######## bin_to_bcd_seq_flat ########
bin_to_bcd_seq_flat, cell classes on the final placement:
Scale: 4 px per um.
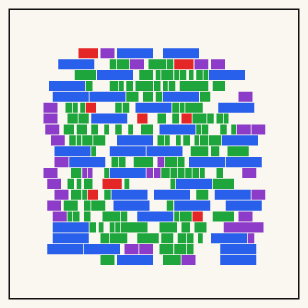

File: config.mk
export PLATFORM = sky130hd
export DESIGN_NAME = bin_to_bcd_seq_flat
export DESIGN_NICKNAME = d
export VERILOG_FILES = /design/src/rtl/bin_to_bcd_seq_if.sv /design/src/rtl/bin_to_bcd_seq.sv /design/src/flat_wrapper.sv
export SDC_FILE = /design/constraint.sdc
export NUM_CORES = 1
export LEC_CHECK = 0
export CORE_MARGIN = 8
export CORE_UTILIZATION = 58
export DETAILED_ROUTE_END_ITERATION = 12
export GPL_TIMING_DRIVEN = 0
export PLACE_DENSITY = 0.84
export SLEW_MARGIN = 30
export SYNTH_ARGS = -nofsm -noshare
export SYNTH_HDL_FRONTEND = slang
export SYNTH_SLANG_ARGS = --single-unit
File: constraint.sdc
create_clock -name clk -period 2.87 [get_ports clk]
set_input_delay 0.574 -clock clk [delete_from_list [all_inputs] [get_ports clk]]
set_output_delay 0.574 -clock clk [all_outputs]
set_load 0.01 [all_outputs]
File: src/rtl/bin_to_bcd_seq_if.sv
// Handshake bundle between the display side (master) and the binary-to-BCD
// converter (slave): start/bin request, busy/done status and packed BCD result.
interface bin_to_bcd_seq_if #(
    parameter int WIDTH  = 8,
    parameter int DIGITS = 3
);
    logic                    start;
    logic [WIDTH-1:0]        bin;
    logic                    busy;
    logic                    done;
    logic [4*DIGITS-1:0]     bcd;

    modport master (
        output start,
        output bin,
        input  busy,
        input  done,
        input  bcd
    );

    modport slave (
        input  start,
        input  bin,
        output busy,
        output done,
        output bcd
    );
endinterface

File: src/rtl/bin_to_bcd_seq.sv
// Sequential double-dabble binary-to-BCD converter, one shift per clock.
// Optional BIN_TO_BCD_AUTO_CONVERT_EN: also start whenever bin differs from the last accepted value.
module bin_to_bcd_seq #(
    parameter int WIDTH  = 8,
    parameter int DIGITS = 3
) (
    input  logic             clk,
    input  logic             reset,
    bin_to_bcd_seq_if.slave  bus
);

    localparam int BCD_W = 4 * DIGITS;
    localparam int CNT_W = $clog2(WIDTH + 1);

    typedef enum logic [1:0] {
        IDLE  = 2'd0,
        SHIFT = 2'd1,
        DONE  = 2'd2
    } state_t;

    state_t             state_q, state_d;
    logic [WIDTH-1:0]   work_q, work_d;
    logic [BCD_W-1:0]   scratch_q, scratch_d;
    logic [CNT_W-1:0]   cnt_q, cnt_d;
    logic [BCD_W-1:0]   bcd_q, bcd_d;
    logic [BCD_W-1:0]   adj;
    logic               start_req;
`ifdef BIN_TO_BCD_AUTO_CONVERT_EN
    logic [WIDTH-1:0]   last_bin_q, last_bin_d;
`endif

    // Each digit independently gets +3 when >= 5; no carry crosses digit boundaries.
    function automatic logic [BCD_W-1:0] add3_digits(input logic [BCD_W-1:0] s);
        logic [BCD_W-1:0] r;
        r = s;
        for (int i = 0; i < DIGITS; i++) begin
            if (s[4*i +: 4] >= 4'd5) begin
                r[4*i +: 4] = s[4*i +: 4] + 4'd3;
            end
        end
        return r;
    endfunction

    always_comb begin
        state_d   = state_q;
        work_d    = work_q;
        scratch_d = scratch_q;
        cnt_d     = cnt_q;
        bcd_d     = bcd_q;
        adj       = add3_digits(scratch_q);
`ifdef BIN_TO_BCD_AUTO_CONVERT_EN
        last_bin_d = last_bin_q;
        start_req  = bus.start || (bus.bin != last_bin_q);
`else
        start_req  = bus.start;
`endif

        case (state_q)
            IDLE: begin
                if (start_req) begin
                    work_d    = bus.bin;
                    scratch_d = '0;
                    cnt_d     = CNT_W'(WIDTH);
                    state_d   = SHIFT;
`ifdef BIN_TO_BCD_AUTO_CONVERT_EN
                    last_bin_d = bus.bin;
`endif
                end
            end
            SHIFT: begin
                scratch_d = {adj[BCD_W-2:0], work_q[WIDTH-1]};
                work_d    = {work_q[WIDTH-2:0], 1'b0};
                cnt_d     = cnt_q - CNT_W'(1);
                // Last shift: the shifted scratch is the final result.
                if (cnt_q == CNT_W'(1)) begin
                    bcd_d   = {adj[BCD_W-2:0], work_q[WIDTH-1]};
                    state_d = DONE;
                end
            end
            DONE: begin
                state_d = IDLE;
            end
            default: begin
                state_d = IDLE;
            end
        endcase
    end

    always_ff @(posedge clk or negedge reset) begin
        if (!reset) begin
            state_q   <= IDLE;
            work_q    <= '0;
            scratch_q <= '0;
            cnt_q     <= '0;
            bcd_q     <= '0;
`ifdef BIN_TO_BCD_AUTO_CONVERT_EN
            last_bin_q <= '0;
`endif
        end else begin
            state_q   <= state_d;
            work_q    <= work_d;
            scratch_q <= scratch_d;
            cnt_q     <= cnt_d;
            bcd_q     <= bcd_d;
`ifdef BIN_TO_BCD_AUTO_CONVERT_EN
            last_bin_q <= last_bin_d;
`endif
        end
    end

    assign bus.busy = (state_q == SHIFT);
    assign bus.done = (state_q == DONE);
    assign bus.bcd  = bcd_q;

endmodule

File: src/flat_wrapper.sv
// flat-port wrapper written by rule: the top's interface ports become plain ports
module bin_to_bcd_seq_flat 
#(
    parameter int WIDTH  = 8,
    parameter int DIGITS = 3
)
  (clk, reset, bus_start, bus_bin, bus_busy, bus_done, bus_bcd);
  bin_to_bcd_seq_if #(.WIDTH(WIDTH), .DIGITS(DIGITS)) bus_i ();
  input  logic clk;
  input  logic reset;
  input wire logic [$bits(bus_i.start)-1:0] bus_start;
  input wire logic [$bits(bus_i.bin)-1:0] bus_bin;
  output wire logic [$bits(bus_i.busy)-1:0] bus_busy;
  output wire logic [$bits(bus_i.done)-1:0] bus_done;
  output wire logic [$bits(bus_i.bcd)-1:0] bus_bcd;
  assign bus_i.start = bus_start;
  assign bus_i.bin = bus_bin;
  assign bus_busy = bus_i.busy;
  assign bus_done = bus_i.done;
  assign bus_bcd = bus_i.bcd;
  bin_to_bcd_seq #(.WIDTH(WIDTH), .DIGITS(DIGITS)) u_core (.clk(clk), .reset(reset), .bus(bus_i));
endmodule
######## hvac_actuator_seq ########
File: src/rtl/hvac_actuator_seq.sv
// hvac_actuator_seq
// Sequences the fan, heater and compressor relays from the controller's
// heat/cool demand bits. Enforces fan lead/lag, minimum run time and a
// compressor anti-short-cycle off-timer. Flags simultaneous heat+cool demand.
//
// Ports:
//   clk, rst_n      clock, synchronous active-low reset
//   heat_req        heating demand
//   cool_req        cooling demand
//   fan_on          fan relay
//   heater_on       heater relay
//   compressor_on   compressor relay
//   lockout         compressor off-timer still running
//   req_err         registered flag: heat_req & cool_req seen last cycle
//
// All outputs are decoded from registered state, so none of them depends
// combinationally on the inputs.
module hvac_actuator_seq #(
  parameter int CNT_W    = 8,
  parameter int FAN_LEAD = 2,
  parameter int FAN_LAG  = 3,
  parameter int MIN_ON   = 4,
  parameter int MIN_OFF  = 6
) (
  input  logic clk,
  input  logic rst_n,
  input  logic heat_req,
  input  logic cool_req,
  output logic fan_on,
  output logic heater_on,
  output logic compressor_on,
  output logic lockout,
  output logic req_err
);

  typedef enum logic [2:0] {
    IDLE     = 3'd0,
    FAN_PRE  = 3'd1,
    HEATING  = 3'd2,
    COOLING  = 3'd3,
    FAN_POST = 3'd4
  } state_t;

  localparam logic [CNT_W-1:0] LEAD_LD = CNT_W'(FAN_LEAD - 1);
  localparam logic [CNT_W-1:0] LAG_LD  = CNT_W'(FAN_LAG - 1);
  localparam logic [CNT_W-1:0] ON_LD   = CNT_W'(MIN_ON - 1);
  localparam logic [CNT_W-1:0] OFF_LD  = CNT_W'(MIN_OFF);

  state_t           state, state_nxt;
  logic             mode_cool, mode_cool_nxt;  // mode held through FAN_PRE
  logic [CNT_W-1:0] cnt, cnt_nxt;
  logic [CNT_W-1:0] off_tmr, off_tmr_nxt;

  logic hr, cr, lock;

  // Contradictory demand is treated as no demand at all.
  assign hr   = heat_req & ~cool_req;
  assign cr   = cool_req & ~heat_req;
  assign lock = (off_tmr != '0);

  always_ff @(posedge clk) begin
    if (!rst_n) begin
      state     <= IDLE;
      mode_cool <= 1'b0;
      cnt       <= '0;
      off_tmr   <= OFF_LD;
      req_err   <= 1'b0;
    end else begin
      state     <= state_nxt;
      mode_cool <= mode_cool_nxt;
      cnt       <= cnt_nxt;
      off_tmr   <= off_tmr_nxt;
      req_err   <= heat_req & cool_req;
    end
  end

  always_comb begin
    state_nxt     = state;
    mode_cool_nxt = mode_cool;
    cnt_nxt       = cnt;
    case (state)
      IDLE: begin
        if (hr) begin
          state_nxt     = FAN_PRE;
          mode_cool_nxt = 1'b0;
          cnt_nxt       = LEAD_LD;
        end else if (cr && !lock) begin
          state_nxt     = FAN_PRE;
          mode_cool_nxt = 1'b1;
          cnt_nxt       = LEAD_LD;
        end
      end
      FAN_PRE: begin
        if (mode_cool ? !cr : !hr) begin
          state_nxt = FAN_POST;
          cnt_nxt   = LAG_LD;
        end else if (cnt == '0) begin
          state_nxt = mode_cool ? COOLING : HEATING;
          cnt_nxt   = ON_LD;
        end else begin
          cnt_nxt = cnt - 1'b1;
        end
      end
      HEATING, COOLING: begin
        // Counter holds at zero once the minimum run time is served.
        if (cnt != '0) begin
          cnt_nxt = cnt - 1'b1;
        end else if (state == HEATING ? !hr : !cr) begin
          state_nxt = FAN_POST;
          cnt_nxt   = LAG_LD;
        end
      end
      FAN_POST: begin
        // Demand returning during the lag skips the lead phase.
        if (hr) begin
          state_nxt = HEATING;
          cnt_nxt   = ON_LD;
        end else if (cr && !lock) begin
          state_nxt = COOLING;
          cnt_nxt   = ON_LD;
        end else if (cnt == '0) begin
          state_nxt = IDLE;
        end else begin
          cnt_nxt = cnt - 1'b1;
        end
      end
      default: begin
        state_nxt = IDLE;
        cnt_nxt   = '0;
      end
    endcase
  end

  // Anti-short-cycle timer restarts on the edge that leaves COOLING.
  always_comb begin
    off_tmr_nxt = off_tmr;
    if (state == COOLING && state_nxt != COOLING) off_tmr_nxt = OFF_LD;
    else if (lock)                                 off_tmr_nxt = off_tmr - 1'b1;
  end

  assign fan_on        = (state != IDLE);
  assign heater_on     = (state == HEATING);
  assign compressor_on = (state == COOLING);
  assign lockout       = lock;

endmodule

File: config.mk
export PLATFORM = sky130hd
export DESIGN_NAME = hvac_actuator_seq
export DESIGN_NICKNAME = d
export VERILOG_FILES = /design/src/rtl/hvac_actuator_seq.sv
export SDC_FILE = /design/constraint.sdc
export NUM_CORES = 1
export LEC_CHECK = 0
export CORE_MARGIN = 2
export CORE_UTILIZATION = 30
export DETAILED_ROUTE_END_ITERATION = 8
export PLACE_DENSITY = 0.56
export RECOVER_POWER = 100
export SYNTH_ARGS = -nofsm -noshare
export SYNTH_HDL_FRONTEND = slang
export SYNTH_SLANG_ARGS = --single-unit
File: constraint.sdc
create_clock -name clk -period 2.6 [get_ports clk]
set_clock_uncertainty 0.1 [all_clocks]
set_input_delay 0.78 -clock clk [delete_from_list [all_inputs] [get_ports clk]]
set_output_delay 0.78 -clock clk [all_outputs]
set_load 0.05 [all_outputs]
######## uart_rx_top ########
## src/rtl/uart_pkg.sv

```systemverilog
// Shared definitions for the UART receive path: receiver state encoding and
// default constants for a 50 MHz clock at 9600 baud with 16x oversampling.
package uart_pkg;

  localparam int unsigned OS_FACTOR         = 16;
  localparam int unsigned DEF_DATA_BITS     = 8;
  localparam int unsigned DEF_STOP_BIT_TICK = 16;
  localparam int unsigned DEF_BR_LIMIT      = 326;
  localparam int unsigned DEF_BR_BITS       = 9;
  localparam int unsigned DEF_FIFO_EXP      = 4;

  typedef enum logic [1:0] {
    IDLE  = 2'd0,
    START = 2'd1,
    DATA  = 2'd2,
    STOP  = 2'd3
  } rx_state_e;

endpackage

```

## src/rtl/uart_fifo.sv

```systemverilog
// Circular receive buffer with registered full/empty flags and
// first-word fall-through read data.
//   clk, rst    : clock, asynchronous active-high reset
//   wr, wr_data : push request and byte
//   rd          : pop request
//   rd_data_c   : head entry (combinational), 0 when empty
//   full, empty : registered occupancy flags
module uart_fifo
  import uart_pkg::*;
#(
  parameter int unsigned DATA_BITS = DEF_DATA_BITS,
  parameter int unsigned FIFO_EXP  = DEF_FIFO_EXP
) (
  input  logic                 clk,
  input  logic                 rst,
  input  logic                 wr,
  input  logic                 rd,
  input  logic [DATA_BITS-1:0] wr_data,
  output logic [DATA_BITS-1:0] rd_data_c,
  output logic                 full,
  output logic                 empty
);

  localparam int unsigned DEPTH = 2 ** FIFO_EXP;

  logic [DATA_BITS-1:0] mem_q [DEPTH];
  logic [DATA_BITS-1:0] mem_d [DEPTH];
  logic [FIFO_EXP-1:0]  wr_ptr_q, wr_ptr_d;
  logic [FIFO_EXP-1:0]  rd_ptr_q, rd_ptr_d;
  logic [FIFO_EXP-1:0]  wr_succ_c, rd_succ_c;
  logic                 full_q, full_d;
  logic                 empty_q, empty_d;
  logic                 wr_en_c;

  assign wr_succ_c = wr_ptr_q + FIFO_EXP'(1);
  assign rd_succ_c = rd_ptr_q + FIFO_EXP'(1);

  // Pointer and flag update for each read/write combination.
  always_comb begin
    wr_ptr_d = wr_ptr_q;
    rd_ptr_d = rd_ptr_q;
    full_d   = full_q;
    empty_d  = empty_q;
    wr_en_c  = 1'b0;
    case ({wr, rd})
      2'b01: begin
        if (!empty_q) begin
          rd_ptr_d = rd_succ_c;
          full_d   = 1'b0;
          empty_d  = (rd_succ_c == wr_ptr_q);
        end
      end
      2'b10: begin
        if (!full_q) begin
          wr_en_c  = 1'b1;
          wr_ptr_d = wr_succ_c;
          empty_d  = 1'b0;
          full_d   = (wr_succ_c == rd_ptr_q);
        end
      end
      2'b11: begin
        if (empty_q) begin
          // Nothing to pop yet; the write alone goes through.
          wr_en_c  = 1'b1;
          wr_ptr_d = wr_succ_c;
          empty_d  = 1'b0;
          full_d   = (wr_succ_c == rd_ptr_q);
        end else begin
          // When full, the popped head slot is the one being overwritten.
          wr_en_c  = 1'b1;
          wr_ptr_d = wr_succ_c;
          rd_ptr_d = rd_succ_c;
        end
      end
      default: ;
    endcase
  end

  // Storage write.
  always_comb begin
    mem_d = mem_q;
    if (wr_en_c) begin
      mem_d[wr_ptr_q] = wr_data;
    end
  end

  always_ff @(posedge clk) begin
    mem_q <= mem_d;
  end

  always_ff @(posedge clk or posedge rst) begin
    if (rst) begin
      wr_ptr_q <= '0;
      rd_ptr_q <= '0;
      full_q   <= 1'b0;
      empty_q  <= 1'b1;
    end else begin
      wr_ptr_q <= wr_ptr_d;
      rd_ptr_q <= rd_ptr_d;
      full_q   <= full_d;
      empty_q  <= empty_d;
    end
  end

  assign rd_data_c = empty_q ? '0 : mem_q[rd_ptr_q];
  assign full      = full_q;
  assign empty     = empty_q;

endmodule

```

## src/rtl/uart_rx_top.sv

```systemverilog
// UART receive front end: oversampling baud tick, rx synchronizer,
// 8N1 receiver FSM and receive FIFO.
//   clk_50MHz : system clock
//   reset     : asynchronous active-high reset
//   rx        : serial input, idle high, asynchronous
//   read_uart : pop strobe, one entry per high cycle
//   rx_full   : FIFO full
//   rx_empty  : FIFO empty
//   read_data : FIFO head (fall-through), 0 when empty
module uart_rx_top
  import uart_pkg::*;
#(
  parameter int unsigned DATA_BITS     = DEF_DATA_BITS,
  parameter int unsigned STOP_BIT_TICK = DEF_STOP_BIT_TICK,
  parameter int unsigned BR_LIMIT      = DEF_BR_LIMIT,
  parameter int unsigned BR_BITS       = DEF_BR_BITS,
  parameter int unsigned FIFO_EXP      = DEF_FIFO_EXP
) (
  input  logic                 clk_50MHz,
  input  logic                 reset,
  input  logic                 rx,
  input  logic                 read_uart,
  output logic                 rx_full,
  output logic                 rx_empty,
  output logic [DATA_BITS-1:0] read_data
);

  localparam int unsigned S_W = 4;
  localparam int unsigned N_W = $clog2(DATA_BITS + 1);

  localparam logic [S_W-1:0]     S_MID   = S_W'(OS_FACTOR / 2 - 1);
  localparam logic [S_W-1:0]     S_LAST  = S_W'(OS_FACTOR - 1);
  localparam logic [S_W-1:0]     S_STOP  = S_W'(STOP_BIT_TICK - 1);
  localparam logic [N_W-1:0]     N_LAST  = N_W'(DATA_BITS - 1);
  localparam logic [BR_BITS-1:0] BR_WRAP = BR_BITS'(BR_LIMIT - 1);

  logic [BR_BITS-1:0]   br_q, br_d;
  logic                 tick_c;
  logic                 rx_meta_q, rx_meta_d;
  logic                 rx_sync_q, rx_sync_d;
  rx_state_e            state_q, state_d;
  logic [S_W-1:0]       s_q, s_d;
  logic [N_W-1:0]       n_q, n_d;
  logic [DATA_BITS-1:0] b_q, b_d;
  logic                 rx_done_c;

  // Free-running oversample tick.
  assign tick_c = (br_q == BR_WRAP);

  always_comb begin
    br_d = tick_c ? '0 : br_q + BR_BITS'(1);
  end

  // Two-flop synchronizer for the asynchronous serial line.
  always_comb begin
    rx_meta_d = rx;
    rx_sync_d = rx_meta_q;
  end

  // Receiver next-state and datapath.
  always_comb begin
    state_d   = state_q;
    s_d       = s_q;
    n_d       = n_q;
    b_d       = b_q;
    rx_done_c = 1'b0;
    case (state_q)
      IDLE: begin
        if (!rx_sync_q) begin
          s_d     = '0;
          state_d = START;
        end
      end
      START: begin
        if (tick_c) begin
          if (s_q == S_MID) begin
            // Still low at mid start bit: real frame, otherwise a glitch.
            if (!rx_sync_q) begin
              s_d     = '0;
              n_d     = '0;
              state_d = DATA;
            end else begin
              state_d = IDLE;
            end
          end else begin
            s_d = s_q + S_W'(1);
          end
        end
      end
      DATA: begin
        if (tick_c) begin
          if (s_q == S_LAST) begin
            s_d = '0;
            b_d = {rx_sync_q, b_q[DATA_BITS-1:1]};
            if (n_q == N_LAST) begin
              state_d = STOP;
            end else begin
              n_d = n_q + N_W'(1);
            end
          end else begin
            s_d = s_q + S_W'(1);
          end
        end
      end
      STOP: begin
        if (tick_c) begin
          if (s_q == S_STOP) begin
            // Stop level is not checked; the byte is always delivered.
            rx_done_c = 1'b1;
            state_d   = IDLE;
          end else begin
            s_d = s_q + S_W'(1);
          end
        end
      end
      default: state_d = IDLE;
    endcase
  end

  always_ff @(posedge clk_50MHz or posedge reset) begin
    if (reset) begin
      br_q      <= '0;
      rx_meta_q <= 1'b1;
      rx_sync_q <= 1'b1;
      state_q   <= IDLE;
      s_q       <= '0;
      n_q       <= '0;
      b_q       <= '0;
    end else begin
      br_q      <= br_d;
      rx_meta_q <= rx_meta_d;
      rx_sync_q <= rx_sync_d;
      state_q   <= state_d;
      s_q       <= s_d;
      n_q       <= n_d;
      b_q       <= b_d;
    end
  end

  uart_fifo #(
    .DATA_BITS (DATA_BITS),
    .FIFO_EXP  (FIFO_EXP)
  ) u_fifo (
    .clk       (clk_50MHz),
    .rst       (reset),
    .wr        (rx_done_c),
    .rd        (read_uart),
    .wr_data   (b_q),
    .rd_data_c (read_data),
    .full      (rx_full),
    .empty     (rx_empty)
  );

endmodule

```

## config.mk

```make
export PLATFORM = sky130hd
export DESIGN_NAME = uart_rx_top
export DESIGN_NICKNAME = d
export VERILOG_FILES = /design/src/rtl/uart_pkg.sv /design/src/rtl/uart_fifo.sv /design/src/rtl/uart_rx_top.sv
export SDC_FILE = /design/constraint.sdc
export NUM_CORES = 1
export LEC_CHECK = 0
export CORE_ASPECT_RATIO = 0.7
export CORE_MARGIN = 4
export CORE_UTILIZATION = 55
export CTS_BUF_LIST = sky130_fd_sc_hd__clkbuf_8
export DETAILED_ROUTE_END_ITERATION = 10
export GPL_ROUTABILITY_DRIVEN = 0
export PLACE_DENSITY_LB_ADDON = 0.2
export SYNTH_ARGS = -nofsm -noshare
export SYNTH_HDL_FRONTEND = slang
export SYNTH_SLANG_ARGS = --single-unit
```

## constraint.sdc

```tcl
create_clock -name clk_50MHz -period 2.85 [get_ports clk_50MHz]
set_input_delay 0.285 -clock clk_50MHz [delete_from_list [all_inputs] [get_ports clk_50MHz]]
set_output_delay 0.285 -clock clk_50MHz [all_outputs]
set_load 0.05 [all_outputs]
```

bin_to_bcd_seq_flat, clock wires, drivers and flops:
Scale: 6 px per um.
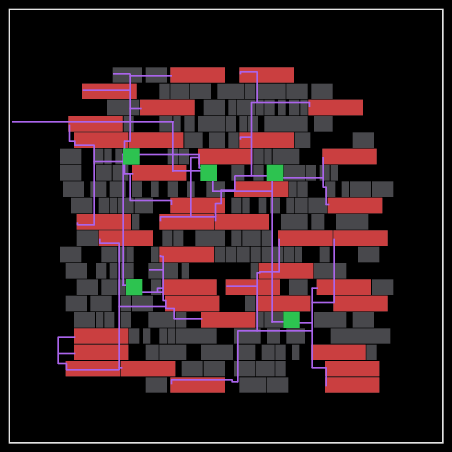
[red] flip-flops | count: 38
[purple] clock wires | length: 467 um
[green] clock drivers | count: 5
routed clock nets	6

About 'cell classes on the final placement' of bin_to_bcd_seq_flat:
color	class	cells	share of their area
blue	flops	38	44%
red	clock drivers and dummy loads	8	3.6%
green	combinational and other logic	125	39%
purple	other buffers and delay cells	30	13%
post-route standard cell area excluding fillers: 2217 um^2
core area: 3028 um^2
Cell Rows: 20

==> results.txt, bin_to_bcd_seq_flat <==
flow finished, numbers: Final Core Density 0.7322, chain of cells forming the critical path clkbuf_1 -> nor2_1 -> clkdlybuf4s50_1, routed length on met3 approximately 240 um, M3 GR Usage 0.04683, most utilized layer in the global route result met2, status finished, final reports clean, cell resize tally after clock tree synthesis 0, power dissipated in combinational cells roughly 1.2 mW, power per cell area 1160 nW/um^2, worst clock skew on the final layout 8.921 ps, count of flip-flops with a built-in enable after synthesis 0, TritonRoute pass-1 iters 4, Internal Dissipation around 1.5 mW, portion of total power attributed to sequential cells 0.384, required time of the critical path roughly 2300 ps, H-tree depth 2, tool warning count 30, initial cell density of the core 0.6012, most area-consuming cells after synthesis dfrtp_1, o21ai_0, ha_1, nand2_1, mux2_4
bin_to_bcd_seq_flat: logic make-up after synthesis:
family / share of synthesized area
mux: 0.06323
fa+ha+maj: 0.05499
buf+inv: 0.03918
xor+xnor: 0.01444
flops: 0.5223
compound gates: 0.1780
simple gates: 0.1278
bin_to_bcd_seq_flat: worst max-delay path by stage:
stage / from / to / slack (ps) / cells past startpoint
6_report: u_core.state_q[0]$_DFFE_PN0P_ / bus_done / 520 / 3
5_1_grt: u_core.state_q[0]$_DFFE_PN0P_ / bus_done / 410 / 3
4_1_cts: u_core.state_q[0]$_DFFE_PN0P_ / bus_done / 520 / 3
3_5_place_dp: u_core.state_q[0]$_DFFE_PN0P_ / bus_done / 910 / 3
3_3_place_gp: reset / u_core.bus.bcd[6]$_DFFE_PN0P_ / 420 / 1
2_1_floorplan: u_core.cnt_q[1]$_DFFE_PN0P_ / u_core.bus.bcd[10]$_DFFE_PN0P_ / 1350 / 6
bin_to_bcd_seq_flat: per-stage QoR:
step                      cells  setup slack (ps)  instance area [um^2]
after CTS                   245             518.6                  2217
after floorplan             168              1351                  1821
final                       245             517.6                  2217
after detailed placement    237             909.6                  2138
after global placement      236             417.8                  2116
after global routing        245             410.7                  2217
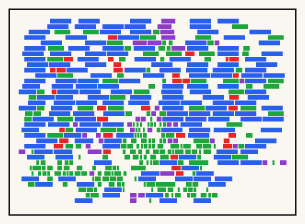
uart_rx_top: cell classes on the final placement
Scale: 2 px per um.
color	class	cells	share of their area
red	clock drivers and dummy loads	32	5.0%
purple	other buffers and delay cells	37	5.2%
blue	flops	167	63%
green	combinational and other logic	210	27%
Final Core Density: 0.6342
flip-flop and latch share of the layout cell area: 0.6125
core area: 12420 um^2
post-route standard cell area excluding fillers: 7878 um^2
Cell Rows: 34

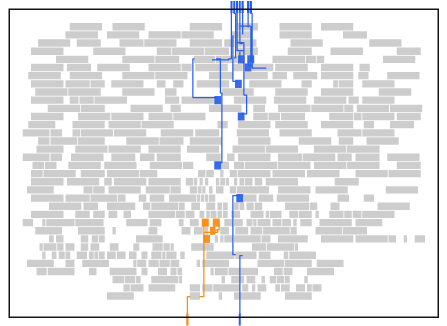
uart_rx_top: port wiring
Scale: 3 px per um.
color	port	bits	direction	edge	end cells	buffers	wire
orange	`read_uart`	1	input	south	4	1	42.9 um
blue	`read_data`	8	output	7 north, 1 south	8	8	272 um

==> results.txt, uart_rx_top <==
flow finished, numbers: Largest register FFs 128, insertion delay to the later sink of the worst-skew pair around 460 ps, most utilized layer in the global route result met1, status finished, final reports clean, cell resize tally after clock tree synthesis 0, category of cells accounting for the largest share of critical-path delay flip-flops, met1 Resource Use GR 0.3176, yosys cell count ~390, area of all sequential standard cells around 4800 um^2, worst setup path class register to output port, tally of filler cells in the layout about 900, post-layout period usage of the worst path 0.9220, number of cells on the critical path 5, area figure in the yosys stat output around 7000 um^2, most frequent logic cells in the routed design edfxtp_1, dfrtp_1, mux4_2, Worst path max stage delay 610 ps, Area growth, synth to finish 13.14%, Setup violations, final 0, final-report hold violation count 0, most used flip-flop cell edfxtp_1, YS warnings 0, floorplan net count a little over 400, power dissipated by switching net loads ~1.5 mW, diodes inserted 0, pin count of the biggest net entering global routing roughly 40, maximum fanout encountered on the critical timing path 17, Mux cell area share 0.1457, power per cell area approximately 660 nW/um^2, TNS Setup 0 ps, number of clock buffer instances in the layout 17, proportion of synthesized chip area in sequential cells 0.6927, first-pass GRT wire length between 20 and 25 mm, setup repair after global routing missed its margin false, Total Die Area ~15000 um^2, Switching Fraction 0.2893, AND/OR/NAND/NOR Cells, Area Fraction 0.06685, hold slack ~230 ps, count of routing violations after the opening detailed-route iteration 339, endpoint of the worst hold-timing path rx_meta_q$_DFF_PP1_, Critical Path Start u_fifo.rd_ptr_q[1]$_DFFE_PP0P_, filler-free cell count of the finished design 608, overall power of the completed layout about 5.2 mW, met2 Resource Use GR 0.2781
## uart_rx_top: power groups by stage
stage / registers, mW / clock network [mW] / logic [mW]
after global routing: 2.72 / 1.78 / 0.890
final: 2.71 / 1.63 / 0.826
after floorplan: 2.73 / 0 / 0.650
after detailed placement: 2.77 / 0 / 0.840
after global placement: 2.76 / 0 / 0.840
after CTS: 2.71 / 1.66 / 0.840
## uart_rx_top: cells in the mapped netlist, drive strengths merged (3+ instances only)
| master | count |
|---|---|
| dfrtp | 36 |
| buf | 11 |
| nand2 | 8 |
| nor4 | 3 |
| mux2 | 11 |
| and3 | 5 |
| clkbuf | 5 |
| mux2i | 17 |
| xor2 | 7 |
| ha | 9 |
| dfstp | 3 |
| edfxtp | 128 |
| a221o | 3 |
| xnor2 | 15 |
| nor2 | 23 |
| nand3 | 13 |
| mux4 | 32 |
| o2bb2ai | 3 |
| inv | 8 |
| nor3 | 7 |
| nand2b | 6 |
| o22ai | 8 |
## uart_rx_top: layer usage
metal / share of wire / vias up
met5: 0 / -
met4: 0.012 / 0
met3: 0.049 / 15
met2: 0.45 / 97
met1: 0.49 / 1857
li1: - / 1635
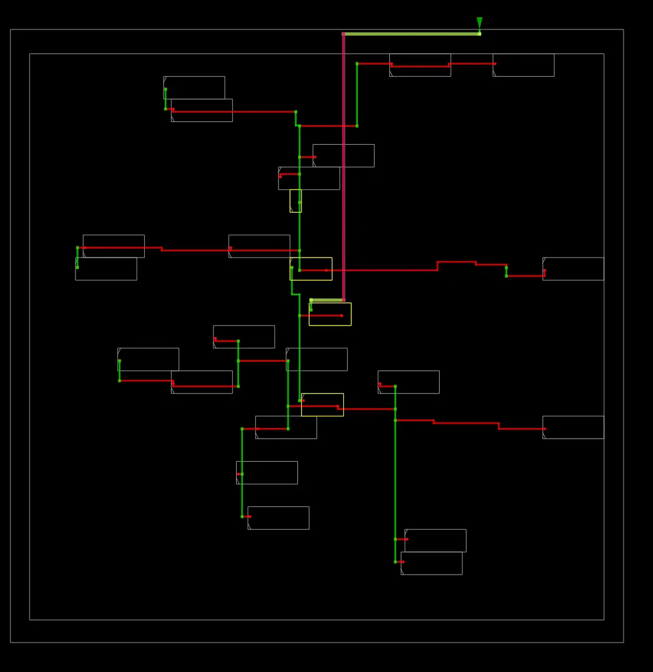
hvac_actuator_seq: clock nets
cts bufs inserted: 3
Clock Power: 0.220 mW

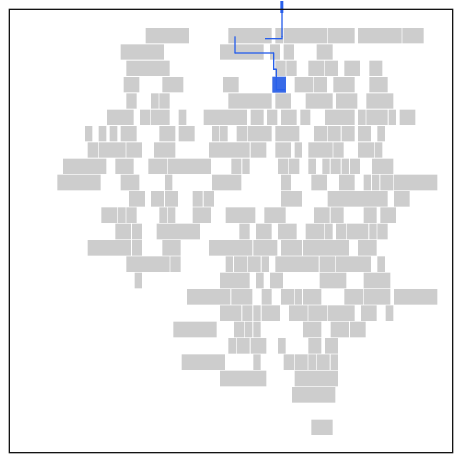
hvac_actuator_seq: port wiring
Scale: 6 px per um.
color	port	bits	direction	edge	end cells	buffers	wire
blue	`fan_on`	1	output	north	1	1	24.9 um
I/O Pins: 9
count of buffers from port buffering: 8

==> results.txt, hvac_actuator_seq <==
flow finished, numbers: most frequent standard cell in the layout excluding fill and tap cells dfxtp_1, area of all sequential standard cells approximately 420 um^2, YS warnings 0, Non-CTS inverters 13, Setup violations, final 1, overall power of the completed layout approximately 0.98 mW, area figure in the yosys stat output approximately 1500 um^2, cell area after placement roughly 1700 um^2, Critical Path Start heat_req, status finished with violations, portion of the layout cell area used by non-clock buffers 0.1345, required time of the critical path between 2000 and 3000 ps, TNS Setup -37.33 ps, post-detailed-route count of antenna-violating nets 0, buffering stage count on the worst path with inverters included 1, Hold Path Stages 2, fraction of layout instances using a drive strength above 1 0.2150, Setup WS post-layout -37.33 ps, fraction of area in clock buffers and inverters 0.02471, length of routed wiring on met1 1.868 mm, area of the mapped netlist 1455 um^2, pin count of the biggest net entering global routing 13, diodes inserted 0, wire length on met2 ~1.8 mm, H-tree depth 1, clock tree buffer depth 2, chain of cells forming the critical path clkdlybuf4s50_1 -> and3b_2 -> or3_1 -> a311oi_1 -> a211oi_1 -> a311oi_1, insertion delay to the later sink of the worst-skew pair 260 ps, global-route usage over all layers 0.1412, clock tree root driver cell clkbuf_8, multi-input gate count 136, violated checks setup timing, die extent in y approximately 74 um, VDD IR max about 0.00017 V, post-route standard cell area excluding fillers between 1500 and 2000 um^2, filler-free cell count of the finished design about 250, endpoint of the worst hold-timing path cnt[7]$_SDFFE_PN0P_, slowest stage cell, crit path clkdlybuf4s50_1
-- hvac_actuator_seq: tightest hold or removal path: stages, from the launching register on --
cell and delay [ps]:
dfxtp_1 330, inv_1 70, o22ai_1 80
-- hvac_actuator_seq: where the power goes --
group	internal, mW	total (mW)	switching, mW
Sequential	0.352	0.389	0.0369
Clock	0.109	0.220	0.111
Combinational	0.159	0.366	0.207
-- hvac_actuator_seq: cell families (layout without fill, tap and decap cells) --
group	count (synthesis)	after routing	share of synthesized area
compound gates	53	55	0.2881
xor+xnor	5	5	0.03010
fa+ha+maj	4	4	0.03440
buf+inv	20	43	0.05675
flops	21	21	0.2889
mux	4	4	0.02752
simple gates	68	68	0.2743
-- hvac_actuator_seq: cells in the mapped netlist (all sizes together), types with 3 or more instances --
master  instances  area share
a32oi           5       0.030
buf             4       0.015
dfxtp          21        0.29
a211oi          3       0.015
nand3           8       0.028
o21ai          11       0.038
xnor2           3       0.018
inv            13       0.034
nor2b           3       0.013
nor3b           5       0.033
mux2i           4       0.028
a21oi          10       0.034
ha              4       0.034
clkbuf          3      0.0077
nand2          14       0.043
nor4            4       0.028
o22ai           5       0.021
nor2           14       0.036
or3             4       0.017

######## mem_port_arbiter ########
mem_port_arbiter, port wiring:
Scale: 3 px per um.
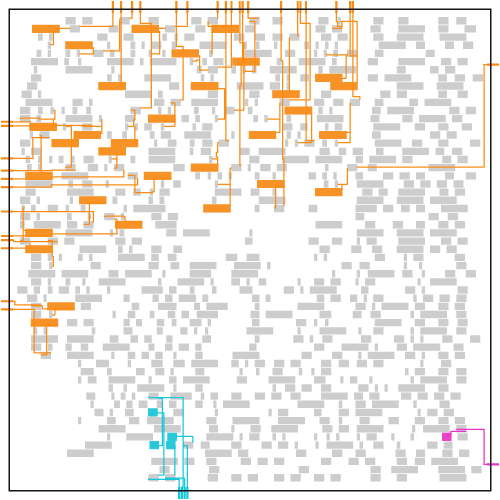

`src/rtl/mem_port_arbiter.sv`:
```
// mem_port_arbiter: shares one single-ported, variable-latency memory between
// the fetch stage and the LSU. Each access uses a req/ack handshake to memory.
// The LSU normally has priority, and a loss counter guarantees that fetch
// still makes progress. An access that is never acked is aborted after
// TIMEOUT cycles.

module mem_port_arbiter #(
    parameter int STARVE_MAX = 4,    // fetch losses before fetch is forced to win (1..15)
    parameter int TIMEOUT    = 255   // cycles of unacked o_mem_req before abort (1..255)
) (
    input  logic        i_clk,
    input  logic        i_rst_n,
    // fetch requester
    input  logic        i_if_req,
    input  logic [31:0] i_if_addr,
    output logic [31:0] o_if_rdata,
    output logic        o_if_valid,
    output logic        o_if_stall,
    // load/store requester
    input  logic        i_ls_req,
    input  logic        i_ls_we,
    input  logic [3:0]  i_ls_be,
    input  logic [31:0] i_ls_addr,
    input  logic [31:0] i_ls_wdata,
    output logic [31:0] o_ls_rdata,
    output logic        o_ls_valid,
    output logic        o_ls_stall,
    // memory side
    output logic        o_mem_req,
    output logic        o_mem_we,
    output logic [3:0]  o_mem_be,
    output logic [31:0] o_mem_addr,
    output logic [31:0] o_mem_wdata,
    input  logic        i_mem_ack,
    input  logic [31:0] i_mem_rdata,
    output logic        o_timeout_err
);

    typedef enum logic [1:0] {
        IDLE    = 2'd0,
        IF_BUSY = 2'd1,
        LS_BUSY = 2'd2
    } state_t;

    localparam logic [3:0] STARVE_LIM   = 4'(STARVE_MAX);
    localparam logic [7:0] TIMEOUT_LAST = 8'(TIMEOUT - 1);

    state_t      state_reg;
    logic [3:0]  starve_cnt_reg;
    logic [7:0]  timeout_cnt_reg;

    // Bit 0 is the fetch requester, bit 1 is the LSU.
    logic [1:0]  req_vec;
    logic [1:0]  valid_vec;
    logic [1:0]  pend_vec;

    logic        timeout_hit;
    logic        access_done;
    logic        arb_en;
    logic        elig_if;
    logic        elig_ls;
    logic        grant_if;
    logic        grant_ls;

    assign req_vec   = {i_ls_req, i_if_req};
    assign valid_vec = {o_ls_valid, o_if_valid};

    // A requester is pending while it holds req and has not yet seen its valid pulse.
    // During the valid cycle, req is still held, but it must not be granted again.
    generate
        for (genvar gi = 0; gi < 2; gi++) begin : g_pend
            assign pend_vec[gi] = req_vec[gi] & ~valid_vec[gi];
        end
    endgenerate

    assign o_if_stall = pend_vec[0];
    assign o_ls_stall = pend_vec[1];

    // Arbitration decision: it runs when idle and on the cycle an access completes.
    // The requester that is completing cannot win in its own completion cycle.
    always_comb begin
        timeout_hit = 1'b0;
        access_done = 1'b0;
        arb_en      = 1'b0;
        elig_if     = 1'b0;
        elig_ls     = 1'b0;
        grant_if    = 1'b0;
        grant_ls    = 1'b0;

        timeout_hit = o_mem_req & ~i_mem_ack & (timeout_cnt_reg == TIMEOUT_LAST);
        access_done = o_mem_req & (i_mem_ack | timeout_hit);
        arb_en      = (state_reg == IDLE) | access_done;
        elig_if     = pend_vec[0] & ~(access_done & (state_reg == IF_BUSY));
        elig_ls     = pend_vec[1] & ~(access_done & (state_reg == LS_BUSY));
        grant_if    = arb_en & elig_if & (~elig_ls | (starve_cnt_reg == STARVE_LIM));
        grant_ls    = arb_en & elig_ls & ~grant_if;
    end

    // Access sequencer. Memory request fields, completion pulses, read data,
    // and the starvation/timeout counters are all registered here.
    always_ff @(posedge i_clk or negedge i_rst_n) begin
        if (!i_rst_n) begin
            state_reg       <= IDLE;
            starve_cnt_reg  <= 4'd0;
            timeout_cnt_reg <= 8'd0;
            o_mem_req       <= 1'b0;
            o_mem_we        <= 1'b0;
            o_mem_be        <= 4'd0;
            o_mem_addr      <= 32'd0;
            o_mem_wdata     <= 32'd0;
            o_if_rdata      <= 32'd0;
            o_if_valid      <= 1'b0;
            o_ls_rdata      <= 32'd0;
            o_ls_valid      <= 1'b0;
            o_timeout_err   <= 1'b0;
        end else begin
            o_if_valid <= 1'b0;
            o_ls_valid <= 1'b0;

            // Completion: return data (zero on abort) and pulse valid next cycle.
            if (access_done) begin
                if (state_reg == IF_BUSY) begin
                    o_if_valid <= 1'b1;
                    o_if_rdata <= timeout_hit ? 32'd0 : i_mem_rdata;
                end
                if (state_reg == LS_BUSY) begin
                    o_ls_valid <= 1'b1;
                    o_ls_rdata <= timeout_hit ? 32'd0 : i_mem_rdata;
                end
            end

            if (timeout_hit) begin
                o_timeout_err <= 1'b1;
            end

            // Fetch loses only when it was eligible and the LSU won instead.
            if (grant_if) begin
                starve_cnt_reg <= 4'd0;
            end else if (grant_ls && elig_if && (starve_cnt_reg != STARVE_LIM)) begin
                starve_cnt_reg <= starve_cnt_reg + 4'd1;
            end

            if (grant_if || grant_ls) begin
                timeout_cnt_reg <= 8'd0;
            end else if (o_mem_req && !i_mem_ack) begin
                timeout_cnt_reg <= timeout_cnt_reg + 8'd1;
            end

            // A grant latches new fields. o_mem_req therefore stays high across
            // back-to-back accesses with no bubble.
            if (grant_if) begin
                state_reg   <= IF_BUSY;
                o_mem_req   <= 1'b1;
                o_mem_we    <= 1'b0;
                o_mem_be    <= 4'hF;
                o_mem_addr  <= i_if_addr;
                o_mem_wdata <= 32'd0;
            end else if (grant_ls) begin
                state_reg   <= LS_BUSY;
                o_mem_req   <= 1'b1;
                o_mem_we    <= i_ls_we;
                o_mem_be    <= i_ls_be;
                o_mem_addr  <= i_ls_addr;
                o_mem_wdata <= i_ls_wdata;
            end else if (access_done) begin
                state_reg   <= IDLE;
                o_mem_req   <= 1'b0;
            end
        end
    end

endmodule

```
`config.mk`:
```
export PLATFORM = sky130hd
export DESIGN_NAME = mem_port_arbiter
export DESIGN_NICKNAME = d
export VERILOG_FILES = /design/src/rtl/mem_port_arbiter.sv
export SDC_FILE = /design/constraint.sdc
export NUM_CORES = 1
export LEC_CHECK = 0
export ABC_CLOCK_PERIOD_IN_PS = 2800
export CAP_MARGIN = 20
export CELL_PAD_IN_SITES_DETAIL_PLACEMENT = 2
export CELL_PAD_IN_SITES_GLOBAL_PLACEMENT = 2
export CORE_MARGIN = 2
export CORE_UTILIZATION = 25
export CTS_BUF_LIST = sky130_fd_sc_hd__clkbuf_4
export CTS_CLUSTER_SIZE = 8
export DETAILED_ROUTE_END_ITERATION = 12
export PLACE_DENSITY_LB_ADDON = 0.1
export SLEW_MARGIN = 20
export SYNTH_ARGS = -nofsm -noshare
export SYNTH_HDL_FRONTEND = slang
export SYNTH_SLANG_ARGS = --single-unit
```
`constraint.sdc`:
```
create_clock -name i_clk -period 2.8 [get_ports i_clk]
set_input_delay 0.56 -clock i_clk [delete_from_list [all_inputs] [get_ports i_clk]]
set_output_delay 0.56 -clock i_clk [all_outputs]
set_load 0.005 [all_outputs]
```
######## apb_csr_bank ########
`src/rtl/apb_csr_bank_pkg.sv`:
```
// Shared types and helpers for the APB CSR bank.
// Holds the transfer FSM states and the per-bit merge rule.
package apb_csr_bank_pkg;

   typedef enum logic [1:0] {
      IDLE,
      WAIT,
      DONE
   } state_e;

   localparam int WOFF_W = 2;
   localparam int STRB_W = 4;

   // RW takes write data, W1C clears on 1 unless set
   // this cycle, RO follows the hardware load strobe.
   function automatic logic [31:0] csr_merge(
      input logic [31:0] cur,
      input logic [31:0] wdata,
      input logic [31:0] wen,
      input logic [31:0] rw,
      input logic [31:0] w1c,
      input logic        hw_ld,
      input logic [31:0] hw_d,
      input logic [31:0] set
   );
      logic [31:0] ro;
      logic [31:0] n;
      ro = ~(rw | w1c);
      n  = cur;
      n  = (n & ~(wen & rw)) | (wdata & wen & rw);
      n  = n & ~(wen & w1c & wdata);
      n  = n | (set & w1c);
      if (hw_ld) begin
         n = (n & ~ro) | (hw_d & ro);
      end
      return n;
   endfunction

endpackage

```
`src/rtl/apb_csr_bank_ctrl.sv`:
```
// APB transfer FSM, wait counter, decode and error flags.
// APB_CSR_BANK_SEC_EN enables secure-register checks.
module apb_csr_bank_ctrl
   import apb_csr_bank_pkg::*;
#(
   parameter int                NUM_REGS    = 4,
   parameter int                ADDR_WIDTH  = 16,
   parameter int                WAIT_STATES = 0,
   parameter bit                WPROT_ERR   = 1'b1,
   parameter logic [NUM_REGS-1:0] SEC_MASK  = '0,
   parameter int                IDX_W       = $clog2(NUM_REGS)
) (
   input  logic                  pclk,
   input  logic                  preset_n,
   input  logic                  psel,
   input  logic                  penable,
   input  logic                  pwrite,
   input  logic [ADDR_WIDTH-1:0] paddr,
   input  logic [2:0]            pprot,
   input  logic                  write_protect_en,
   output logic                  pready,
   output logic                  pslverr,
   output logic                  rd_ok,
   output logic                  wr_commit,
   output logic [IDX_W-1:0]      idx
);

   state_e      state_q, state_d;
   logic [2:0]  cnt_q, cnt_d;
   logic        pready_q, pready_d;
   logic        in_range;
   logic        sec_err;
   logic        dec_err;
   logic        complete;
   logic [ADDR_WIDTH-WOFF_W-1:0] word;

   assign word     = paddr[ADDR_WIDTH-1:WOFF_W];
   assign idx      = word[IDX_W-1:0];
   assign in_range = 32'(word) < NUM_REGS;

`ifdef APB_CSR_BANK_SEC_EN
   logic unused_prot;
   assign unused_prot = pprot[0] ^ pprot[2];
   assign sec_err     = pprot[1] & SEC_MASK[idx];
`else
   logic unused_sec;
   assign unused_sec = ^{pprot, SEC_MASK};
   assign sec_err    = 1'b0;
`endif

   assign dec_err   = (paddr[1:0] != 2'b00) | ~in_range | sec_err;
   assign complete  = pready_q & psel & penable;
   assign pready    = pready_q;
   assign pslverr   = pready_q &
                      (dec_err | (pwrite & write_protect_en & WPROT_ERR));
   assign rd_ok     = pready_q & ~dec_err;
   assign wr_commit = complete & pwrite & ~dec_err & ~write_protect_en;

   always_comb begin
      state_d = state_q;
      cnt_d   = cnt_q;
      unique case (state_q)
         IDLE: begin
            if (psel && !penable) begin
               if (WAIT_STATES == 0) begin
                  state_d = DONE;
               end else begin
                  state_d = WAIT;
                  cnt_d   = 3'(WAIT_STATES);
               end
            end
         end
         WAIT: begin
            if (!psel) begin
               state_d = IDLE;
            end else if (cnt_q == 3'd1) begin
               state_d = DONE;
               cnt_d   = 3'd0;
            end else begin
               cnt_d = cnt_q - 3'd1;
            end
         end
         DONE: begin
            if (!psel || penable) begin
               state_d = IDLE;
            end
         end
         default: state_d = IDLE;
      endcase
      pready_d = (state_d == DONE);
   end

   always_ff @(posedge pclk or negedge preset_n) begin
      if (!preset_n) begin
         state_q  <= IDLE;
         cnt_q    <= 3'd0;
         pready_q <= 1'b0;
      end else begin
         state_q  <= state_d;
         cnt_q    <= cnt_d;
         pready_q <= pready_d;
      end
   end

endmodule

```
`src/rtl/apb_csr_bank.sv`:
```
// Parametrised APB CSR bank with RW/W1C/RO bits and level irq.
// Define APB_CSR_BANK_SEC_EN to enforce SEC_MASK on pprot[1].
module apb_csr_bank
   import apb_csr_bank_pkg::*;
#(
   parameter int NUM_REGS     = 4,
   parameter int ADDR_WIDTH   = 16,
   parameter int DATA_WIDTH   = 32,
   parameter int WAIT_STATES  = 0,
   parameter logic [NUM_REGS*DATA_WIDTH-1:0] RW_MASK   = '0,
   parameter logic [NUM_REGS*DATA_WIDTH-1:0] W1C_MASK  = '0,
   parameter logic [NUM_REGS*DATA_WIDTH-1:0] RESET_VAL = '0,
   parameter logic [NUM_REGS-1:0]            SEC_MASK  = '0,
   parameter bit WPROT_ERR    = 1'b1,
   parameter int IRQ_STAT_IDX = 0,
   parameter int IRQ_EN_IDX   = 1
) (
   input  logic                           pclk,
   input  logic                           preset_n,
   input  logic                           psel,
   input  logic                           penable,
   input  logic                           pwrite,
   input  logic [ADDR_WIDTH-1:0]          paddr,
   input  logic [DATA_WIDTH-1:0]          pwdata,
   input  logic [DATA_WIDTH/8-1:0]        pstrb,
   input  logic [2:0]                     pprot,
   output logic                           pready,
   output logic                           pslverr,
   output logic [DATA_WIDTH-1:0]          prdata,
   input  logic                           write_protect_en,
   input  logic [NUM_REGS-1:0]            hw_we,
   input  logic [NUM_REGS*DATA_WIDTH-1:0] hw_wdata,
   input  logic [NUM_REGS*DATA_WIDTH-1:0] hw_set,
   output logic [NUM_REGS*DATA_WIDTH-1:0] reg_q,
   output logic [NUM_REGS-1:0]            reg_wr_pulse,
   output logic                           irq
);

   localparam int IDX_W = $clog2(NUM_REGS);
   localparam int DW    = DATA_WIDTH;

   logic [DW-1:0]       regs_q [NUM_REGS];
   logic [DW-1:0]       regs_d [NUM_REGS];
   logic [NUM_REGS-1:0] wr_pulse_q, wr_pulse_d;
   logic                irq_q, irq_d;
   logic [DW-1:0]       bit_en;
   logic                rd_ok;
   logic                wr_commit;
   logic [IDX_W-1:0]    idx;

   apb_csr_bank_ctrl #(
      .NUM_REGS    (NUM_REGS),
      .ADDR_WIDTH  (ADDR_WIDTH),
      .WAIT_STATES (WAIT_STATES),
      .WPROT_ERR   (WPROT_ERR),
      .SEC_MASK    (SEC_MASK),
      .IDX_W       (IDX_W)
   ) u_ctrl (
      .pclk             (pclk),
      .preset_n         (preset_n),
      .psel             (psel),
      .penable          (penable),
      .pwrite           (pwrite),
      .paddr            (paddr),
      .pprot            (pprot),
      .write_protect_en (write_protect_en),
      .pready           (pready),
      .pslverr          (pslverr),
      .rd_ok            (rd_ok),
      .wr_commit        (wr_commit),
      .idx              (idx)
   );

   always_comb begin
      bit_en = '0;
      for (int b = 0; b < STRB_W; b++) begin
         bit_en[b*8 +: 8] = {8{pstrb[b]}};
      end
   end

   always_comb begin
      wr_pulse_d = '0;
      for (int i = 0; i < NUM_REGS; i++) begin
         wr_pulse_d[i] = wr_commit && (idx == IDX_W'(i));
         regs_d[i] = csr_merge(regs_q[i], pwdata,
                               bit_en & {DW{wr_pulse_d[i]}},
                               RW_MASK[i*DW +: DW],
                               W1C_MASK[i*DW +: DW],
                               hw_we[i],
                               hw_wdata[i*DW +: DW],
                               hw_set[i*DW +: DW]);
      end
      irq_d = |(regs_q[IRQ_STAT_IDX] & regs_q[IRQ_EN_IDX]);
   end

   always_ff @(posedge pclk or negedge preset_n) begin
      if (!preset_n) begin
         for (int i = 0; i < NUM_REGS; i++) begin
            regs_q[i] <= RESET_VAL[i*DW +: DW];
         end
         wr_pulse_q <= '0;
         irq_q      <= 1'b0;
      end else begin
         for (int i = 0; i < NUM_REGS; i++) begin
            regs_q[i] <= regs_d[i];
         end
         wr_pulse_q <= wr_pulse_d;
         irq_q      <= irq_d;
      end
   end

   always_comb begin
      reg_q = '0;
      for (int i = 0; i < NUM_REGS; i++) begin
         reg_q[i*DW +: DW] = regs_q[i];
      end
   end

   assign prdata       = rd_ok ? regs_q[idx] : '0;
   assign reg_wr_pulse = wr_pulse_q;
   assign irq          = irq_q;

endmodule

```
`config.mk`:
```
export PLATFORM = sky130hd
export DESIGN_NAME = apb_csr_bank
export DESIGN_NICKNAME = d
export VERILOG_FILES = /design/src/rtl/apb_csr_bank_pkg.sv /design/src/rtl/apb_csr_bank_ctrl.sv /design/src/rtl/apb_csr_bank.sv
export SDC_FILE = /design/constraint.sdc
export NUM_CORES = 1
export LEC_CHECK = 0
export CAP_MARGIN = 20
export CORE_AREA = 2 2 189 191
export DETAILED_ROUTE_END_ITERATION = 12
export DIE_AREA = 0 0 191 193
export HOLD_SLACK_MARGIN = 0.02
export PLACE_DENSITY_LB_ADDON = 0.05
export RECOVER_POWER = 50
export SLEW_MARGIN = 15
export SYNTH_ARGS = -nofsm -noshare
export SYNTH_HDL_FRONTEND = slang
export SYNTH_HIERARCHICAL = 1
export SYNTH_SLANG_ARGS = --single-unit
```
`constraint.sdc`:
```
create_clock -name pclk -period 1.9 [get_ports pclk]
set_clock_uncertainty 0.15 [all_clocks]
set_input_delay 0.285 -clock pclk [delete_from_list [all_inputs] [get_ports pclk]]
set_output_delay 0.285 -clock pclk [all_outputs]
set_load 0.01 [all_outputs]
```

==> screenshots <==
Cell classes on the final placement.
Scale: 1.5 px per um.
(a)
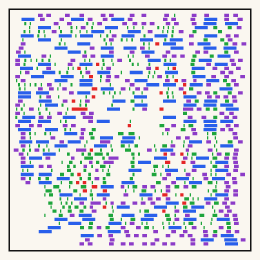
(b)
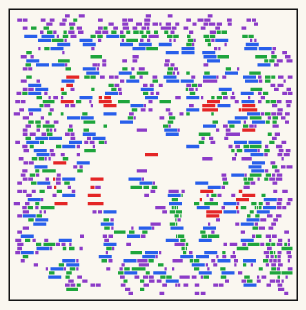
For apb_csr_bank, see (b).
For mem_port_arbiter, see (a).
The one with the highest utilization is (a).
The one with the most cells is (b).

apb_csr_bank, clock nets:
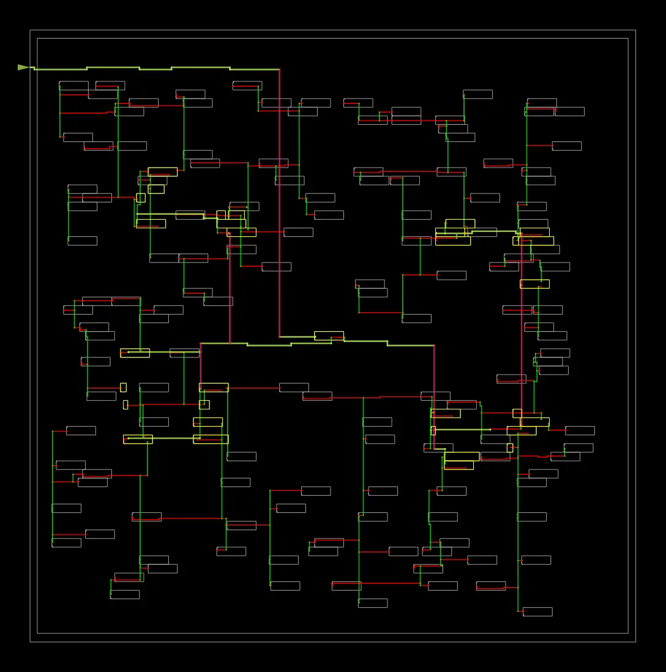
FFs & Latches: 139
cts bufs inserted: 17

==> results.txt, apb_csr_bank <==
flow finished, numbers: status finished with violations, violated checks setup timing, Setup WS post-layout -217.9 ps, Total Die Area around 37000 um^2, Switching Fraction 0.2661, syn avg cell area 15.49 um^2, number of global-route vias before repair about 6300, TritonRoute pass-1 iters 4, HPWL Detailed between 20 and 25 mm, Final Wtd Congestion 0.8185, Setup violations, final 32, dominant class by area buffers, most utilized layer in the global route result met2, H-tree depth 4, slowest stage cell, crit path mux4_1, max_cap viols 0, portion of total power attributed to sequential cells 0.368, startpoint type of the worst setup path register
==> apb_csr_bank: worst min-delay path by stage <==
stage / end / slack [ps] / cells past startpoint
after CTS: reg_q[24]$_DFFE_PN0P_ / 200 / 2
after detailed placement: reg_q[91]$_DFFE_PN0P_ / 100 / 1
after global placement: reg_q[123]$_DFFE_PN0P_ / 80 / 1
after global routing: reg_wr_pulse[1]$_DFF_PN0_ / 250 / 3
after floorplan: irq$_DFF_PN0_ / -160 / 0
final: reg_wr_pulse[1]$_DFF_PN0_ / 250 / 3
==> apb_csr_bank: worst max-delay path: cells and delay by family (launching register included) <==
family                 cells  cell delay [ps]
buffers and inverters      1              110
muxes                      1              550
and+or+nand+nor            1              190
DFF                        1              410
==> apb_csr_bank: sequential cells by signal, summed over array words and instances, names as in the netlist <==
| signal | flops |
|---|---|
| irq | 1 |
| reg_q | 128 |
| reg_wr_pulse | 4 |
| u_ctrl/cnt_q | 3 |
| u_ctrl/pready | 1 |
| u_ctrl/state_q | 2 |
==> apb_csr_bank: timing repair <==
action,CTS,global route
buffers inserted,14,1
pin swaps,10,8
hold buffers,1,0
cloned,4,0
endpoints found under the hold margin,60,0
setup endpoints to repair,111,76
gates resized,286,86
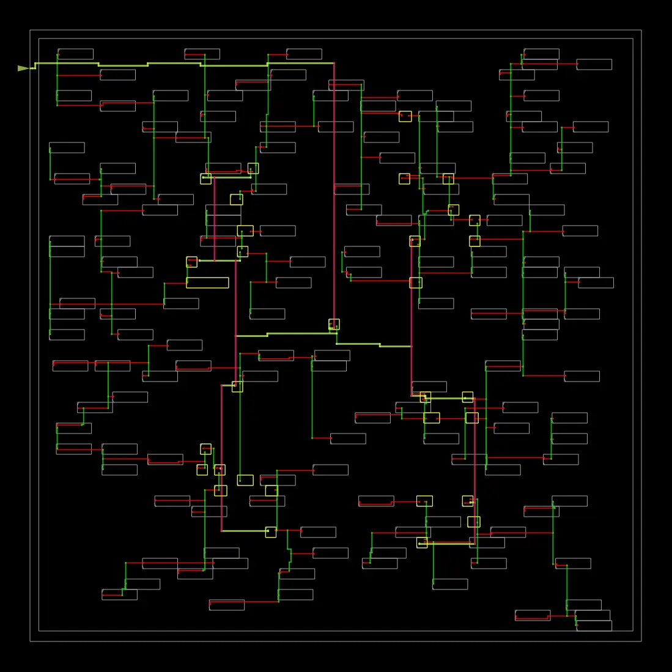
mem_port_arbiter: clock nets
worst clock skew on the final layout: 32.62 ps
cts bufs inserted: 17
FFs & Latches: 151
number of clock buffer instances in the layout: 18

Notes on 'port wiring' of mem_port_arbiter above:
color	port	bits	direction	edge	end cells	buffers	wire
orange	`o_if_rdata`	32	output	19 north, 12 west, 1 east	32	32	1400 um
magenta	`i_ls_we`	1	input	east	1	1	30.3 um
cyan	`i_ls_be`	4	input	south	4	4	143 um
I/O Pins: 277
count of buffers from port buffering: 276

==> results.txt, mem_port_arbiter <==
flow finished, numbers: status finished, final reports clean, overall power of the completed layout between 9 and 10 mW, count of routing violations after the opening detailed-route iteration roughly 260, clock tree root driver cell clkbuf_4, max_cap viols 0, power per cell area slightly below 1000 nW/um^2, Post-Synth Adder-Cell Area 0.008227, number of antenna violations at the first check in global routing 2, Final Wtd Congestion approximately 0.75, syn avg cell area ~11 um^2, Synth area leader dfrtp_1, detailed-route wire length about 24 mm, nonclk buf count roughly 300, AO/OA Area Share 0.1847, Final Core Density 0.3986, Worst slew margin 0.3916, critical path data arrival time 1990 ps, overall die width between 150 and 200 um, xor and xnor area share after synthesis 0.01008, tally of filler cells in the layout between 2000 and 3000, startpoint type of the worst setup path register, Setup WS post-layout 252.7 ps, logic area approximately 2100 um^2, pin count of the biggest net entering global routing approximately 69, category of cells accounting for the largest share of critical-path delay buffers and inverters, synthesized instance count ~570, global-route usage over all layers 0.1920, floorplan net count between 700 and 800, average detailed-routed wire length per instance between 20 and 25 um, Total Die Area 25600 um^2, share of flip-flops with an asynchronous set or reset after synthesis 1.000, HPWL Detailed about 17 mm, clock period minus final worst setup slack approximately 2500 ps, Critical Path Start o_ls_valid$_DFF_PN0_, flops out of synthesis between 150 and 200, area figure in the yosys stat output around 6100 um^2, tap cell instance count about 320, AND/OR/NAND/NOR Cells, Area Fraction 0.1378, clock tree from TritonCTS built, leading cell type by number of instances after synthesis dfrtp_1, number of cells on the critical path 3
mem_port_arbiter: logic make-up after synthesis:
| logic type | Yosys count |
|---|---|
| and+or+nand+nor | 207 |
| AOI/OAI and AO/OA | 154 |
| DFF | 151 |
| buffers and inverters | 47 |
| xor gates and xnor gates | 7 |
| adders and majority gates | 4 |
| muxes | 1 |
mem_port_arbiter: per-stage QoR:
stage / hold WS (ps) / setup TNS [ps] / std cells / area (um^2)
2_1_floorplan: 264.4 / 0 / 571 / 6083
3_3_place_gp: 449.7 / 0 / 1150 / 9309
3_5_place_dp: 463.7 / -2320 / 1150 / 9309
4_1_cts: 476.6 / 0 / 1183 / 9605
5_1_grt: 490.4 / 0 / 1184 / 9608
6_report: 496.2 / 0 / 1184 / 9608
mem_port_arbiter: routing by layer:
layer	vias up	GRT usage	part of all wire
met5	-	0	0
met4	0	0.04545	0.011
met3	18	0.06779	0.077
met2	191	0.3101	0.47
met1	2802	0.2476	0.44
li1	2535	-	-
mem_port_arbiter: power breakdown:
group / total (mW) / internal [mW] / switching, mW
Sequential: 3.69 / 3.11 / 0.581
Clock: 1.42 / 0.492 / 0.925
Combinational: 4.43 / 2.54 / 1.89
Total: 9.53 / 6.13 / 3.40

######## v2_pulse_gen ########
v2_pulse_gen, met3 routing:
Scale: 4 px per um.
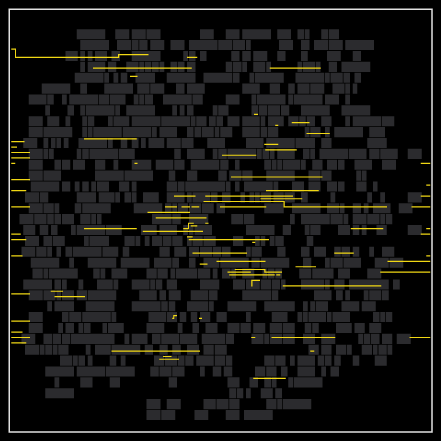

File: config.mk
export PLATFORM = sky130hd
export DESIGN_NAME = v2_pulse_gen
export DESIGN_NICKNAME = d
export VERILOG_FILES = /design/src/rtl/v2_pulse_gen_pkg.sv /design/src/rtl/v2_pulse_gen_sat_add.sv /design/src/rtl/v2_pulse_gen.sv
export SDC_FILE = /design/constraint.sdc
export NUM_CORES = 1
export LEC_CHECK = 0
export ABC_CLOCK_PERIOD_IN_PS = 7630
export CAP_MARGIN = 20
export CORE_MARGIN = 2
export CORE_UTILIZATION = 48
export CTS_CLUSTER_DIAMETER = 40
export DETAILED_ROUTE_END_ITERATION = 6
export HOLD_SLACK_MARGIN = 0.08
export PLACE_DENSITY = 0.72
export SETUP_SLACK_MARGIN = 0.3
export SLEW_MARGIN = 25
export SYNTH_ARGS = -nofsm -noshare
export SYNTH_HDL_FRONTEND = slang
export SYNTH_HIERARCHICAL = 1
export SYNTH_SLANG_ARGS = --single-unit
File: constraint.sdc
create_clock -name clk -period 7.63 [get_ports clk]
set_clock_uncertainty 0.1 [all_clocks]
set_input_delay 0.763 -clock clk [delete_from_list [all_inputs] [get_ports clk]]
set_output_delay 0.763 -clock clk [all_outputs]
set_load 0.1 [all_outputs]
File: src/rtl/v2_pulse_gen_pkg.sv
// Shared V2 constants and types for the synthetic pulse source and its shaping filter.
package v2_pulse_gen_pkg;

    localparam int V2_WIDTH     = 16;
    localparam int V2_TAU_SHIFT = 5;
    localparam int V2_RISE_LOG2 = 2;

    // Exact deconvolution constant matching a decay of y - (y >> V2_TAU_SHIFT).
    localparam int V2_M = 2**V2_TAU_SHIFT - 1;

    typedef enum logic [1:0] {
        PG_IDLE,
        PG_RISE,
        PG_DECAY
    } v2_pg_state_t;

endpackage

File: src/rtl/v2_pulse_gen_sat_add.sv
// Unsigned saturating adder: the result clamps at 2^WIDTH-1 instead of wrapping.
module v2_sat_add #(
    parameter int WIDTH = 16
) (
    input  logic [WIDTH-1:0] a,
    input  logic [WIDTH-1:0] b,
    output logic [WIDTH-1:0] y
);

    logic [WIDTH:0] sum;

    assign sum = {1'b0, a} + {1'b0, b};
    assign y   = sum[WIDTH] ? {WIDTH{1'b1}} : sum[WIDTH-1:0];

endmodule

File: src/rtl/v2_pulse_gen.sv
// Synthetic detector pulses: linear leading edge over 2^RISE_LOG2 cycles, then an
// exponential tail y - (y >> TAU_SHIFT), with pile-up summation of overlapping requests.
module v2_pulse_gen
    import v2_pulse_gen_pkg::*;
#(
    parameter int WIDTH     = V2_WIDTH,
    parameter int TAU_SHIFT = V2_TAU_SHIFT,
    parameter int RISE_LOG2 = V2_RISE_LOG2
) (
    input  logic             clk,
    input  logic             reset,
    input  logic             trig_valid,
    input  logic [WIDTH-1:0] trig_amp,
    output logic             trig_ready,
    output logic [WIDTH-1:0] out,
    output logic             busy,
    output logic [15:0]      pulse_cnt
);

    localparam int R  = 1 << RISE_LOG2;
    localparam int CW = (RISE_LOG2 > 0) ? RISE_LOG2 : 1;
    localparam logic [CW-1:0] RISE_LAST = CW'(R - 1);

    v2_pg_state_t     state_r, state_d;
    logic [WIDTH-1:0] out_d;
    logic [WIDTH-1:0] step_r, step_d;
    logic [WIDTH-1:0] rem_r, rem_d;
    logic [CW-1:0]    cnt_r, cnt_d;
    logic [15:0]      pcnt_d;

    logic             accept;
    logic             rise_last;
    logic [WIDTH-1:0] rise_add;
    logic [WIDTH-1:0] rise_sum;
    logic [WIDTH-1:0] tail_shift;
    logic [WIDTH-1:0] tail_dec;
    logic [WIDTH-1:0] new_step;
    logic [WIDTH-1:0] new_rem;

    assign trig_ready = (state_r != PG_RISE);
    assign busy       = (state_r != PG_IDLE);
    assign accept     = trig_valid & trig_ready;

    // rem = amp - step*(R-1) = step + (amp mod R), so the R additions sum to exactly amp.
    assign new_step = trig_amp >> RISE_LOG2;
    assign new_rem  = new_step + (trig_amp & WIDTH'(R - 1));

    assign rise_last = (cnt_r == RISE_LAST);
    assign rise_add  = rise_last ? rem_r : step_r;

    // Forced minimum decrement of 1 guarantees the tail reaches zero.
    assign tail_shift = out >> TAU_SHIFT;
    assign tail_dec   = (tail_shift == '0) ? WIDTH'(1) : tail_shift;

    v2_sat_add #(.WIDTH(WIDTH)) u_rise_add (
        .a (out),
        .b (rise_add),
        .y (rise_sum)
    );

    // NOTE: every variable gets a default before the case so no latch is inferred.
    always_comb begin
        state_d = state_r;
        out_d   = out;
        step_d  = step_r;
        rem_d   = rem_r;
        cnt_d   = cnt_r;
        pcnt_d  = pulse_cnt;

        unique case (state_r)
            PG_IDLE: begin
                if (accept) state_d = PG_RISE;
            end
            PG_RISE: begin
                out_d = rise_sum;
                cnt_d = cnt_r + CW'(1);
                if (rise_last) state_d = PG_DECAY;
            end
            PG_DECAY: begin
                if (out != '0) out_d = out - tail_dec;
                if (accept)              state_d = PG_RISE;
                else if (out_d == '0)    state_d = PG_IDLE;
            end
            default: begin
                state_d = PG_IDLE;
                out_d   = '0;
            end
        endcase

        if (accept) begin
            step_d = new_step;
            rem_d  = new_rem;
            cnt_d  = '0;
            pcnt_d = pulse_cnt + 16'd1;
        end
    end

    // NOTE: reset is synchronous and checked first, so it discards any in-flight pulse.
    always_ff @(posedge clk) begin
        if (reset) begin
            state_r   <= PG_IDLE;
            out       <= '0;
            step_r    <= '0;
            rem_r     <= '0;
            cnt_r     <= '0;
            pulse_cnt <= '0;
        end else begin
            state_r   <= state_d;
            out       <= out_d;
            step_r    <= step_d;
            rem_r     <= rem_d;
            cnt_r     <= cnt_d;
            pulse_cnt <= pcnt_d;
        end
    end

endmodule

######## boot_loader_ctrl_flat ########
**src/rtl/boot_loader_ctrl_if.sv**
```systemverilog
// Bus bundle for boot_loader_ctrl: UART FIFO handshakes, imem write port,
// core-side requests and core release. master = loader, slave = surroundings.
`timescale 1ns/1ps
interface boot_loader_ctrl_if #(
  parameter int unsigned ADDR_W = 10
);
  logic [7:0]        uart_rx_data;
  logic              empty;
  logic              uart_rd_en;
  logic [7:0]        uart_tx_data;
  logic              full;
  logic              uart_wr_en;
  logic              cpu_uart_rd_en;
  logic [7:0]        cpu_uart_tx_data;
  logic              cpu_uart_wr_en;
  logic              cpu_imem_we;
  logic [ADDR_W-1:0] cpu_imem_waddr;
  logic [31:0]       cpu_imem_di;
  logic              imem_we;
  logic [ADDR_W-1:0] imem_waddr;
  logic [31:0]       imem_di;
  logic              cpu_rstn;
  logic              done;

  modport master (
    input  uart_rx_data, empty, full,
    input  cpu_uart_rd_en, cpu_uart_tx_data, cpu_uart_wr_en,
    input  cpu_imem_we, cpu_imem_waddr, cpu_imem_di,
    output uart_rd_en, uart_tx_data, uart_wr_en,
    output imem_we, imem_waddr, imem_di, cpu_rstn, done
  );

  modport slave (
    output uart_rx_data, empty, full,
    output cpu_uart_rd_en, cpu_uart_tx_data, cpu_uart_wr_en,
    output cpu_imem_we, cpu_imem_waddr, cpu_imem_di,
    input  uart_rd_en, uart_tx_data, uart_wr_en,
    input  imem_we, imem_waddr, imem_di, cpu_rstn, done
  );
endinterface

```
**src/rtl/boot_loader_ctrl.sv**
```systemverilog
// Boot sequencer: loads a length-prefixed image from UART into imem, acks, then
// hands imem/UART to the core. Optional trailing XOR checksum: LOADER_CHECKSUM_EN.
`timescale 1ns/1ps
module boot_loader_ctrl #(
  parameter int unsigned ADDR_W   = 10,
  parameter logic [7:0]  ACK_BYTE = 8'hAA,
  parameter logic [7:0]  NAK_BYTE = 8'h55
) (
  input logic                clk,
  input logic                rst,
  boot_loader_ctrl_if.master bus
);

  typedef enum logic [2:0] {
    S_LEN,
    S_DATA,
`ifdef LOADER_CHECKSUM_EN
    S_CSUM,
`endif
    S_ACK,
    S_RUN
  } state_t;

`ifdef LOADER_CHECKSUM_EN
  localparam state_t POST_DATA = S_CSUM;
`else
  localparam state_t POST_DATA = S_ACK;
`endif

  state_t            state;
  logic [1:0]        byteCnt;
  logic [23:0]       asmBytes;
  logic [31:0]       wordLen;
  logic [31:0]       wordIdx;
  logic              imemWeR;
  logic [ADDR_W-1:0] imemAddrR;
  logic [31:0]       imemDiR;
  logic              ackArm;
  logic              cpuRstnR;
  logic              doneR;
  logic              ackOk;
  logic              intake;
  logic              pop;
  logic              running;
  logic [31:0]       word;

`ifdef LOADER_CHECKSUM_EN
  logic [7:0] csum;
  logic       csumOk;
  assign ackOk = csumOk;
`else
  assign ackOk = 1'b1;
`endif

  always_comb begin
    intake = (state == S_LEN) || (state == S_DATA);
`ifdef LOADER_CHECKSUM_EN
    if (state == S_CSUM) intake = 1'b1;
`endif
  end

  // A pop during rst would lose a byte the restarted load never sees.
  assign pop     = intake && !bus.empty && !rst;
  assign running = (state == S_RUN);
  assign word    = {asmBytes, bus.uart_rx_data};

  always_ff @(posedge clk) begin
    if (rst) begin
      state     <= S_LEN;
      byteCnt   <= '0;
      asmBytes  <= '0;
      wordLen   <= '0;
      wordIdx   <= '0;
      imemWeR   <= 1'b0;
      imemAddrR <= '0;
      imemDiR   <= '0;
      ackArm    <= 1'b0;
      cpuRstnR  <= 1'b0;
      doneR     <= 1'b0;
`ifdef LOADER_CHECKSUM_EN
      csum      <= '0;
      csumOk    <= 1'b0;
`endif
    end else begin
      imemWeR <= 1'b0;
      if (pop) begin
        byteCnt  <= byteCnt + 2'd1;
        asmBytes <= word[23:0];
`ifdef LOADER_CHECKSUM_EN
        csum     <= csum ^ bus.uart_rx_data;
`endif
      end
      case (state)
        S_LEN: begin
          if (pop && byteCnt == 2'd3) begin
            wordLen <= word;
            wordIdx <= '0;
            state   <= (word == '0) ? POST_DATA : S_DATA;
          end
        end
        S_DATA: begin
          if (pop && byteCnt == 2'd3) begin
            imemWeR   <= 1'b1;
            imemAddrR <= wordIdx[ADDR_W-1:0];
            imemDiR   <= word;
            wordIdx   <= wordIdx + 32'd1;
            if (wordIdx == wordLen - 32'd1) state <= POST_DATA;
          end
        end
`ifdef LOADER_CHECKSUM_EN
        S_CSUM: begin
          if (pop) begin
            csumOk <= (bus.uart_rx_data == csum);
            state  <= S_ACK;
          end
        end
`endif
        // ackArm spaces the push at least one cycle behind the final imem write.
        S_ACK: begin
          if (!ackArm) begin
            ackArm <= 1'b1;
          end else if (!bus.full) begin
            ackArm <= 1'b0;
            if (ackOk) begin
              state    <= S_RUN;
              cpuRstnR <= 1'b1;
              doneR    <= 1'b1;
            end else begin
              state <= S_LEN;
`ifdef LOADER_CHECKSUM_EN
              csum  <= '0;
`endif
            end
          end
        end
        S_RUN:   ;
        default: state <= S_LEN;
      endcase
    end
  end

  always_comb begin
    if (running) begin
      bus.imem_we      = bus.cpu_imem_we;
      bus.imem_waddr   = bus.cpu_imem_waddr;
      bus.imem_di      = bus.cpu_imem_di;
      bus.uart_rd_en   = bus.cpu_uart_rd_en;
      bus.uart_wr_en   = bus.cpu_uart_wr_en;
      bus.uart_tx_data = bus.cpu_uart_tx_data;
    end else begin
      bus.imem_we      = imemWeR;
      bus.imem_waddr   = imemAddrR;
      bus.imem_di      = imemDiR;
      bus.uart_rd_en   = pop;
      bus.uart_wr_en   = (state == S_ACK) && ackArm && !bus.full;
      bus.uart_tx_data = (state == S_ACK) ? (ackOk ? ACK_BYTE : NAK_BYTE) : '0;
    end
  end

  assign bus.cpu_rstn = cpuRstnR;
  assign bus.done     = doneR;

endmodule

```
**src/flat_wrapper.sv**
```systemverilog
// flat-port wrapper written by rule: the top's interface ports become plain ports
module boot_loader_ctrl_flat 
#(
  parameter int unsigned ADDR_W   = 10,
  parameter logic [7:0]  ACK_BYTE = 8'hAA,
  parameter logic [7:0]  NAK_BYTE = 8'h55
)
  (clk, rst, bus_uart_rx_data, bus_empty, bus_full, bus_cpu_uart_rd_en, bus_cpu_uart_tx_data, bus_cpu_uart_wr_en, bus_cpu_imem_we, bus_cpu_imem_waddr, bus_cpu_imem_di, bus_uart_rd_en, bus_uart_tx_data, bus_uart_wr_en, bus_imem_we, bus_imem_waddr, bus_imem_di, bus_cpu_rstn, bus_done);
  boot_loader_ctrl_if #(.ADDR_W(ADDR_W)) bus_i ();
  input logic clk;
  input logic rst;
  input wire logic [$bits(bus_i.uart_rx_data)-1:0] bus_uart_rx_data;
  input wire logic [$bits(bus_i.empty)-1:0] bus_empty;
  input wire logic [$bits(bus_i.full)-1:0] bus_full;
  input wire logic [$bits(bus_i.cpu_uart_rd_en)-1:0] bus_cpu_uart_rd_en;
  input wire logic [$bits(bus_i.cpu_uart_tx_data)-1:0] bus_cpu_uart_tx_data;
  input wire logic [$bits(bus_i.cpu_uart_wr_en)-1:0] bus_cpu_uart_wr_en;
  input wire logic [$bits(bus_i.cpu_imem_we)-1:0] bus_cpu_imem_we;
  input wire logic [$bits(bus_i.cpu_imem_waddr)-1:0] bus_cpu_imem_waddr;
  input wire logic [$bits(bus_i.cpu_imem_di)-1:0] bus_cpu_imem_di;
  output wire logic [$bits(bus_i.uart_rd_en)-1:0] bus_uart_rd_en;
  output wire logic [$bits(bus_i.uart_tx_data)-1:0] bus_uart_tx_data;
  output wire logic [$bits(bus_i.uart_wr_en)-1:0] bus_uart_wr_en;
  output wire logic [$bits(bus_i.imem_we)-1:0] bus_imem_we;
  output wire logic [$bits(bus_i.imem_waddr)-1:0] bus_imem_waddr;
  output wire logic [$bits(bus_i.imem_di)-1:0] bus_imem_di;
  output wire logic [$bits(bus_i.cpu_rstn)-1:0] bus_cpu_rstn;
  output wire logic [$bits(bus_i.done)-1:0] bus_done;
  assign bus_i.uart_rx_data = bus_uart_rx_data;
  assign bus_i.empty = bus_empty;
  assign bus_i.full = bus_full;
  assign bus_i.cpu_uart_rd_en = bus_cpu_uart_rd_en;
  assign bus_i.cpu_uart_tx_data = bus_cpu_uart_tx_data;
  assign bus_i.cpu_uart_wr_en = bus_cpu_uart_wr_en;
  assign bus_i.cpu_imem_we = bus_cpu_imem_we;
  assign bus_i.cpu_imem_waddr = bus_cpu_imem_waddr;
  assign bus_i.cpu_imem_di = bus_cpu_imem_di;
  assign bus_uart_rd_en = bus_i.uart_rd_en;
  assign bus_uart_tx_data = bus_i.uart_tx_data;
  assign bus_uart_wr_en = bus_i.uart_wr_en;
  assign bus_imem_we = bus_i.imem_we;
  assign bus_imem_waddr = bus_i.imem_waddr;
  assign bus_imem_di = bus_i.imem_di;
  assign bus_cpu_rstn = bus_i.cpu_rstn;
  assign bus_done = bus_i.done;
  boot_loader_ctrl #(.ADDR_W(ADDR_W), .ACK_BYTE(ACK_BYTE), .NAK_BYTE(NAK_BYTE)) u_core (.clk(clk), .rst(rst), .bus(bus_i));
endmodule
```
**config.mk**
```make
export PLATFORM = sky130hd
export DESIGN_NAME = boot_loader_ctrl_flat
export DESIGN_NICKNAME = d
export VERILOG_FILES = /design/src/rtl/boot_loader_ctrl_if.sv /design/src/rtl/boot_loader_ctrl.sv /design/src/flat_wrapper.sv
export SDC_FILE = /design/constraint.sdc
export NUM_CORES = 1
export LEC_CHECK = 0
export CORE_ASPECT_RATIO = 0.6
export CORE_UTILIZATION = 54
export CTS_CLUSTER_SIZE = 10
export DETAILED_ROUTE_END_ITERATION = 10
export PLACE_DENSITY = 0.89
export SLEW_MARGIN = 20
export SYNTH_ARGS = -nofsm -noshare
export SYNTH_HDL_FRONTEND = slang
export SYNTH_SLANG_ARGS = --single-unit
export TNS_END_PERCENT = 100
```
**constraint.sdc**
```tcl
create_clock -name clk -period 3.7 [get_ports clk]
set_input_delay 0.74 -clock clk [delete_from_list [all_inputs] [get_ports clk]]
set_output_delay 0.74 -clock clk [all_outputs]
set_load 0.1 [all_outputs]
```
######## autobaud_ctrl ########
`src/rtl/uart_pkg.sv`:
```
// Shared UART-side types for the baud-rate configuration path.
package uart_pkg;

  // Divisor width; must match the baud generator's counter.
  localparam int DVSR_W = 11;

  typedef enum logic [1:0] {
    IDLE,
    ARMED,
    MEASURE,
    CALC
  } autobaud_state_t;

endpackage

```
`src/rtl/rx_sync_edge.sv`:
```
// Two-flop synchroniser for the raw rx pin plus a falling-edge pulse.
// All flops reset to 1 (line idle) so leaving reset never looks like a fall.
module rx_sync_edge (
  input  logic clk,
  input  logic reset_n,
  input  logic i_rx,
  output logic o_fall
);

  logic r_meta;
  logic r_sync;
  logic r_prev;

  // Synchronise rx and keep one cycle of history for edge detection.
  always_ff @(posedge clk or negedge reset_n) begin
    if (!reset_n) begin
      r_meta <= 1'b1;
      r_sync <= 1'b1;
      r_prev <= 1'b1;
    end else begin
      r_meta <= i_rx;
      r_sync <= r_meta;
      r_prev <= r_sync;
    end
  end

  assign o_fall = r_prev & ~r_sync;

endmodule

```
`src/rtl/autobaud_ctrl.sv`:
```
// Baud divisor controller: software-loaded divisor or auto-baud measurement of a
// 0x55 sync character. Optional fall-to-fall interval check: AUTOBAUD_CHECK_EN.
//
// state   | meaning
// IDLE    | divisor stable, waiting for start
// ARMED   | waiting for the start-bit fall of the sync character
// MEASURE | counting cycles across the first five falls (8 bit periods)
// CALC    | divide the count down to a divisor and range-check it
module autobaud_ctrl
  import uart_pkg::*;
#(
  parameter int CNT_W        = 20,
  parameter int DEFAULT_DVSR = 650,
  parameter int MIN_DVSR     = 3
) (
  input  logic              clk,
  input  logic              reset_n,
  input  logic              rx,
  input  logic              start,
  input  logic              sw_we,
  input  logic [DVSR_W-1:0] sw_dvsr,
  output logic [DVSR_W-1:0] dvsr,
  output logic              gen_clr,
  output logic              busy,
  output logic              locked,
  output logic              err
);

  localparam logic [CNT_W-1:0] CNT_MAX = '1;

  autobaud_state_t   r_state;
  logic [CNT_W-1:0]  r_cnt;
  logic [2:0]        r_edges;
  logic [DVSR_W-1:0] r_dvsr;
  logic              r_gen_clr;
  logic              r_locked;
  logic              r_err;

  logic              w_fall;
  logic [CNT_W:0]    w_sum;
  logic [CNT_W:0]    w_q;
  logic              w_q_ok;
  logic [DVSR_W-1:0] w_cand;
  logic              w_intv_bad;

  rx_sync_edge u_rx (
    .clk     (clk),
    .reset_n (reset_n),
    .i_rx    (rx),
    .o_fall  (w_fall)
  );

  // Eight bit times over 128 (8 bits x 16 oversample), rounded; one extra bit keeps the add from wrapping.
  assign w_sum  = {1'b0, r_cnt} + (CNT_W+1)'(64);
  assign w_q    = w_sum >> 7;
  assign w_q_ok = (w_q > (CNT_W+1)'(MIN_DVSR)) && (w_q <= (CNT_W+1)'(2**DVSR_W));
  assign w_cand = DVSR_W'(w_q - (CNT_W+1)'(1));

`ifdef AUTOBAUD_CHECK_EN
  logic [CNT_W-1:0] r_last;
  logic [CNT_W-1:0] r_i1;
  logic [CNT_W-1:0] w_intv;
  logic [CNT_W-1:0] w_lo;
  logic [CNT_W:0]   w_hi;

  assign w_intv     = r_cnt - r_last;
  assign w_lo       = r_i1 - (r_i1 >> 2);
  assign w_hi       = {1'b0, r_i1} + {3'b000, r_i1[CNT_W-1:2]};
  // The first interval (second fall) is the reference and is never judged itself.
  assign w_intv_bad = (r_edges != 3'd1) && ((w_intv < w_lo) || ({1'b0, w_intv} > w_hi));

  // Track the count at the previous fall and latch the first interval as reference.
  always_ff @(posedge clk or negedge reset_n) begin
    if (!reset_n) begin
      r_last <= '0;
      r_i1   <= '0;
    end else if (r_state == ARMED) begin
      r_last <= '0;
    end else if (r_state == MEASURE && w_fall) begin
      r_last <= r_cnt;
      if (r_edges == 3'd1) r_i1 <= w_intv;
    end
  end
`else
  assign w_intv_bad = 1'b0;
`endif

  // Sequencing FSM; a software write overrides every measurement event in the same cycle.
  always_ff @(posedge clk or negedge reset_n) begin
    if (!reset_n) begin
      r_state   <= IDLE;
      r_cnt     <= '0;
      r_edges   <= '0;
      r_dvsr    <= DVSR_W'(DEFAULT_DVSR);
      r_gen_clr <= 1'b0;
      r_locked  <= 1'b0;
      r_err     <= 1'b0;
    end else begin
      r_gen_clr <= 1'b0;
      if (sw_we) begin
        r_dvsr    <= sw_dvsr;
        r_gen_clr <= 1'b1;
        r_locked  <= 1'b0;
        r_err     <= 1'b0;
        r_state   <= IDLE;
      end else begin
        case (r_state)
          IDLE: begin
            if (start) begin
              r_state  <= ARMED;
              r_locked <= 1'b0;
              r_err    <= 1'b0;
            end
          end
          ARMED: begin
            if (w_fall) begin
              r_state <= MEASURE;
              r_cnt   <= CNT_W'(1);
              r_edges <= 3'd1;
            end
          end
          MEASURE: begin
            if (r_cnt == CNT_MAX) begin
              r_state <= IDLE;
              r_err   <= 1'b1;
            end else begin
              r_cnt <= r_cnt + CNT_W'(1);
              if (w_fall) begin
                r_edges <= r_edges + 3'd1;
                if (w_intv_bad) begin
                  r_state <= IDLE;
                  r_err   <= 1'b1;
                end else if (r_edges == 3'd4) begin
                  r_state <= CALC;
                end
              end
            end
          end
          CALC: begin
            r_state <= IDLE;
            if (w_q_ok) begin
              r_dvsr    <= w_cand;
              r_locked  <= 1'b1;
              r_gen_clr <= 1'b1;
            end else begin
              r_err <= 1'b1;
            end
          end
          default: r_state <= IDLE;
        endcase
      end
    end
  end

  assign dvsr    = r_dvsr;
  assign gen_clr = r_gen_clr;
  assign locked  = r_locked;
  assign err     = r_err;
  assign busy    = (r_state != IDLE);

endmodule
```
`config.mk`:
```
export PLATFORM = sky130hd
export DESIGN_NAME = autobaud_ctrl
export DESIGN_NICKNAME = d
export VERILOG_FILES = /design/src/rtl/uart_pkg.sv /design/src/rtl/rx_sync_edge.sv /design/src/rtl/autobaud_ctrl.sv
export SDC_FILE = /design/constraint.sdc
export NUM_CORES = 1
export LEC_CHECK = 0
export ABC_AREA = 1
export CORE_ASPECT_RATIO = 1.4
export CORE_MARGIN = 5
export CORE_UTILIZATION = 57
export DETAILED_ROUTE_END_ITERATION = 7
export GPL_TIMING_DRIVEN = 0
export PLACE_DENSITY = 0.8
export SLEW_MARGIN = 20
export SYNTH_ARGS = -nofsm -noshare
export SYNTH_HDL_FRONTEND = slang
export SYNTH_SLANG_ARGS = --single-unit
```
`constraint.sdc`:
```
create_clock -name clk -period 2.5 [get_ports clk]
set_input_delay 0.5 -clock clk [delete_from_list [all_inputs] [get_ports clk]]
set_output_delay 0.5 -clock clk [all_outputs]
set_load 0.01 [all_outputs]
```
######## weight_multiply ########
`config.mk`:
```
export PLATFORM = sky130hd
export DESIGN_NAME = weight_multiply
export DESIGN_NICKNAME = d
export VERILOG_FILES = /design/src/rtl/weight_multiply.sv
export SDC_FILE = /design/constraint.sdc
export NUM_CORES = 1
export LEC_CHECK = 0
export ABC_AREA = 1
export CELL_PAD_IN_SITES_DETAIL_PLACEMENT = 0
export CELL_PAD_IN_SITES_GLOBAL_PLACEMENT = 2
export CORE_MARGIN = 2
export CORE_UTILIZATION = 43
export CTS_BUF_LIST = sky130_fd_sc_hd__clkbuf_2 sky130_fd_sc_hd__clkbuf_4 sky130_fd_sc_hd__clkbuf_8
export DETAILED_ROUTE_END_ITERATION = 12
export PLACE_DENSITY_LB_ADDON = 0.2
export SLEW_MARGIN = 20
export SYNTH_ARGS = -nofsm -noshare
export SYNTH_HDL_FRONTEND = slang
export SYNTH_SLANG_ARGS = --single-unit
```
`constraint.sdc`:
```
create_clock -name clk -period 10.9 [get_ports clk]
set_input_delay 1.09 -clock clk [delete_from_list [all_inputs] [get_ports clk]]
set_output_delay 1.09 -clock clk [all_outputs]
set_load 0.02 [all_outputs]
```
`src/rtl/weight_multiply.sv`:
```
// Weight-multiply stage of a dot-product lane: each activation is scaled by a
// per-position Q(W-F).F weight and the saturated product is forwarded on a stb/rdy stream.
module weight_multiply #(
    parameter int W = 16,
    parameter int F = 8,
    parameter int N = 4
) (
    input  logic                 clk,
    input  logic                 rst,
    input  logic                 w_stb,
    input  logic [$clog2(N)-1:0] w_adr,
    input  logic [W-1:0]         w_dat,
    input  logic                 s_stb,
    input  logic [W-1:0]         s_dat,
    output logic                 s_rdy,
    input  logic                 m_rdy,
    output logic                 m_stb,
    output logic [W-1:0]         m_dat
);

    localparam int AW = $clog2(N);
    localparam logic [AW-1:0] IDX_LAST = AW'(N - 1);

    logic signed [W-1:0]   weight [N];
    logic [AW-1:0]         idx;
    logic signed [2*W-1:0] prod;
    logic signed [2*W-1:0] shifted;
    logic [W-1:0]          sat_val;
    logic                  xfer;

    assign s_rdy = ~m_stb | m_rdy;
    assign xfer  = s_stb & s_rdy;

    always_comb begin
        prod    = $signed(s_dat) * weight[idx];
        shifted = prod >>> F;
        sat_val = shifted[W-1:0];
        // The shifted product fits in W bits only if its top W+1 bits are all sign copies.
        if (!((&shifted[2*W-1:W-1]) || (~|shifted[2*W-1:W-1]))) begin
            if (shifted[2*W-1])
                sat_val = {1'b1, {(W-1){1'b0}}};
            else
                sat_val = {1'b0, {(W-1){1'b1}}};
        end
    end

    always_ff @(posedge clk or negedge rst) begin
        if (!rst) begin
            m_stb <= 1'b0;
            m_dat <= '0;
        end else if (xfer) begin
            m_stb <= 1'b1;
            m_dat <= sat_val;
        end else if (m_stb && m_rdy) begin
            m_stb <= 1'b0;
        end
    end

    // A cycle with no offered input ends the vector, so the next burst restarts at weight 0.
    always_ff @(posedge clk or negedge rst) begin
        if (!rst) begin
            idx <= '0;
        end else if (xfer) begin
            idx <= (idx == IDX_LAST) ? '0 : idx + 1'b1;
        end else if (!s_stb) begin
            idx <= '0;
        end
    end

    always_ff @(posedge clk or negedge rst) begin
        if (!rst) begin
            for (int i = 0; i < N; i++)
                weight[i] <= '0;
        end else if (w_stb && (int'(w_adr) < N)) begin
            weight[w_adr] <= w_dat;
        end
    end

endmodule

```

## Gallery

Port wiring.
shot_01.png
Scale: 2 px per um.
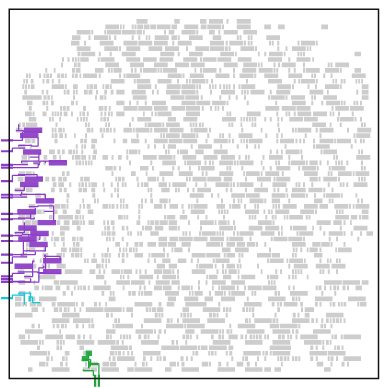
shot_02.png
Scale: 4 px per um.
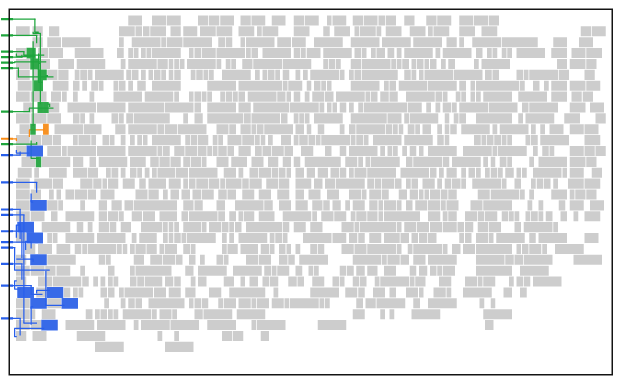
shot_03.png
Scale: 4 px per um.
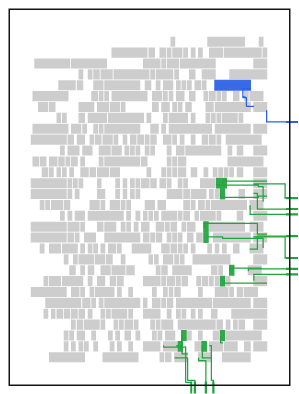
shot_04.png
Scale: 4 px per um.
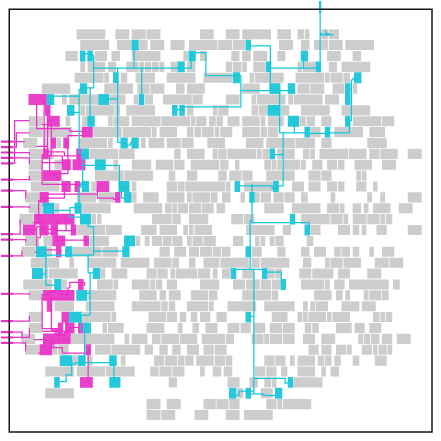
For weight_multiply, see shot_01.png.
For autobaud_ctrl, see shot_03.png.
For boot_loader_ctrl_flat, see shot_02.png.
For v2_pulse_gen, see shot_04.png.
Of these, most cells: shot_01.png
Of these, fewest cells: shot_03.png

weight_multiply, met3 routing:
Scale: 2 px per um.
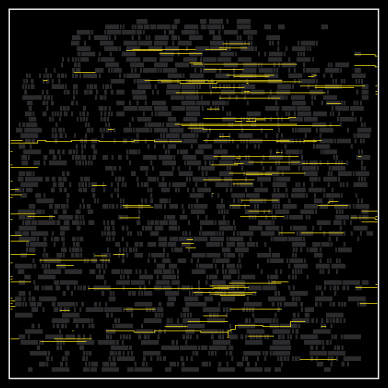
nets with wire on the layer	109
wire length on this layer	2070 um
share of all routed wire	5.6%
main direction	horizontal
longest straight run	79.1 um

==> results.txt, weight_multiply <==
flow finished, numbers: status finished, final reports clean, tally of filler cells in the layout ~3200, synthesized instance count about 1700, hold slack 488.4 ps, HPWL Detailed around 30 mm, diodes inserted 0, insertion delay to the later sink of the worst-skew pair ~380 ps, I/O Pins about 57, Setup WS post-layout ~2800 ps, first-pass GRT wire length roughly 62 mm, Tightest Hold Check Type register to register, number of global-route vias before repair between 10000 and 15000, r2r endpoint m_dat[0]$_DFFE_PN0P_, buffering stage count on the worst path with inverters included 7, startpoint type of the worst setup path input port, largest reg by FF count weight, total congestion overflow after global routing 0, cell area after placement 14760 um^2, global-route usage over all layers 0.2402, Worst slew margin 0.3081, flip-flop and latch share of the layout cell area 0.1387, dominant class by area multi-input combinational cells, launch instance of the worst min-delay path weight[11]$_DFFE_PN0P_
weight_multiply: kinds of logic (layout without fill, tap and decap cells):
family,count (synthesis),after routing,synth area share
simple gates,685,685,0.2060
buf+inv,433,455,0.1205
fa+ha+maj,341,341,0.4476
compound gates,139,139,0.05703
flops,83,83,0.1493
xor+xnor,28,28,0.01952
weight_multiply: worst max path at each step:
stage                                   from                    end  slack [ps]  cells past startpoint
after global placement             s_dat[15]   m_dat[4]$_DFFE_PN0P_        2460                     25
after detailed placement           s_dat[15]   m_dat[2]$_DFFE_PN0P_        2340                     26
after CTS                          s_dat[15]   m_dat[1]$_DFFE_PN0P_        2750                     26
after global routing               s_dat[15]   m_dat[0]$_DFFE_PN0P_        2160                     28
final                              s_dat[15]   m_dat[0]$_DFFE_PN0P_        2760                     26
after floorplan           idx[0]$_DFFE_PN0P_  m_dat[10]$_DFFE_PN0P_        3740                     36
weight_multiply: layer usage:
| layer | part of all wire | vias to the layer above | global-route usage |
|---|---|---|---|
| met3 | 0.056 | 16 | 0.03843 |
| li1 | - | 5069 | - |
| met2 | 0.45 | 232 | 0.3682 |
| met5 | 0 | - | 0 |
| met1 | 0.49 | 5260 | 0.3663 |
| met4 | 0.0091 | 0 | 0.03296 |
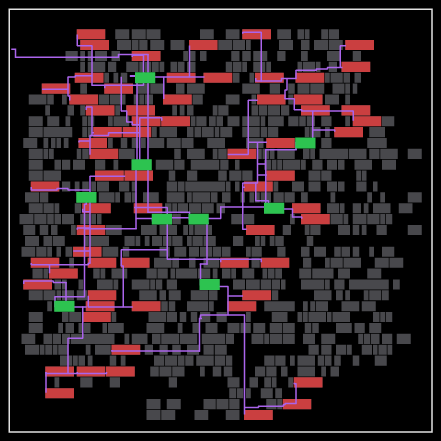
v2_pulse_gen: clock wires, drivers and flops
Scale: 4 px per um.
[red] flip-flops | count: 65
[green] clock drivers | count: 9
[purple] clock wires | length: 906 um
routed clock nets	10

## Picture notes: 'met3 routing' of v2_pulse_gen
main direction	horizontal
nets with wire on the layer	63
wire length on this layer	593 um
M3 GR Usage: 0.04267
detailed-route wire length: 12.57 mm
vias after detailed routing: 4577

==> results.txt, v2_pulse_gen <==
flow finished, numbers: status finished, final reports clean, xor and xnor area share after synthesis 0.07108, tally of filler cells in the layout 911, endpoint of the worst hold-timing path step_r[9]$_SDFFE_PP0P_, HPWL Detailed 9.157 mm, H-tree depth 3, Critical Path Sink out[14]$_SDFFE_PP0N_, global-route usage over all layers 0.2291, maximum clock rate roughly 0.24 GHz, Unique masters post-synth just under 80, Setup Buffers After CTS 0, Hold Path Stages 2, largest registers out (16), pulse_cnt (16), rem_r (15), Tightest Hold Check Type register to register, Post-Synth Adder-Cell Area 0.1036
-- v2_pulse_gen: cells in the mapped netlist (3+ instances only) --
library cell   n  area share
a211oi_1      15       0.023
or3_1          8       0.010
o2111ai_1      3      0.0053
a21o_1         9       0.014
inv_1         26       0.020
fa_1           3       0.012
nor2b_1        3      0.0038
buf_1          3      0.0023
xnor2_1       20       0.036
o21a_1         6      0.0091
and3_1         9       0.011
o31ai_1        4      0.0061
and2_1         8       0.010
a21oi_1       40       0.041
o21ai_0       28       0.028
buf_2          4      0.0041
nand2b_1       6      0.0076
nor3_1        12       0.012
a22o_1         7       0.012
ha_1          36       0.091
a311oi_1       3      0.0053
a22oi_1       16       0.024
dfxtp_1       65        0.26
clkbuf_1      20       0.015
o211ai_1       3      0.0046
nand3_1        9      0.0091
nand2_2       10       0.013
nand2_1       69       0.053
mux2_2        14       0.032
xor2_1        20       0.036
nor2_1        57       0.043
a21boi_0       4      0.0061
nand4_1       12       0.015
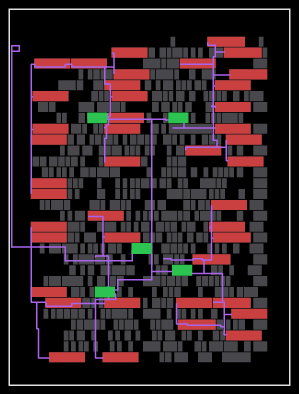
autobaud_ctrl: clock wires, drivers and flops
Scale: 4 px per um.
[purple] clock wires | length: 532 um
[green] clock drivers | count: 5
[red] flip-flops | count: 42
routed clock nets	6
flops lie	spread over the die

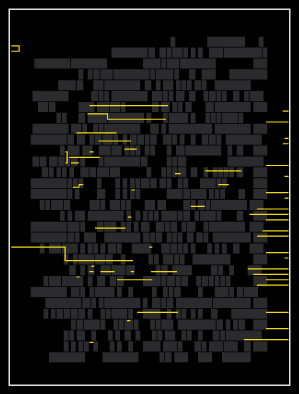
autobaud_ctrl: met3 routing
Scale: 4 px per um.
main direction	horizontal
share of all routed wire	4.1%
nets with wire on the layer	42

==> results.txt, autobaud_ctrl <==
flow finished, numbers: status finished, final reports clean, dominant class by area multi-input combinational cells, die extent in y ~94 um, Final Wtd Congestion about 0.93, global-route usage over all layers 0.2210, Sinks on Clock Net roughly 42, HPWL Detailed 5.316 mm, xor and xnor area share after synthesis 0.04000, most frequent standard cell in the layout excluding fill and tap cells nand2_1, Post-Synth Adder-Cell Area 0.03077, fraction of area in clock buffers and inverters 0.03378, met1 Resource Use GR 0.2395, number of cells on the critical path 15, total congestion overflow after global routing 0, max_cap viols 0, proportion of synthesized chip area in sequential cells 0.3723, number of global-route vias before repair ~2500, area of the mapped netlist 2846 um^2, I/O Pins 31, r2r endpoint dvsr[0]$_DFFE_PN0P_, routed length on met3 about 280 um, area of all sequential standard cells 1060 um^2, post-detailed-route count of antenna-violating nets 0, net count reported at finish 467, maximum fanout encountered on the critical timing path 10, Critical Path Start r_cnt[6]$_DFFE_PN0P_, Unique masters post-synth 30, number of clock buffer instances in the layout 5, critical path data arrival time approximately 2500 ps, yosys cell count 405, clock tree buffer depth 2, hold buffer count at cts 0, area figure in the yosys stat output approximately 2800 um^2, Total Die Area approximately 6500 um^2, count of buffers from port buffering 29, portion of the layout cell area used by non-clock buffers 0.1088, clk slew on worst S/H paths 90 ps, setup repair after global routing missed its margin false
==> autobaud_ctrl: synthesized netlist by cell type <==
cell	instances
clkbuf_1	4
o21ai_1	2
o31ai_1	11
nor3_1	8
a31oi_1	3
nand3_2	1
nand4_1	11
o21ai_0	17
nand2_4	2
nor2_1	37
inv_1	43
nand2_1	129
nor2_4	6
nand3_1	38
nor2_2	4
nand2_2	9
nor3b_1	1
dfrtp_1	35
buf_1	1
o211ai_1	1
xnor2_1	2
nand3b_1	1
buf_6	2
inv_2	2
a21oi_1	8
xor2_1	11
dfstp_2	7
buf_2	1
ha_1	7
o21a_1	1
==> autobaud_ctrl: per-stage QoR <==
step	area, um^2	hold slack, ps	setup TNS (ps)	std cells
after floorplan	2846	204.4	0	405
after global placement	3217	346.2	-4975	498
after detailed placement	3232	349.1	0	499
after CTS	3346	114.4	0	507
after global routing	3371	136.9	0	509
final	3371	109.0	0	509
==> autobaud_ctrl: repair_timing <==
action | 4_1_cts | 5_1_grt
resized | 0 | 3
buffers inserted | 0 | 2
setup endpoints to repair | 0 | 21
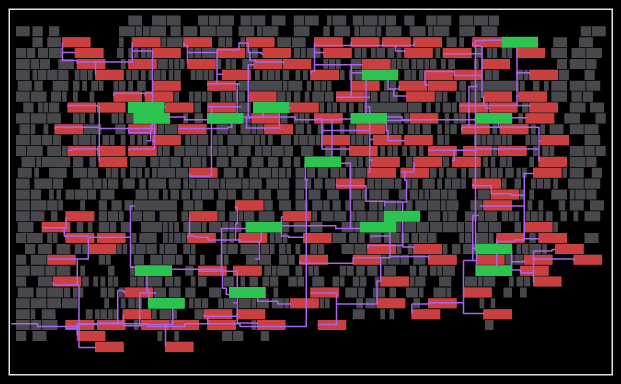
boot_loader_ctrl_flat: clock wires, drivers and flops
Scale: 4 px per um.
[green] clock drivers | count: 17
[purple] clock wires | length: 1650 um
[red] flip-flops | count: 137
flops lie	spread over the die
routed clock nets	18

==> results.txt, boot_loader_ctrl_flat <==
flow finished, numbers: met2 Resource Use GR 0.4501, most area-consuming cells after synthesis dfxtp_1, nand2_1, a21oi_1, mux2_2, xor2_1, post-detailed-route count of antenna-violating nets 0, post-route standard cell area excluding fillers roughly 8900 um^2, insertion delay to the later sink of the worst-skew pair around 420 ps, Setup Buffers After CTS 0, proportion of synthesized chip area in sequential cells 0.3846, global-route usage over all layers 0.2887, startpoint of the worst-slack reg-to-reg timing path u_core.wordLen[22]$_SDFFE_PP0P_, r2r endpoint u_core.state[0]$_SDFFE_PP0P_, leading cell type by number of instances after synthesis nand2_1, TNS Setup 0 ps, buffering stage count on the worst path with inverters included 2, H-tree depth 4, Tightest Hold Check Type register to register, initial cell density of the core 0.5548, Setup violations, final 0, status finished, final reports clean, net count reported at finish ~1100
==> boot_loader_ctrl_flat: cell type report <==
| cell class | instances | area (um^2) |
|---|---|---|
| flip-flops and latches | 137 | 2743 |
| clock buffers | 19 | 432.9 |
| inverters | 8 | 30.03 |
| multi-input cells | 706 | 4036 |
| repair buffers | 139 | 1219 |
| clock inverters | 13 | 193.9 |
| well taps | 170 | 212.7 |
| fillers | 995 | 3985 |
==> boot_loader_ctrl_flat: metal layers <==
layer  vias to the layer above  part of all wire
met5                         -                 0
met4                         0             0.019
met3                        41             0.091
met2                       381              0.45
met1                      3263              0.44
li1                       3333                 -
==> boot_loader_ctrl_flat: placed cells by master (no fill, tap or decap), drive strengths merged, types with 4 or more instances in the layout <==
cell type,count
nand2,245
dfxtp,137
a21oi,116
buf,74
clkdlybuf4s50,65
nor2,49
mux2,44
xor2,31
xnor2,27
nor3,23
nor4,20
nand3,19
clkbuf,19
nand4,18
o21ai,12
or3,10
inv,9
ha,8
or4,8
and2,7
clkinv,7
nor2b,6
or3b,5
nand2b,4
o211ai,4
and4,4
bufinv,4
a211oi,4
o311ai,4

######## alu_exec_stage_flat ########
alu_exec_stage_flat, clock nets:
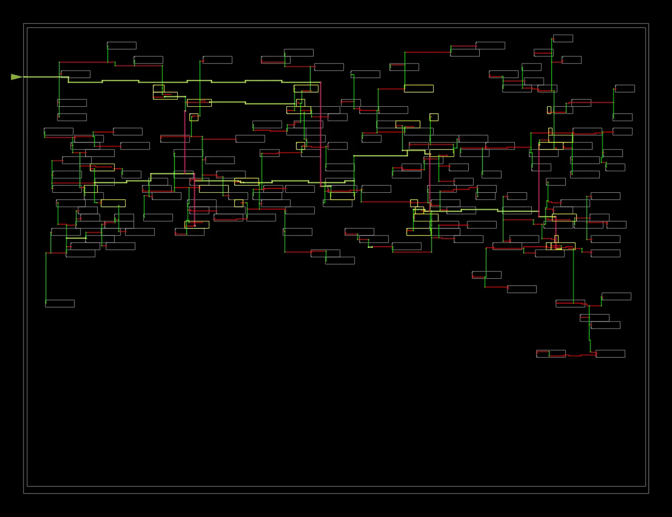

**src/rtl/alu_exec_stage_if.sv**
```systemverilog
// Operand/result bus of the EX-stage ALU: valid/ready on the issue side
// and on the EX/MEM side.
interface alu_exec_stage_if #(
    parameter int WIDTH = 32,
    parameter int RD_W  = 5
);
    logic             in_valid;
    logic             in_ready;
    logic [3:0]       ALUcontrol;
    logic [WIDTH-1:0] op_a;
    logic [WIDTH-1:0] op_b;
    logic [RD_W-1:0]  rd_in;
    logic             reg_write_in;

    logic             out_valid;
    logic             out_ready;
    logic [WIDTH-1:0] result;
    logic             zero;
    logic             overflow;
    logic             illegal;
    logic [RD_W-1:0]  rd_out;
    logic             reg_write_out;

    modport master (
        output in_valid, ALUcontrol, op_a, op_b, rd_in, reg_write_in, out_ready,
        input  in_ready, out_valid, result, zero, overflow, illegal, rd_out, reg_write_out
    );

    modport slave (
        input  in_valid, ALUcontrol, op_a, op_b, rd_in, reg_write_in, out_ready,
        output in_ready, out_valid, result, zero, overflow, illegal, rd_out, reg_write_out
    );
endinterface

```
**src/rtl/alu_exec_stage.sv**
```systemverilog
// EX-stage execution unit: single-cycle logic/arith ops plus an iterative
// shift-add multiplier, with a registered result slot toward EX/MEM.
module alu_exec_stage #(
    parameter int WIDTH = 32,
    parameter int RD_W  = 5
) (
    input  logic           clk,
    input  logic           reset,
    input  logic           flush,
    alu_exec_stage_if.slave bus
);
    localparam int CNT_W = $clog2(WIDTH) + 1;
    localparam logic [CNT_W-1:0] LAST_ITER = CNT_W'(WIDTH - 1);

    localparam logic [1:0] S_IDLE = 2'd0;
    localparam logic [1:0] S_MUL  = 2'd1;
    localparam logic [1:0] S_DONE = 2'd2;

    localparam logic [3:0] OP_AND = 4'b0000;
    localparam logic [3:0] OP_OR  = 4'b0001;
    localparam logic [3:0] OP_ADD = 4'b0010;
    localparam logic [3:0] OP_SUB = 4'b0110;
    localparam logic [3:0] OP_SLT = 4'b0111;
    localparam logic [3:0] OP_NOR = 4'b1100;
    localparam logic [3:0] OP_MUL = 4'b1000;

    logic [1:0]       state;
    logic [CNT_W-1:0] cnt;
    logic [WIDTH-1:0] mcand;
    logic [WIDTH-1:0] mplier;
    logic [WIDTH-1:0] acc;
    logic [RD_W-1:0]  mul_rd;
    logic             mul_rw;

    logic             out_valid_q;
    logic [WIDTH-1:0] result_q;
    logic             zero_q;
    logic             overflow_q;
    logic             illegal_q;
    logic [RD_W-1:0]  rd_q;
    logic             rw_q;

    logic             slot_free;
    logic             accept;
    logic [WIDTH-1:0] sum;
    logic [WIDTH-1:0] diff;
    logic [WIDTH-1:0] alu_res;
    logic             alu_ovf;
    logic             alu_ill;

    assign slot_free    = !out_valid_q || bus.out_ready;
    assign bus.in_ready = (state == S_IDLE) && slot_free && !flush && !reset;
    assign accept       = bus.in_valid && bus.in_ready;

    assign sum  = bus.op_a + bus.op_b;
    assign diff = bus.op_a - bus.op_b;

    always_comb begin
        // NOTE: every output of this block gets a default first so no path can infer a latch.
        alu_res = '0;
        alu_ovf = 1'b0;
        alu_ill = 1'b0;
        case (bus.ALUcontrol)
            OP_AND: alu_res = bus.op_a & bus.op_b;
            OP_OR:  alu_res = bus.op_a | bus.op_b;
            OP_NOR: alu_res = ~(bus.op_a | bus.op_b);
            OP_ADD: begin
                alu_res = sum;
                alu_ovf = (bus.op_a[WIDTH-1] == bus.op_b[WIDTH-1]) &&
                          (sum[WIDTH-1] != bus.op_a[WIDTH-1]);
            end
            OP_SUB: begin
                alu_res = diff;
                alu_ovf = (bus.op_a[WIDTH-1] != bus.op_b[WIDTH-1]) &&
                          (diff[WIDTH-1] != bus.op_a[WIDTH-1]);
            end
            OP_SLT: alu_res = {{(WIDTH-1){1'b0}}, ($signed(bus.op_a) < $signed(bus.op_b))};
            OP_MUL: alu_res = '0;
            default: alu_ill = 1'b1;
        endcase
    end

    always_ff @(posedge clk) begin
        // NOTE: sequential state uses non-blocking assignments only.
        if (reset) begin
            state       <= S_IDLE;
            cnt         <= '0;
            out_valid_q <= 1'b0;
            result_q    <= '0;
            zero_q      <= 1'b0;
            overflow_q  <= 1'b0;
            illegal_q   <= 1'b0;
            rd_q        <= '0;
            rw_q        <= 1'b0;
        end else if (flush) begin
            state       <= S_IDLE;
            cnt         <= '0;
            out_valid_q <= 1'b0;
        end else begin
            // A consumed result leaves the slot unless a new one lands this edge.
            if (slot_free)
                out_valid_q <= 1'b0;
            case (state)
                S_IDLE: begin
                    if (accept) begin
                        if (bus.ALUcontrol == OP_MUL) begin
                            mcand  <= bus.op_a;
                            mplier <= bus.op_b;
                            acc    <= '0;
                            cnt    <= '0;
                            mul_rd <= bus.rd_in;
                            mul_rw <= bus.reg_write_in;
                            state  <= S_MUL;
                        end else begin
                            out_valid_q <= 1'b1;
                            result_q    <= alu_res;
                            zero_q      <= (alu_res == '0);
                            overflow_q  <= alu_ovf;
                            illegal_q   <= alu_ill;
                            rd_q        <= bus.rd_in;
                            rw_q        <= bus.reg_write_in && !alu_ill;
                        end
                    end
                end
                S_MUL: begin
                    if (mplier[0])
                        acc <= acc + mcand;
                    mcand  <= mcand << 1;
                    mplier <= mplier >> 1;
                    cnt    <= cnt + 1'b1;
                    if (cnt == LAST_ITER)
                        state <= S_DONE;
                end
                S_DONE: begin
                    if (slot_free) begin
                        out_valid_q <= 1'b1;
                        result_q    <= acc;
                        zero_q      <= (acc == '0);
                        overflow_q  <= 1'b0;
                        illegal_q   <= 1'b0;
                        rd_q        <= mul_rd;
                        rw_q        <= mul_rw;
                        state       <= S_IDLE;
                    end
                end
                default: state <= S_IDLE;
            endcase
        end
    end

    // NOTE: multiplier datapath registers are not reset; they are always loaded before use.

    assign bus.out_valid     = out_valid_q;
    assign bus.result        = result_q;
    assign bus.zero          = zero_q;
    assign bus.overflow      = overflow_q;
    assign bus.illegal       = illegal_q;
    assign bus.rd_out        = rd_q;
    assign bus.reg_write_out = rw_q;
endmodule
```
**src/flat_wrapper.sv**
```systemverilog
// flat-port wrapper written by rule: the top's interface ports become plain ports
module alu_exec_stage_flat 
#(
    parameter int WIDTH = 32,
    parameter int RD_W  = 5
)
  (clk, reset, flush, bus_in_valid, bus_ALUcontrol, bus_op_a, bus_op_b, bus_rd_in, bus_reg_write_in, bus_out_ready, bus_in_ready, bus_out_valid, bus_result, bus_zero, bus_overflow, bus_illegal, bus_rd_out, bus_reg_write_out);
  alu_exec_stage_if #(.WIDTH(WIDTH), .RD_W(RD_W)) bus_i ();
  input  logic clk;
  input  logic reset;
  input  logic flush;
  input wire logic [$bits(bus_i.in_valid)-1:0] bus_in_valid;
  input wire logic [$bits(bus_i.ALUcontrol)-1:0] bus_ALUcontrol;
  input wire logic [$bits(bus_i.op_a)-1:0] bus_op_a;
  input wire logic [$bits(bus_i.op_b)-1:0] bus_op_b;
  input wire logic [$bits(bus_i.rd_in)-1:0] bus_rd_in;
  input wire logic [$bits(bus_i.reg_write_in)-1:0] bus_reg_write_in;
  input wire logic [$bits(bus_i.out_ready)-1:0] bus_out_ready;
  output wire logic [$bits(bus_i.in_ready)-1:0] bus_in_ready;
  output wire logic [$bits(bus_i.out_valid)-1:0] bus_out_valid;
  output wire logic [$bits(bus_i.result)-1:0] bus_result;
  output wire logic [$bits(bus_i.zero)-1:0] bus_zero;
  output wire logic [$bits(bus_i.overflow)-1:0] bus_overflow;
  output wire logic [$bits(bus_i.illegal)-1:0] bus_illegal;
  output wire logic [$bits(bus_i.rd_out)-1:0] bus_rd_out;
  output wire logic [$bits(bus_i.reg_write_out)-1:0] bus_reg_write_out;
  assign bus_i.in_valid = bus_in_valid;
  assign bus_i.ALUcontrol = bus_ALUcontrol;
  assign bus_i.op_a = bus_op_a;
  assign bus_i.op_b = bus_op_b;
  assign bus_i.rd_in = bus_rd_in;
  assign bus_i.reg_write_in = bus_reg_write_in;
  assign bus_i.out_ready = bus_out_ready;
  assign bus_in_ready = bus_i.in_ready;
  assign bus_out_valid = bus_i.out_valid;
  assign bus_result = bus_i.result;
  assign bus_zero = bus_i.zero;
  assign bus_overflow = bus_i.overflow;
  assign bus_illegal = bus_i.illegal;
  assign bus_rd_out = bus_i.rd_out;
  assign bus_reg_write_out = bus_i.reg_write_out;
  alu_exec_stage #(.WIDTH(WIDTH), .RD_W(RD_W)) u_core (.clk(clk), .reset(reset), .flush(flush), .bus(bus_i));
endmodule
```
**config.mk**
```make
export PLATFORM = sky130hd
export DESIGN_NAME = alu_exec_stage_flat
export DESIGN_NICKNAME = d
export VERILOG_FILES = /design/src/rtl/alu_exec_stage_if.sv /design/src/rtl/alu_exec_stage.sv /design/src/flat_wrapper.sv
export SDC_FILE = /design/constraint.sdc
export NUM_CORES = 1
export LEC_CHECK = 0
export ABC_AREA = 1
export CAP_MARGIN = 25
export CORE_ASPECT_RATIO = 0.75
export CORE_UTILIZATION = 35
export CTS_BUF_LIST = sky130_fd_sc_hd__clkbuf_8 sky130_fd_sc_hd__clkbuf_16
export CTS_CLUSTER_DIAMETER = 150
export CTS_CLUSTER_SIZE = 8
export DETAILED_ROUTE_END_ITERATION = 10
export PLACE_DENSITY = 0.55
export SKIP_LAST_GASP = 1
export SYNTH_ARGS = -nofsm -noshare
export SYNTH_HDL_FRONTEND = slang
export SYNTH_SLANG_ARGS = --single-unit
```
**constraint.sdc**
```tcl
create_clock -name clk -period 8.4 [get_ports clk]
set_input_delay 1.26 -clock clk [delete_from_list [all_inputs] [get_ports clk]]
set_output_delay 1.26 -clock clk [all_outputs]
set_load 0.02 [all_outputs]
```
######## sub_exec_responder ########
### src/rtl/sub_exec_responder_pkg.sv
// Shared types for the subcore dispatch responder: FSM state encoding and
// result-buffer address width helper.
package inst_package;

  typedef enum logic [1:0] {
    IDLE  = 2'd0,
    START = 2'd1,
    RUN   = 2'd2,
    DRAIN = 2'd3
  } state_t;

  localparam int DEFAULT_RESULT_DEPTH = 32;

  // Address width for a result buffer of the given depth (never below 1 bit).
  function automatic int result_addr_w(input int depth);
    return (depth > 1) ? $clog2(depth) : 1;
  endfunction

  localparam int RESULT_ADDR_W = result_addr_w(DEFAULT_RESULT_DEPTH);

endpackage

### src/rtl/sub_exec_responder_result_buf.sv
// sub_result_buf: 1W1R synchronous result RAM with write-first bypass; the top
// word reads back CORE_NUM until it is first written after reset.
module sub_result_buf
  import inst_package::*;
#(
  parameter int DEPTH    = 32,
  parameter int CORE_NUM = 0,
  parameter int ADDR_W   = result_addr_w(DEPTH)
) (
  input  logic              clk,
  input  logic              rstn,
  input  logic              we,
  input  logic [ADDR_W-1:0] waddr,
  input  logic [31:0]       wdata,
  input  logic [ADDR_W-1:0] raddr,
  output logic [31:0]       rdata
);

  localparam logic [ADDR_W-1:0] TOP_ADDR = ADDR_W'(DEPTH - 1);

  logic [31:0] mem [DEPTH];
  logic        top_written;

  // Storage itself is deliberately left unreset.
  always_ff @(posedge clk) begin
    if (we) begin
      mem[waddr] <= wdata;
    end
  end

  always_ff @(posedge clk or negedge rstn) begin
    if (!rstn) begin
      top_written <= 1'b0;
      rdata       <= 32'd0;
    end else begin
      if (we && (waddr == TOP_ADDR)) begin
        top_written <= 1'b1;
      end
      if (we && (waddr == raddr)) begin
        rdata <= wdata;
      end else if ((raddr == TOP_ADDR) && !top_written) begin
        rdata <= 32'(CORE_NUM);
      end else begin
        rdata <= mem[raddr];
      end
    end
  end

endmodule

### src/rtl/sub_exec_responder.sv
// Subcore-side responder: accepts main's exec request, pulses the pipeline start,
// drains after halt and serves result-buffer reads. Option: SUB_EXEC_REQ_QUEUE_EN.
//
// Handshake: exec_requested is a level sampled every cycle and accepted only in
// IDLE; core_start is a one-cycle pulse with core_pc valid alongside it;
// subcore_ended is low from acceptance until the drain completes.
module sub_exec_responder
  import inst_package::*;
#(
  parameter int CORE_NUM     = 0,
  parameter int RESULT_DEPTH = 32,
  parameter int DRAIN_CYCLES = 4
) (
  input  logic                                   clk,
  input  logic                                   rstn,
  input  logic                                   exec_requested,
  input  logic [31:0]                            requested_pc,
  output logic                                   subcore_ended,
  input  logic [31:0]                            fetch_addr,
  output logic [31:0]                            fetch_result,
  output logic                                   core_start,
  output logic [31:0]                            core_pc,
  input  logic                                   core_halted,
  input  logic                                   core_busy,
  input  logic                                   res_we,
  input  logic [result_addr_w(RESULT_DEPTH)-1:0] res_addr,
  input  logic [31:0]                            res_wdata,
  output state_t                                 dbg_state
);

  localparam int ADDR_W = result_addr_w(RESULT_DEPTH);
  localparam int CNT_W  = (DRAIN_CYCLES > 1) ? $clog2(DRAIN_CYCLES) : 1;
  localparam logic [CNT_W-1:0] DRAIN_LOAD = CNT_W'(DRAIN_CYCLES - 1);

  state_t           state;
  logic [CNT_W-1:0] drain_cnt;
  logic             drain_done;
  logic             unused_fetch_hi;

  assign dbg_state       = state;
  assign drain_done      = (state == DRAIN) && (drain_cnt == '0) && !core_busy;
  assign unused_fetch_hi = ^fetch_addr[31:ADDR_W];

`ifdef SUB_EXEC_REQ_QUEUE_EN
  logic        pend_valid;
  logic [31:0] pend_pc;

  // First request arriving while busy wins; the slot empties when it is consumed.
  always_ff @(posedge clk or negedge rstn) begin
    if (!rstn) begin
      pend_valid <= 1'b0;
      pend_pc    <= 32'd0;
    end else if (drain_done) begin
      pend_valid <= 1'b0;
    end else if (exec_requested && !pend_valid && (state != IDLE)) begin
      pend_valid <= 1'b1;
      pend_pc    <= requested_pc;
    end
  end
`endif

  // core_pc doubles as the latched start PC and holds after START.
  always_ff @(posedge clk or negedge rstn) begin
    if (!rstn) begin
      state         <= IDLE;
      subcore_ended <= 1'b1;
      core_start    <= 1'b0;
      core_pc       <= 32'd0;
      drain_cnt     <= '0;
    end else begin
      core_start <= 1'b0;
      case (state)
        IDLE: begin
          if (exec_requested) begin
            core_pc       <= requested_pc;
            core_start    <= 1'b1;
            subcore_ended <= 1'b0;
            state         <= START;
          end
        end
        START: begin
          state <= RUN;
        end
        RUN: begin
          if (core_halted) begin
            drain_cnt <= DRAIN_LOAD;
            state     <= DRAIN;
          end
        end
        DRAIN: begin
          if (drain_cnt != '0) begin
            drain_cnt <= drain_cnt - 1'b1;
          end else if (!core_busy) begin
`ifdef SUB_EXEC_REQ_QUEUE_EN
            if (pend_valid) begin
              core_pc    <= pend_pc;
              core_start <= 1'b1;
              state      <= START;
            end else
`endif
            begin
              subcore_ended <= 1'b1;
              state         <= IDLE;
            end
          end
        end
        default: state <= IDLE;
      endcase
    end
  end

  sub_result_buf #(
    .DEPTH    (RESULT_DEPTH),
    .CORE_NUM (CORE_NUM),
    .ADDR_W   (ADDR_W)
  ) u_result_buf (
    .clk   (clk),
    .rstn  (rstn),
    .we    (res_we),
    .waddr (res_addr),
    .wdata (res_wdata),
    .raddr (fetch_addr[ADDR_W-1:0]),
    .rdata (fetch_result)
  );

endmodule
### config.mk
export PLATFORM = sky130hd
export DESIGN_NAME = sub_exec_responder
export DESIGN_NICKNAME = d
export VERILOG_FILES = /design/src/rtl/sub_exec_responder_pkg.sv /design/src/rtl/sub_exec_responder_result_buf.sv /design/src/rtl/sub_exec_responder.sv
export SDC_FILE = /design/constraint.sdc
export NUM_CORES = 1
export LEC_CHECK = 0
export CAP_MARGIN = 20
export CORE_MARGIN = 5
export CORE_UTILIZATION = 57
export CTS_BUF_LIST = sky130_fd_sc_hd__clkbuf_8
export DETAILED_ROUTE_END_ITERATION = 8
export GPL_TIMING_DRIVEN = 0
export PLACE_DENSITY_LB_ADDON = 0.08
export SETUP_SLACK_MARGIN = 0.1
export SYNTH_ARGS = -nofsm -noshare
export SYNTH_HDL_FRONTEND = slang
export SYNTH_SLANG_ARGS = --single-unit
export TNS_END_PERCENT = 10
### constraint.sdc
create_clock -name clk -period 1.6 [get_ports clk]
set_clock_uncertainty 0.15 [all_clocks]
set_input_delay 0.32 -clock clk [delete_from_list [all_inputs] [get_ports clk]]
set_output_delay 0.32 -clock clk [all_outputs]
set_load 0.01 [all_outputs]

## Gallery

Met3 routing.
Scale: 1.5 px per um.
image #1
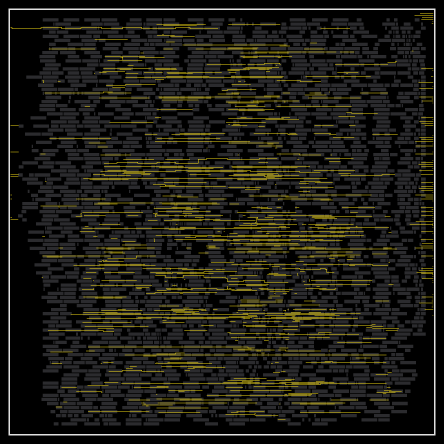
image #2
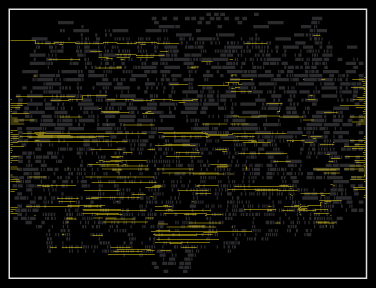
image #2: alu_exec_stage_flat
image #1: sub_exec_responder

sub_exec_responder, clock wires, drivers and flops:
Scale: 1.5 px per um.
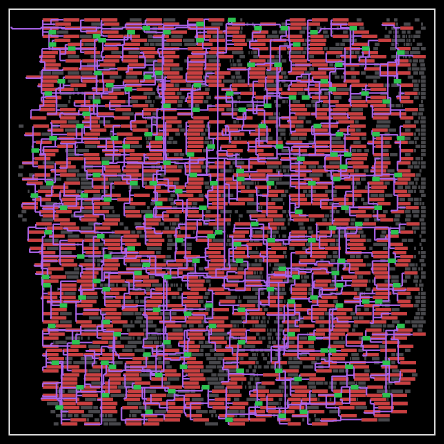
[green] clock drivers | count: 170
[purple] clock wires | length: 12600 um
[red] flip-flops | count: 1095
flops lie	spread over the die
routed clock nets	171
Clock Power: 20.9 mW
power share of the clock group: 0.349
insertion delay to the later sink of the worst-skew pair: 830 ps

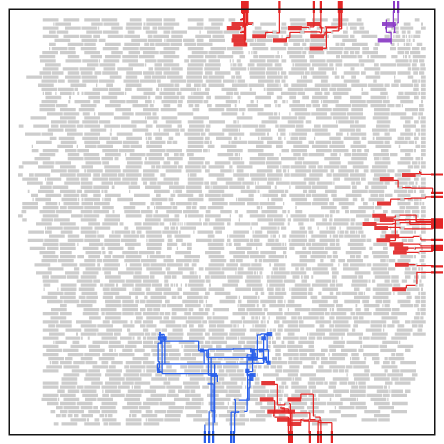
sub_exec_responder: port wiring
Scale: 1.5 px per um.
color	port	bits	direction	edge	end cells	buffers	wire
purple	`dbg_state`	2	output	north	2	2	52.8 um
red	`fetch_result`	32	output	14 east, 11 north, 7 south	32	32	865 um
blue	`res_addr`	5	input	south	19	5	716 um
count of buffers from port buffering: 140
I/O Pins: 175

==> results.txt, sub_exec_responder <==
flow finished, numbers: remaining design rule violation count 0, TritonRoute pass-1 iters 8, met2 Resource Use GR 0.4333, FFs & Latches ~1100, violated checks setup timing, number of clock buffer instances in the layout approximately 180, Setup WS post-layout -479.6 ps, status finished with violations, top-area cell type share of the netlist area 0.7253, Setup violations, final between 150 and 200, Non-CTS inverters 6, slowest stage cell, crit path mux4_2, vias after detailed routing between 20000 and 25000, final-report hold violation count 0, cell resize tally after clock tree synthesis ~430, flip-flop and latch share of the layout cell area 0.6386, HPWL Detailed between 70 and 80 mm
sub_exec_responder: stage by stage:
step	area, um^2	TNS (ps)	setup WS [ps]	cells	power (mW)
finish	50940	-25200	-479.6	3559	59.82
global route	50930	-31360	-523.9	3558	61.95
CTS	50320	-28520	-420.5	3545	59.70
detailed placement	46370	-1688690	-1878	3173	39.20
global placement	45310	-2543760	-2393	3126	38.83
floorplan	42700	-496300	-553.8	2017	36.01
sub_exec_responder: state kept, by name, indices dropped and copies added, names as in the netlist:
signal,count
u_result_buf.mem,1024
core_pc,32
u_result_buf.rdata,32
dbg_state,2
drain_cnt,2
core_start,1
subcore_ended,1
u_result_buf.top_written,1
sub_exec_responder: cell families after synthesis:
logic type               synth area share
flip-flops                         0.7672
XOR/XNOR                         0.001033
AND/OR/NAND/NOR                   0.01830
adder cells (fa/ha/maj)          0.001476
AND-OR/OR-AND                     0.04592
buffers and inverters             0.01479
multiplexers                       0.1513
sub_exec_responder: worst min-delay path, cell delays in order:
cell	delay [ps]
clkbuf_16	130
or3b_4	200
nor2_4	140
sub_exec_responder: report_power, final:
group          switching [mW]  internal (mW)
Clock                    10.6           10.3
Sequential              0.343           32.2
Combinational            3.40           2.94
Total                    14.3           45.5
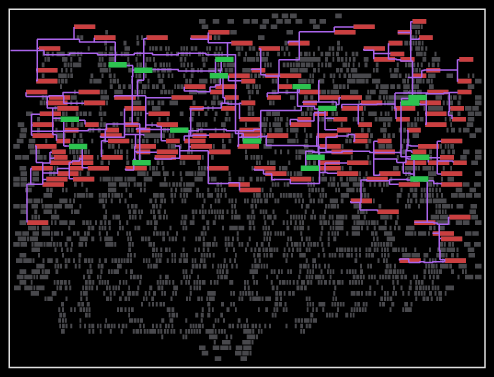
alu_exec_stage_flat: clock wires, drivers and flops
Scale: 2 px per um.
[purple] clock wires | length: 2360 um
[red] flip-flops | count: 152
[green] clock drivers | count: 17
routed clock nets	18

Notes on 'clock nets' of alu_exec_stage_flat above:
FFs & Latches: 152
insertion delay to the later sink of the worst-skew pair: 450 ps

==> results.txt, alu_exec_stage_flat <==
flow finished, numbers: status finished, final reports clean, Internal Dissipation 1.422 mW, flip-flop and latch share of the layout cell area 0.2428, AO/OA Area Share 0.1585, most used flip-flop cell edfxtp_1, number of cells on the critical path 21, Sinks on Clock Net between 150 and 200, setup repair after global routing missed its margin false, Post-Synth Adder-Cell Area 0.1170, VDD IR max roughly 0.00016 V, logic area about 8700 um^2, startpoint type of the worst setup path input port, Total Die Area approximately 42000 um^2, Switching Fraction 0.3340, multi-input gate count approximately 1700, via count normalized by instance count roughly 5.2, number of global-route vias before repair 13710, Mux cell area share 0, Worst path max stage delay between 500 and 600 ps, I/O Pins 122, launch instance of the worst min-delay path u_core.bus.result[13]$_SDFFE_PP0P_, required time of the critical path a little under 9000 ps, TritonRoute pass-1 iters 7, fraction of layout instances using a drive strength above 1 0.03581, count of flip-flops with a built-in enable after synthesis about 100, AND/OR/NAND/NOR Cells, Area Fraction 0.3190, max_cap viols 0, core area between 40000 and 50000 um^2, slew at the pin with the worst max-slew slack 936.2 ps, clock tree buffer depth 2, area of all sequential standard cells 4064 um^2, tap cell instance count ~530, worst setup path class input port to register
==> alu_exec_stage_flat: state kept, by name (all words and copies together) (netlist names) <==
signal / count
u_core.acc: 32
u_core.bus.illegal: 1
u_core.bus.out_valid: 1
u_core.bus.overflow: 1
u_core.bus.rd_out: 5
u_core.bus.reg_write_out: 1
u_core.bus.result: 32
u_core.bus.zero: 1
u_core.cnt: 6
u_core.mcand: 32
u_core.mplier: 32
u_core.mul_rd: 5
u_core.mul_rw: 1
u_core.state: 2
==> alu_exec_stage_flat: stage by stage <==
step,util,area (um^2),hold slack (ps)
3_5_place_dp,0.3955,16150,470.0
4_1_cts,0.4099,16740,489.4
3_3_place_gp,0.3942,16100,481.8
2_1_floorplan,-,14520,456.8
6_report,0.4099,16740,487.8
5_1_grt,0.4099,16740,498.0
==> alu_exec_stage_flat: per-layer routing <==
metal | track usage | vias to the layer above | part of all wire
li1 | - | 7461 | -
met1 | 0.3799 | 6886 | 0.50
met2 | 0.4061 | 516 | 0.43
met3 | 0.03544 | 56 | 0.064
met4 | 0.05215 | 0 | 0.015
met5 | 0 | - | 0


## Gallery

Clock nets.
Plate I
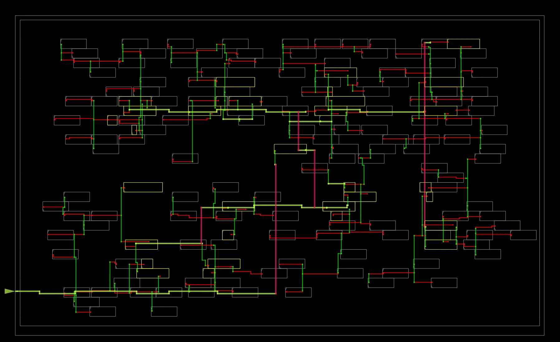
Plate II
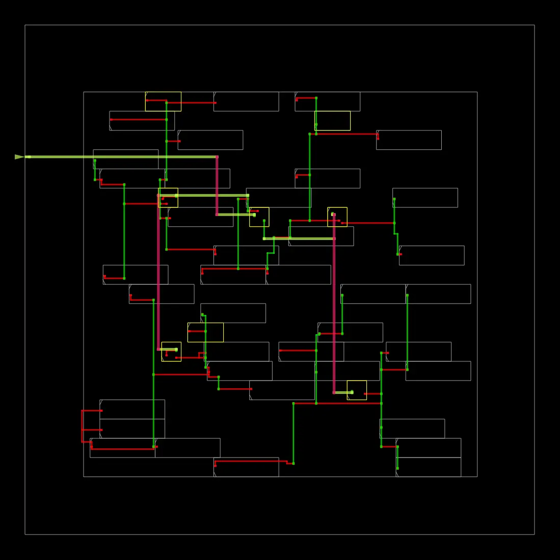
Plate III
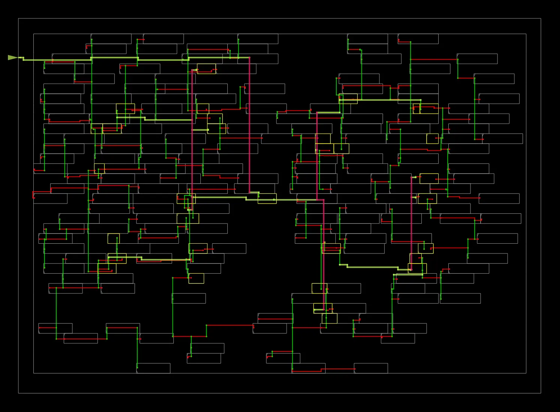
Plate IV
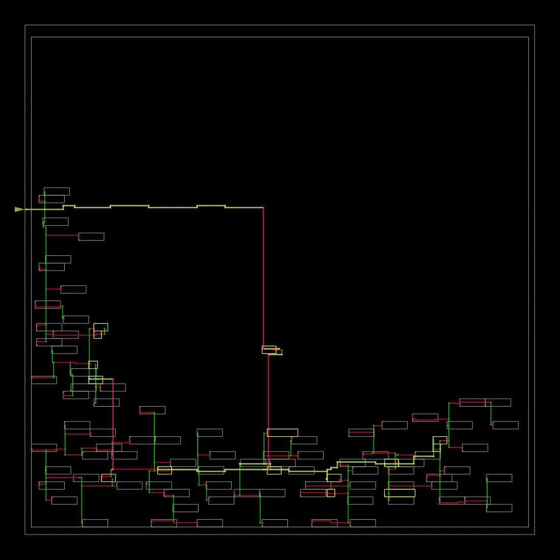
Plate V
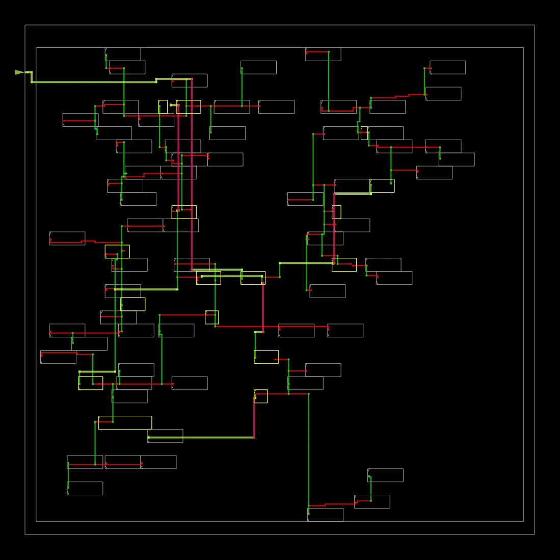
Plate VI
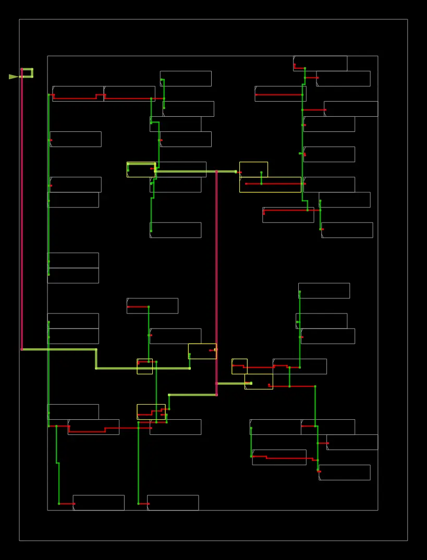
Of these, most sequential cells: Plate III
Of these, fewest clock buffers: Plate VI
autobaud_ctrl -> Plate VI
bin_to_bcd_seq_flat -> Plate II
uart_rx_top -> Plate III
weight_multiply -> Plate IV
v2_pulse_gen -> Plate V
boot_loader_ctrl_flat -> Plate I


==> screenshots <==
Met3 routing.
picture 1
Scale: 2 px per um.
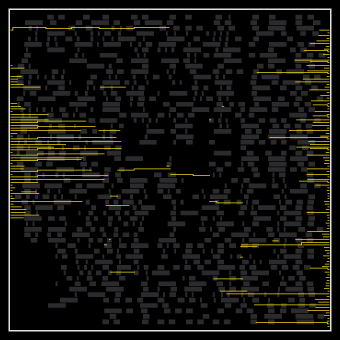
picture 2
Scale: 3 px per um.
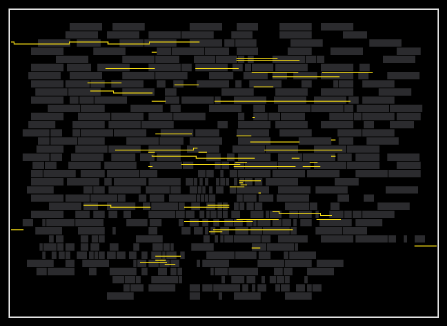
picture 3
Scale: 4 px per um.
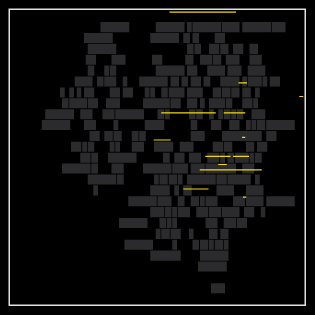
picture 4
Scale: 2 px per um.
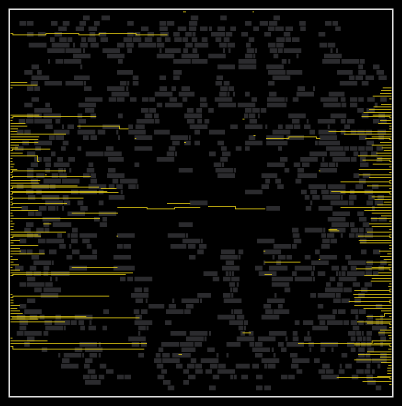
picture 5
Scale: 3 px per um.
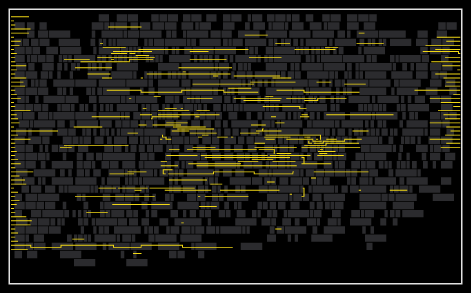
picture 6
Scale: 4 px per um.
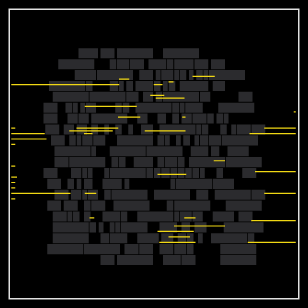
Of these, largest die: picture 4
| picture | from |
|---|---|
| picture 3 | hvac_actuator_seq |
| picture 6 | bin_to_bcd_seq_flat |
| picture 2 | uart_rx_top |
| picture 1 | mem_port_arbiter |
| picture 5 | boot_loader_ctrl_flat |
| picture 4 | apb_csr_bank |

Power and IR drop assume default switching activity.
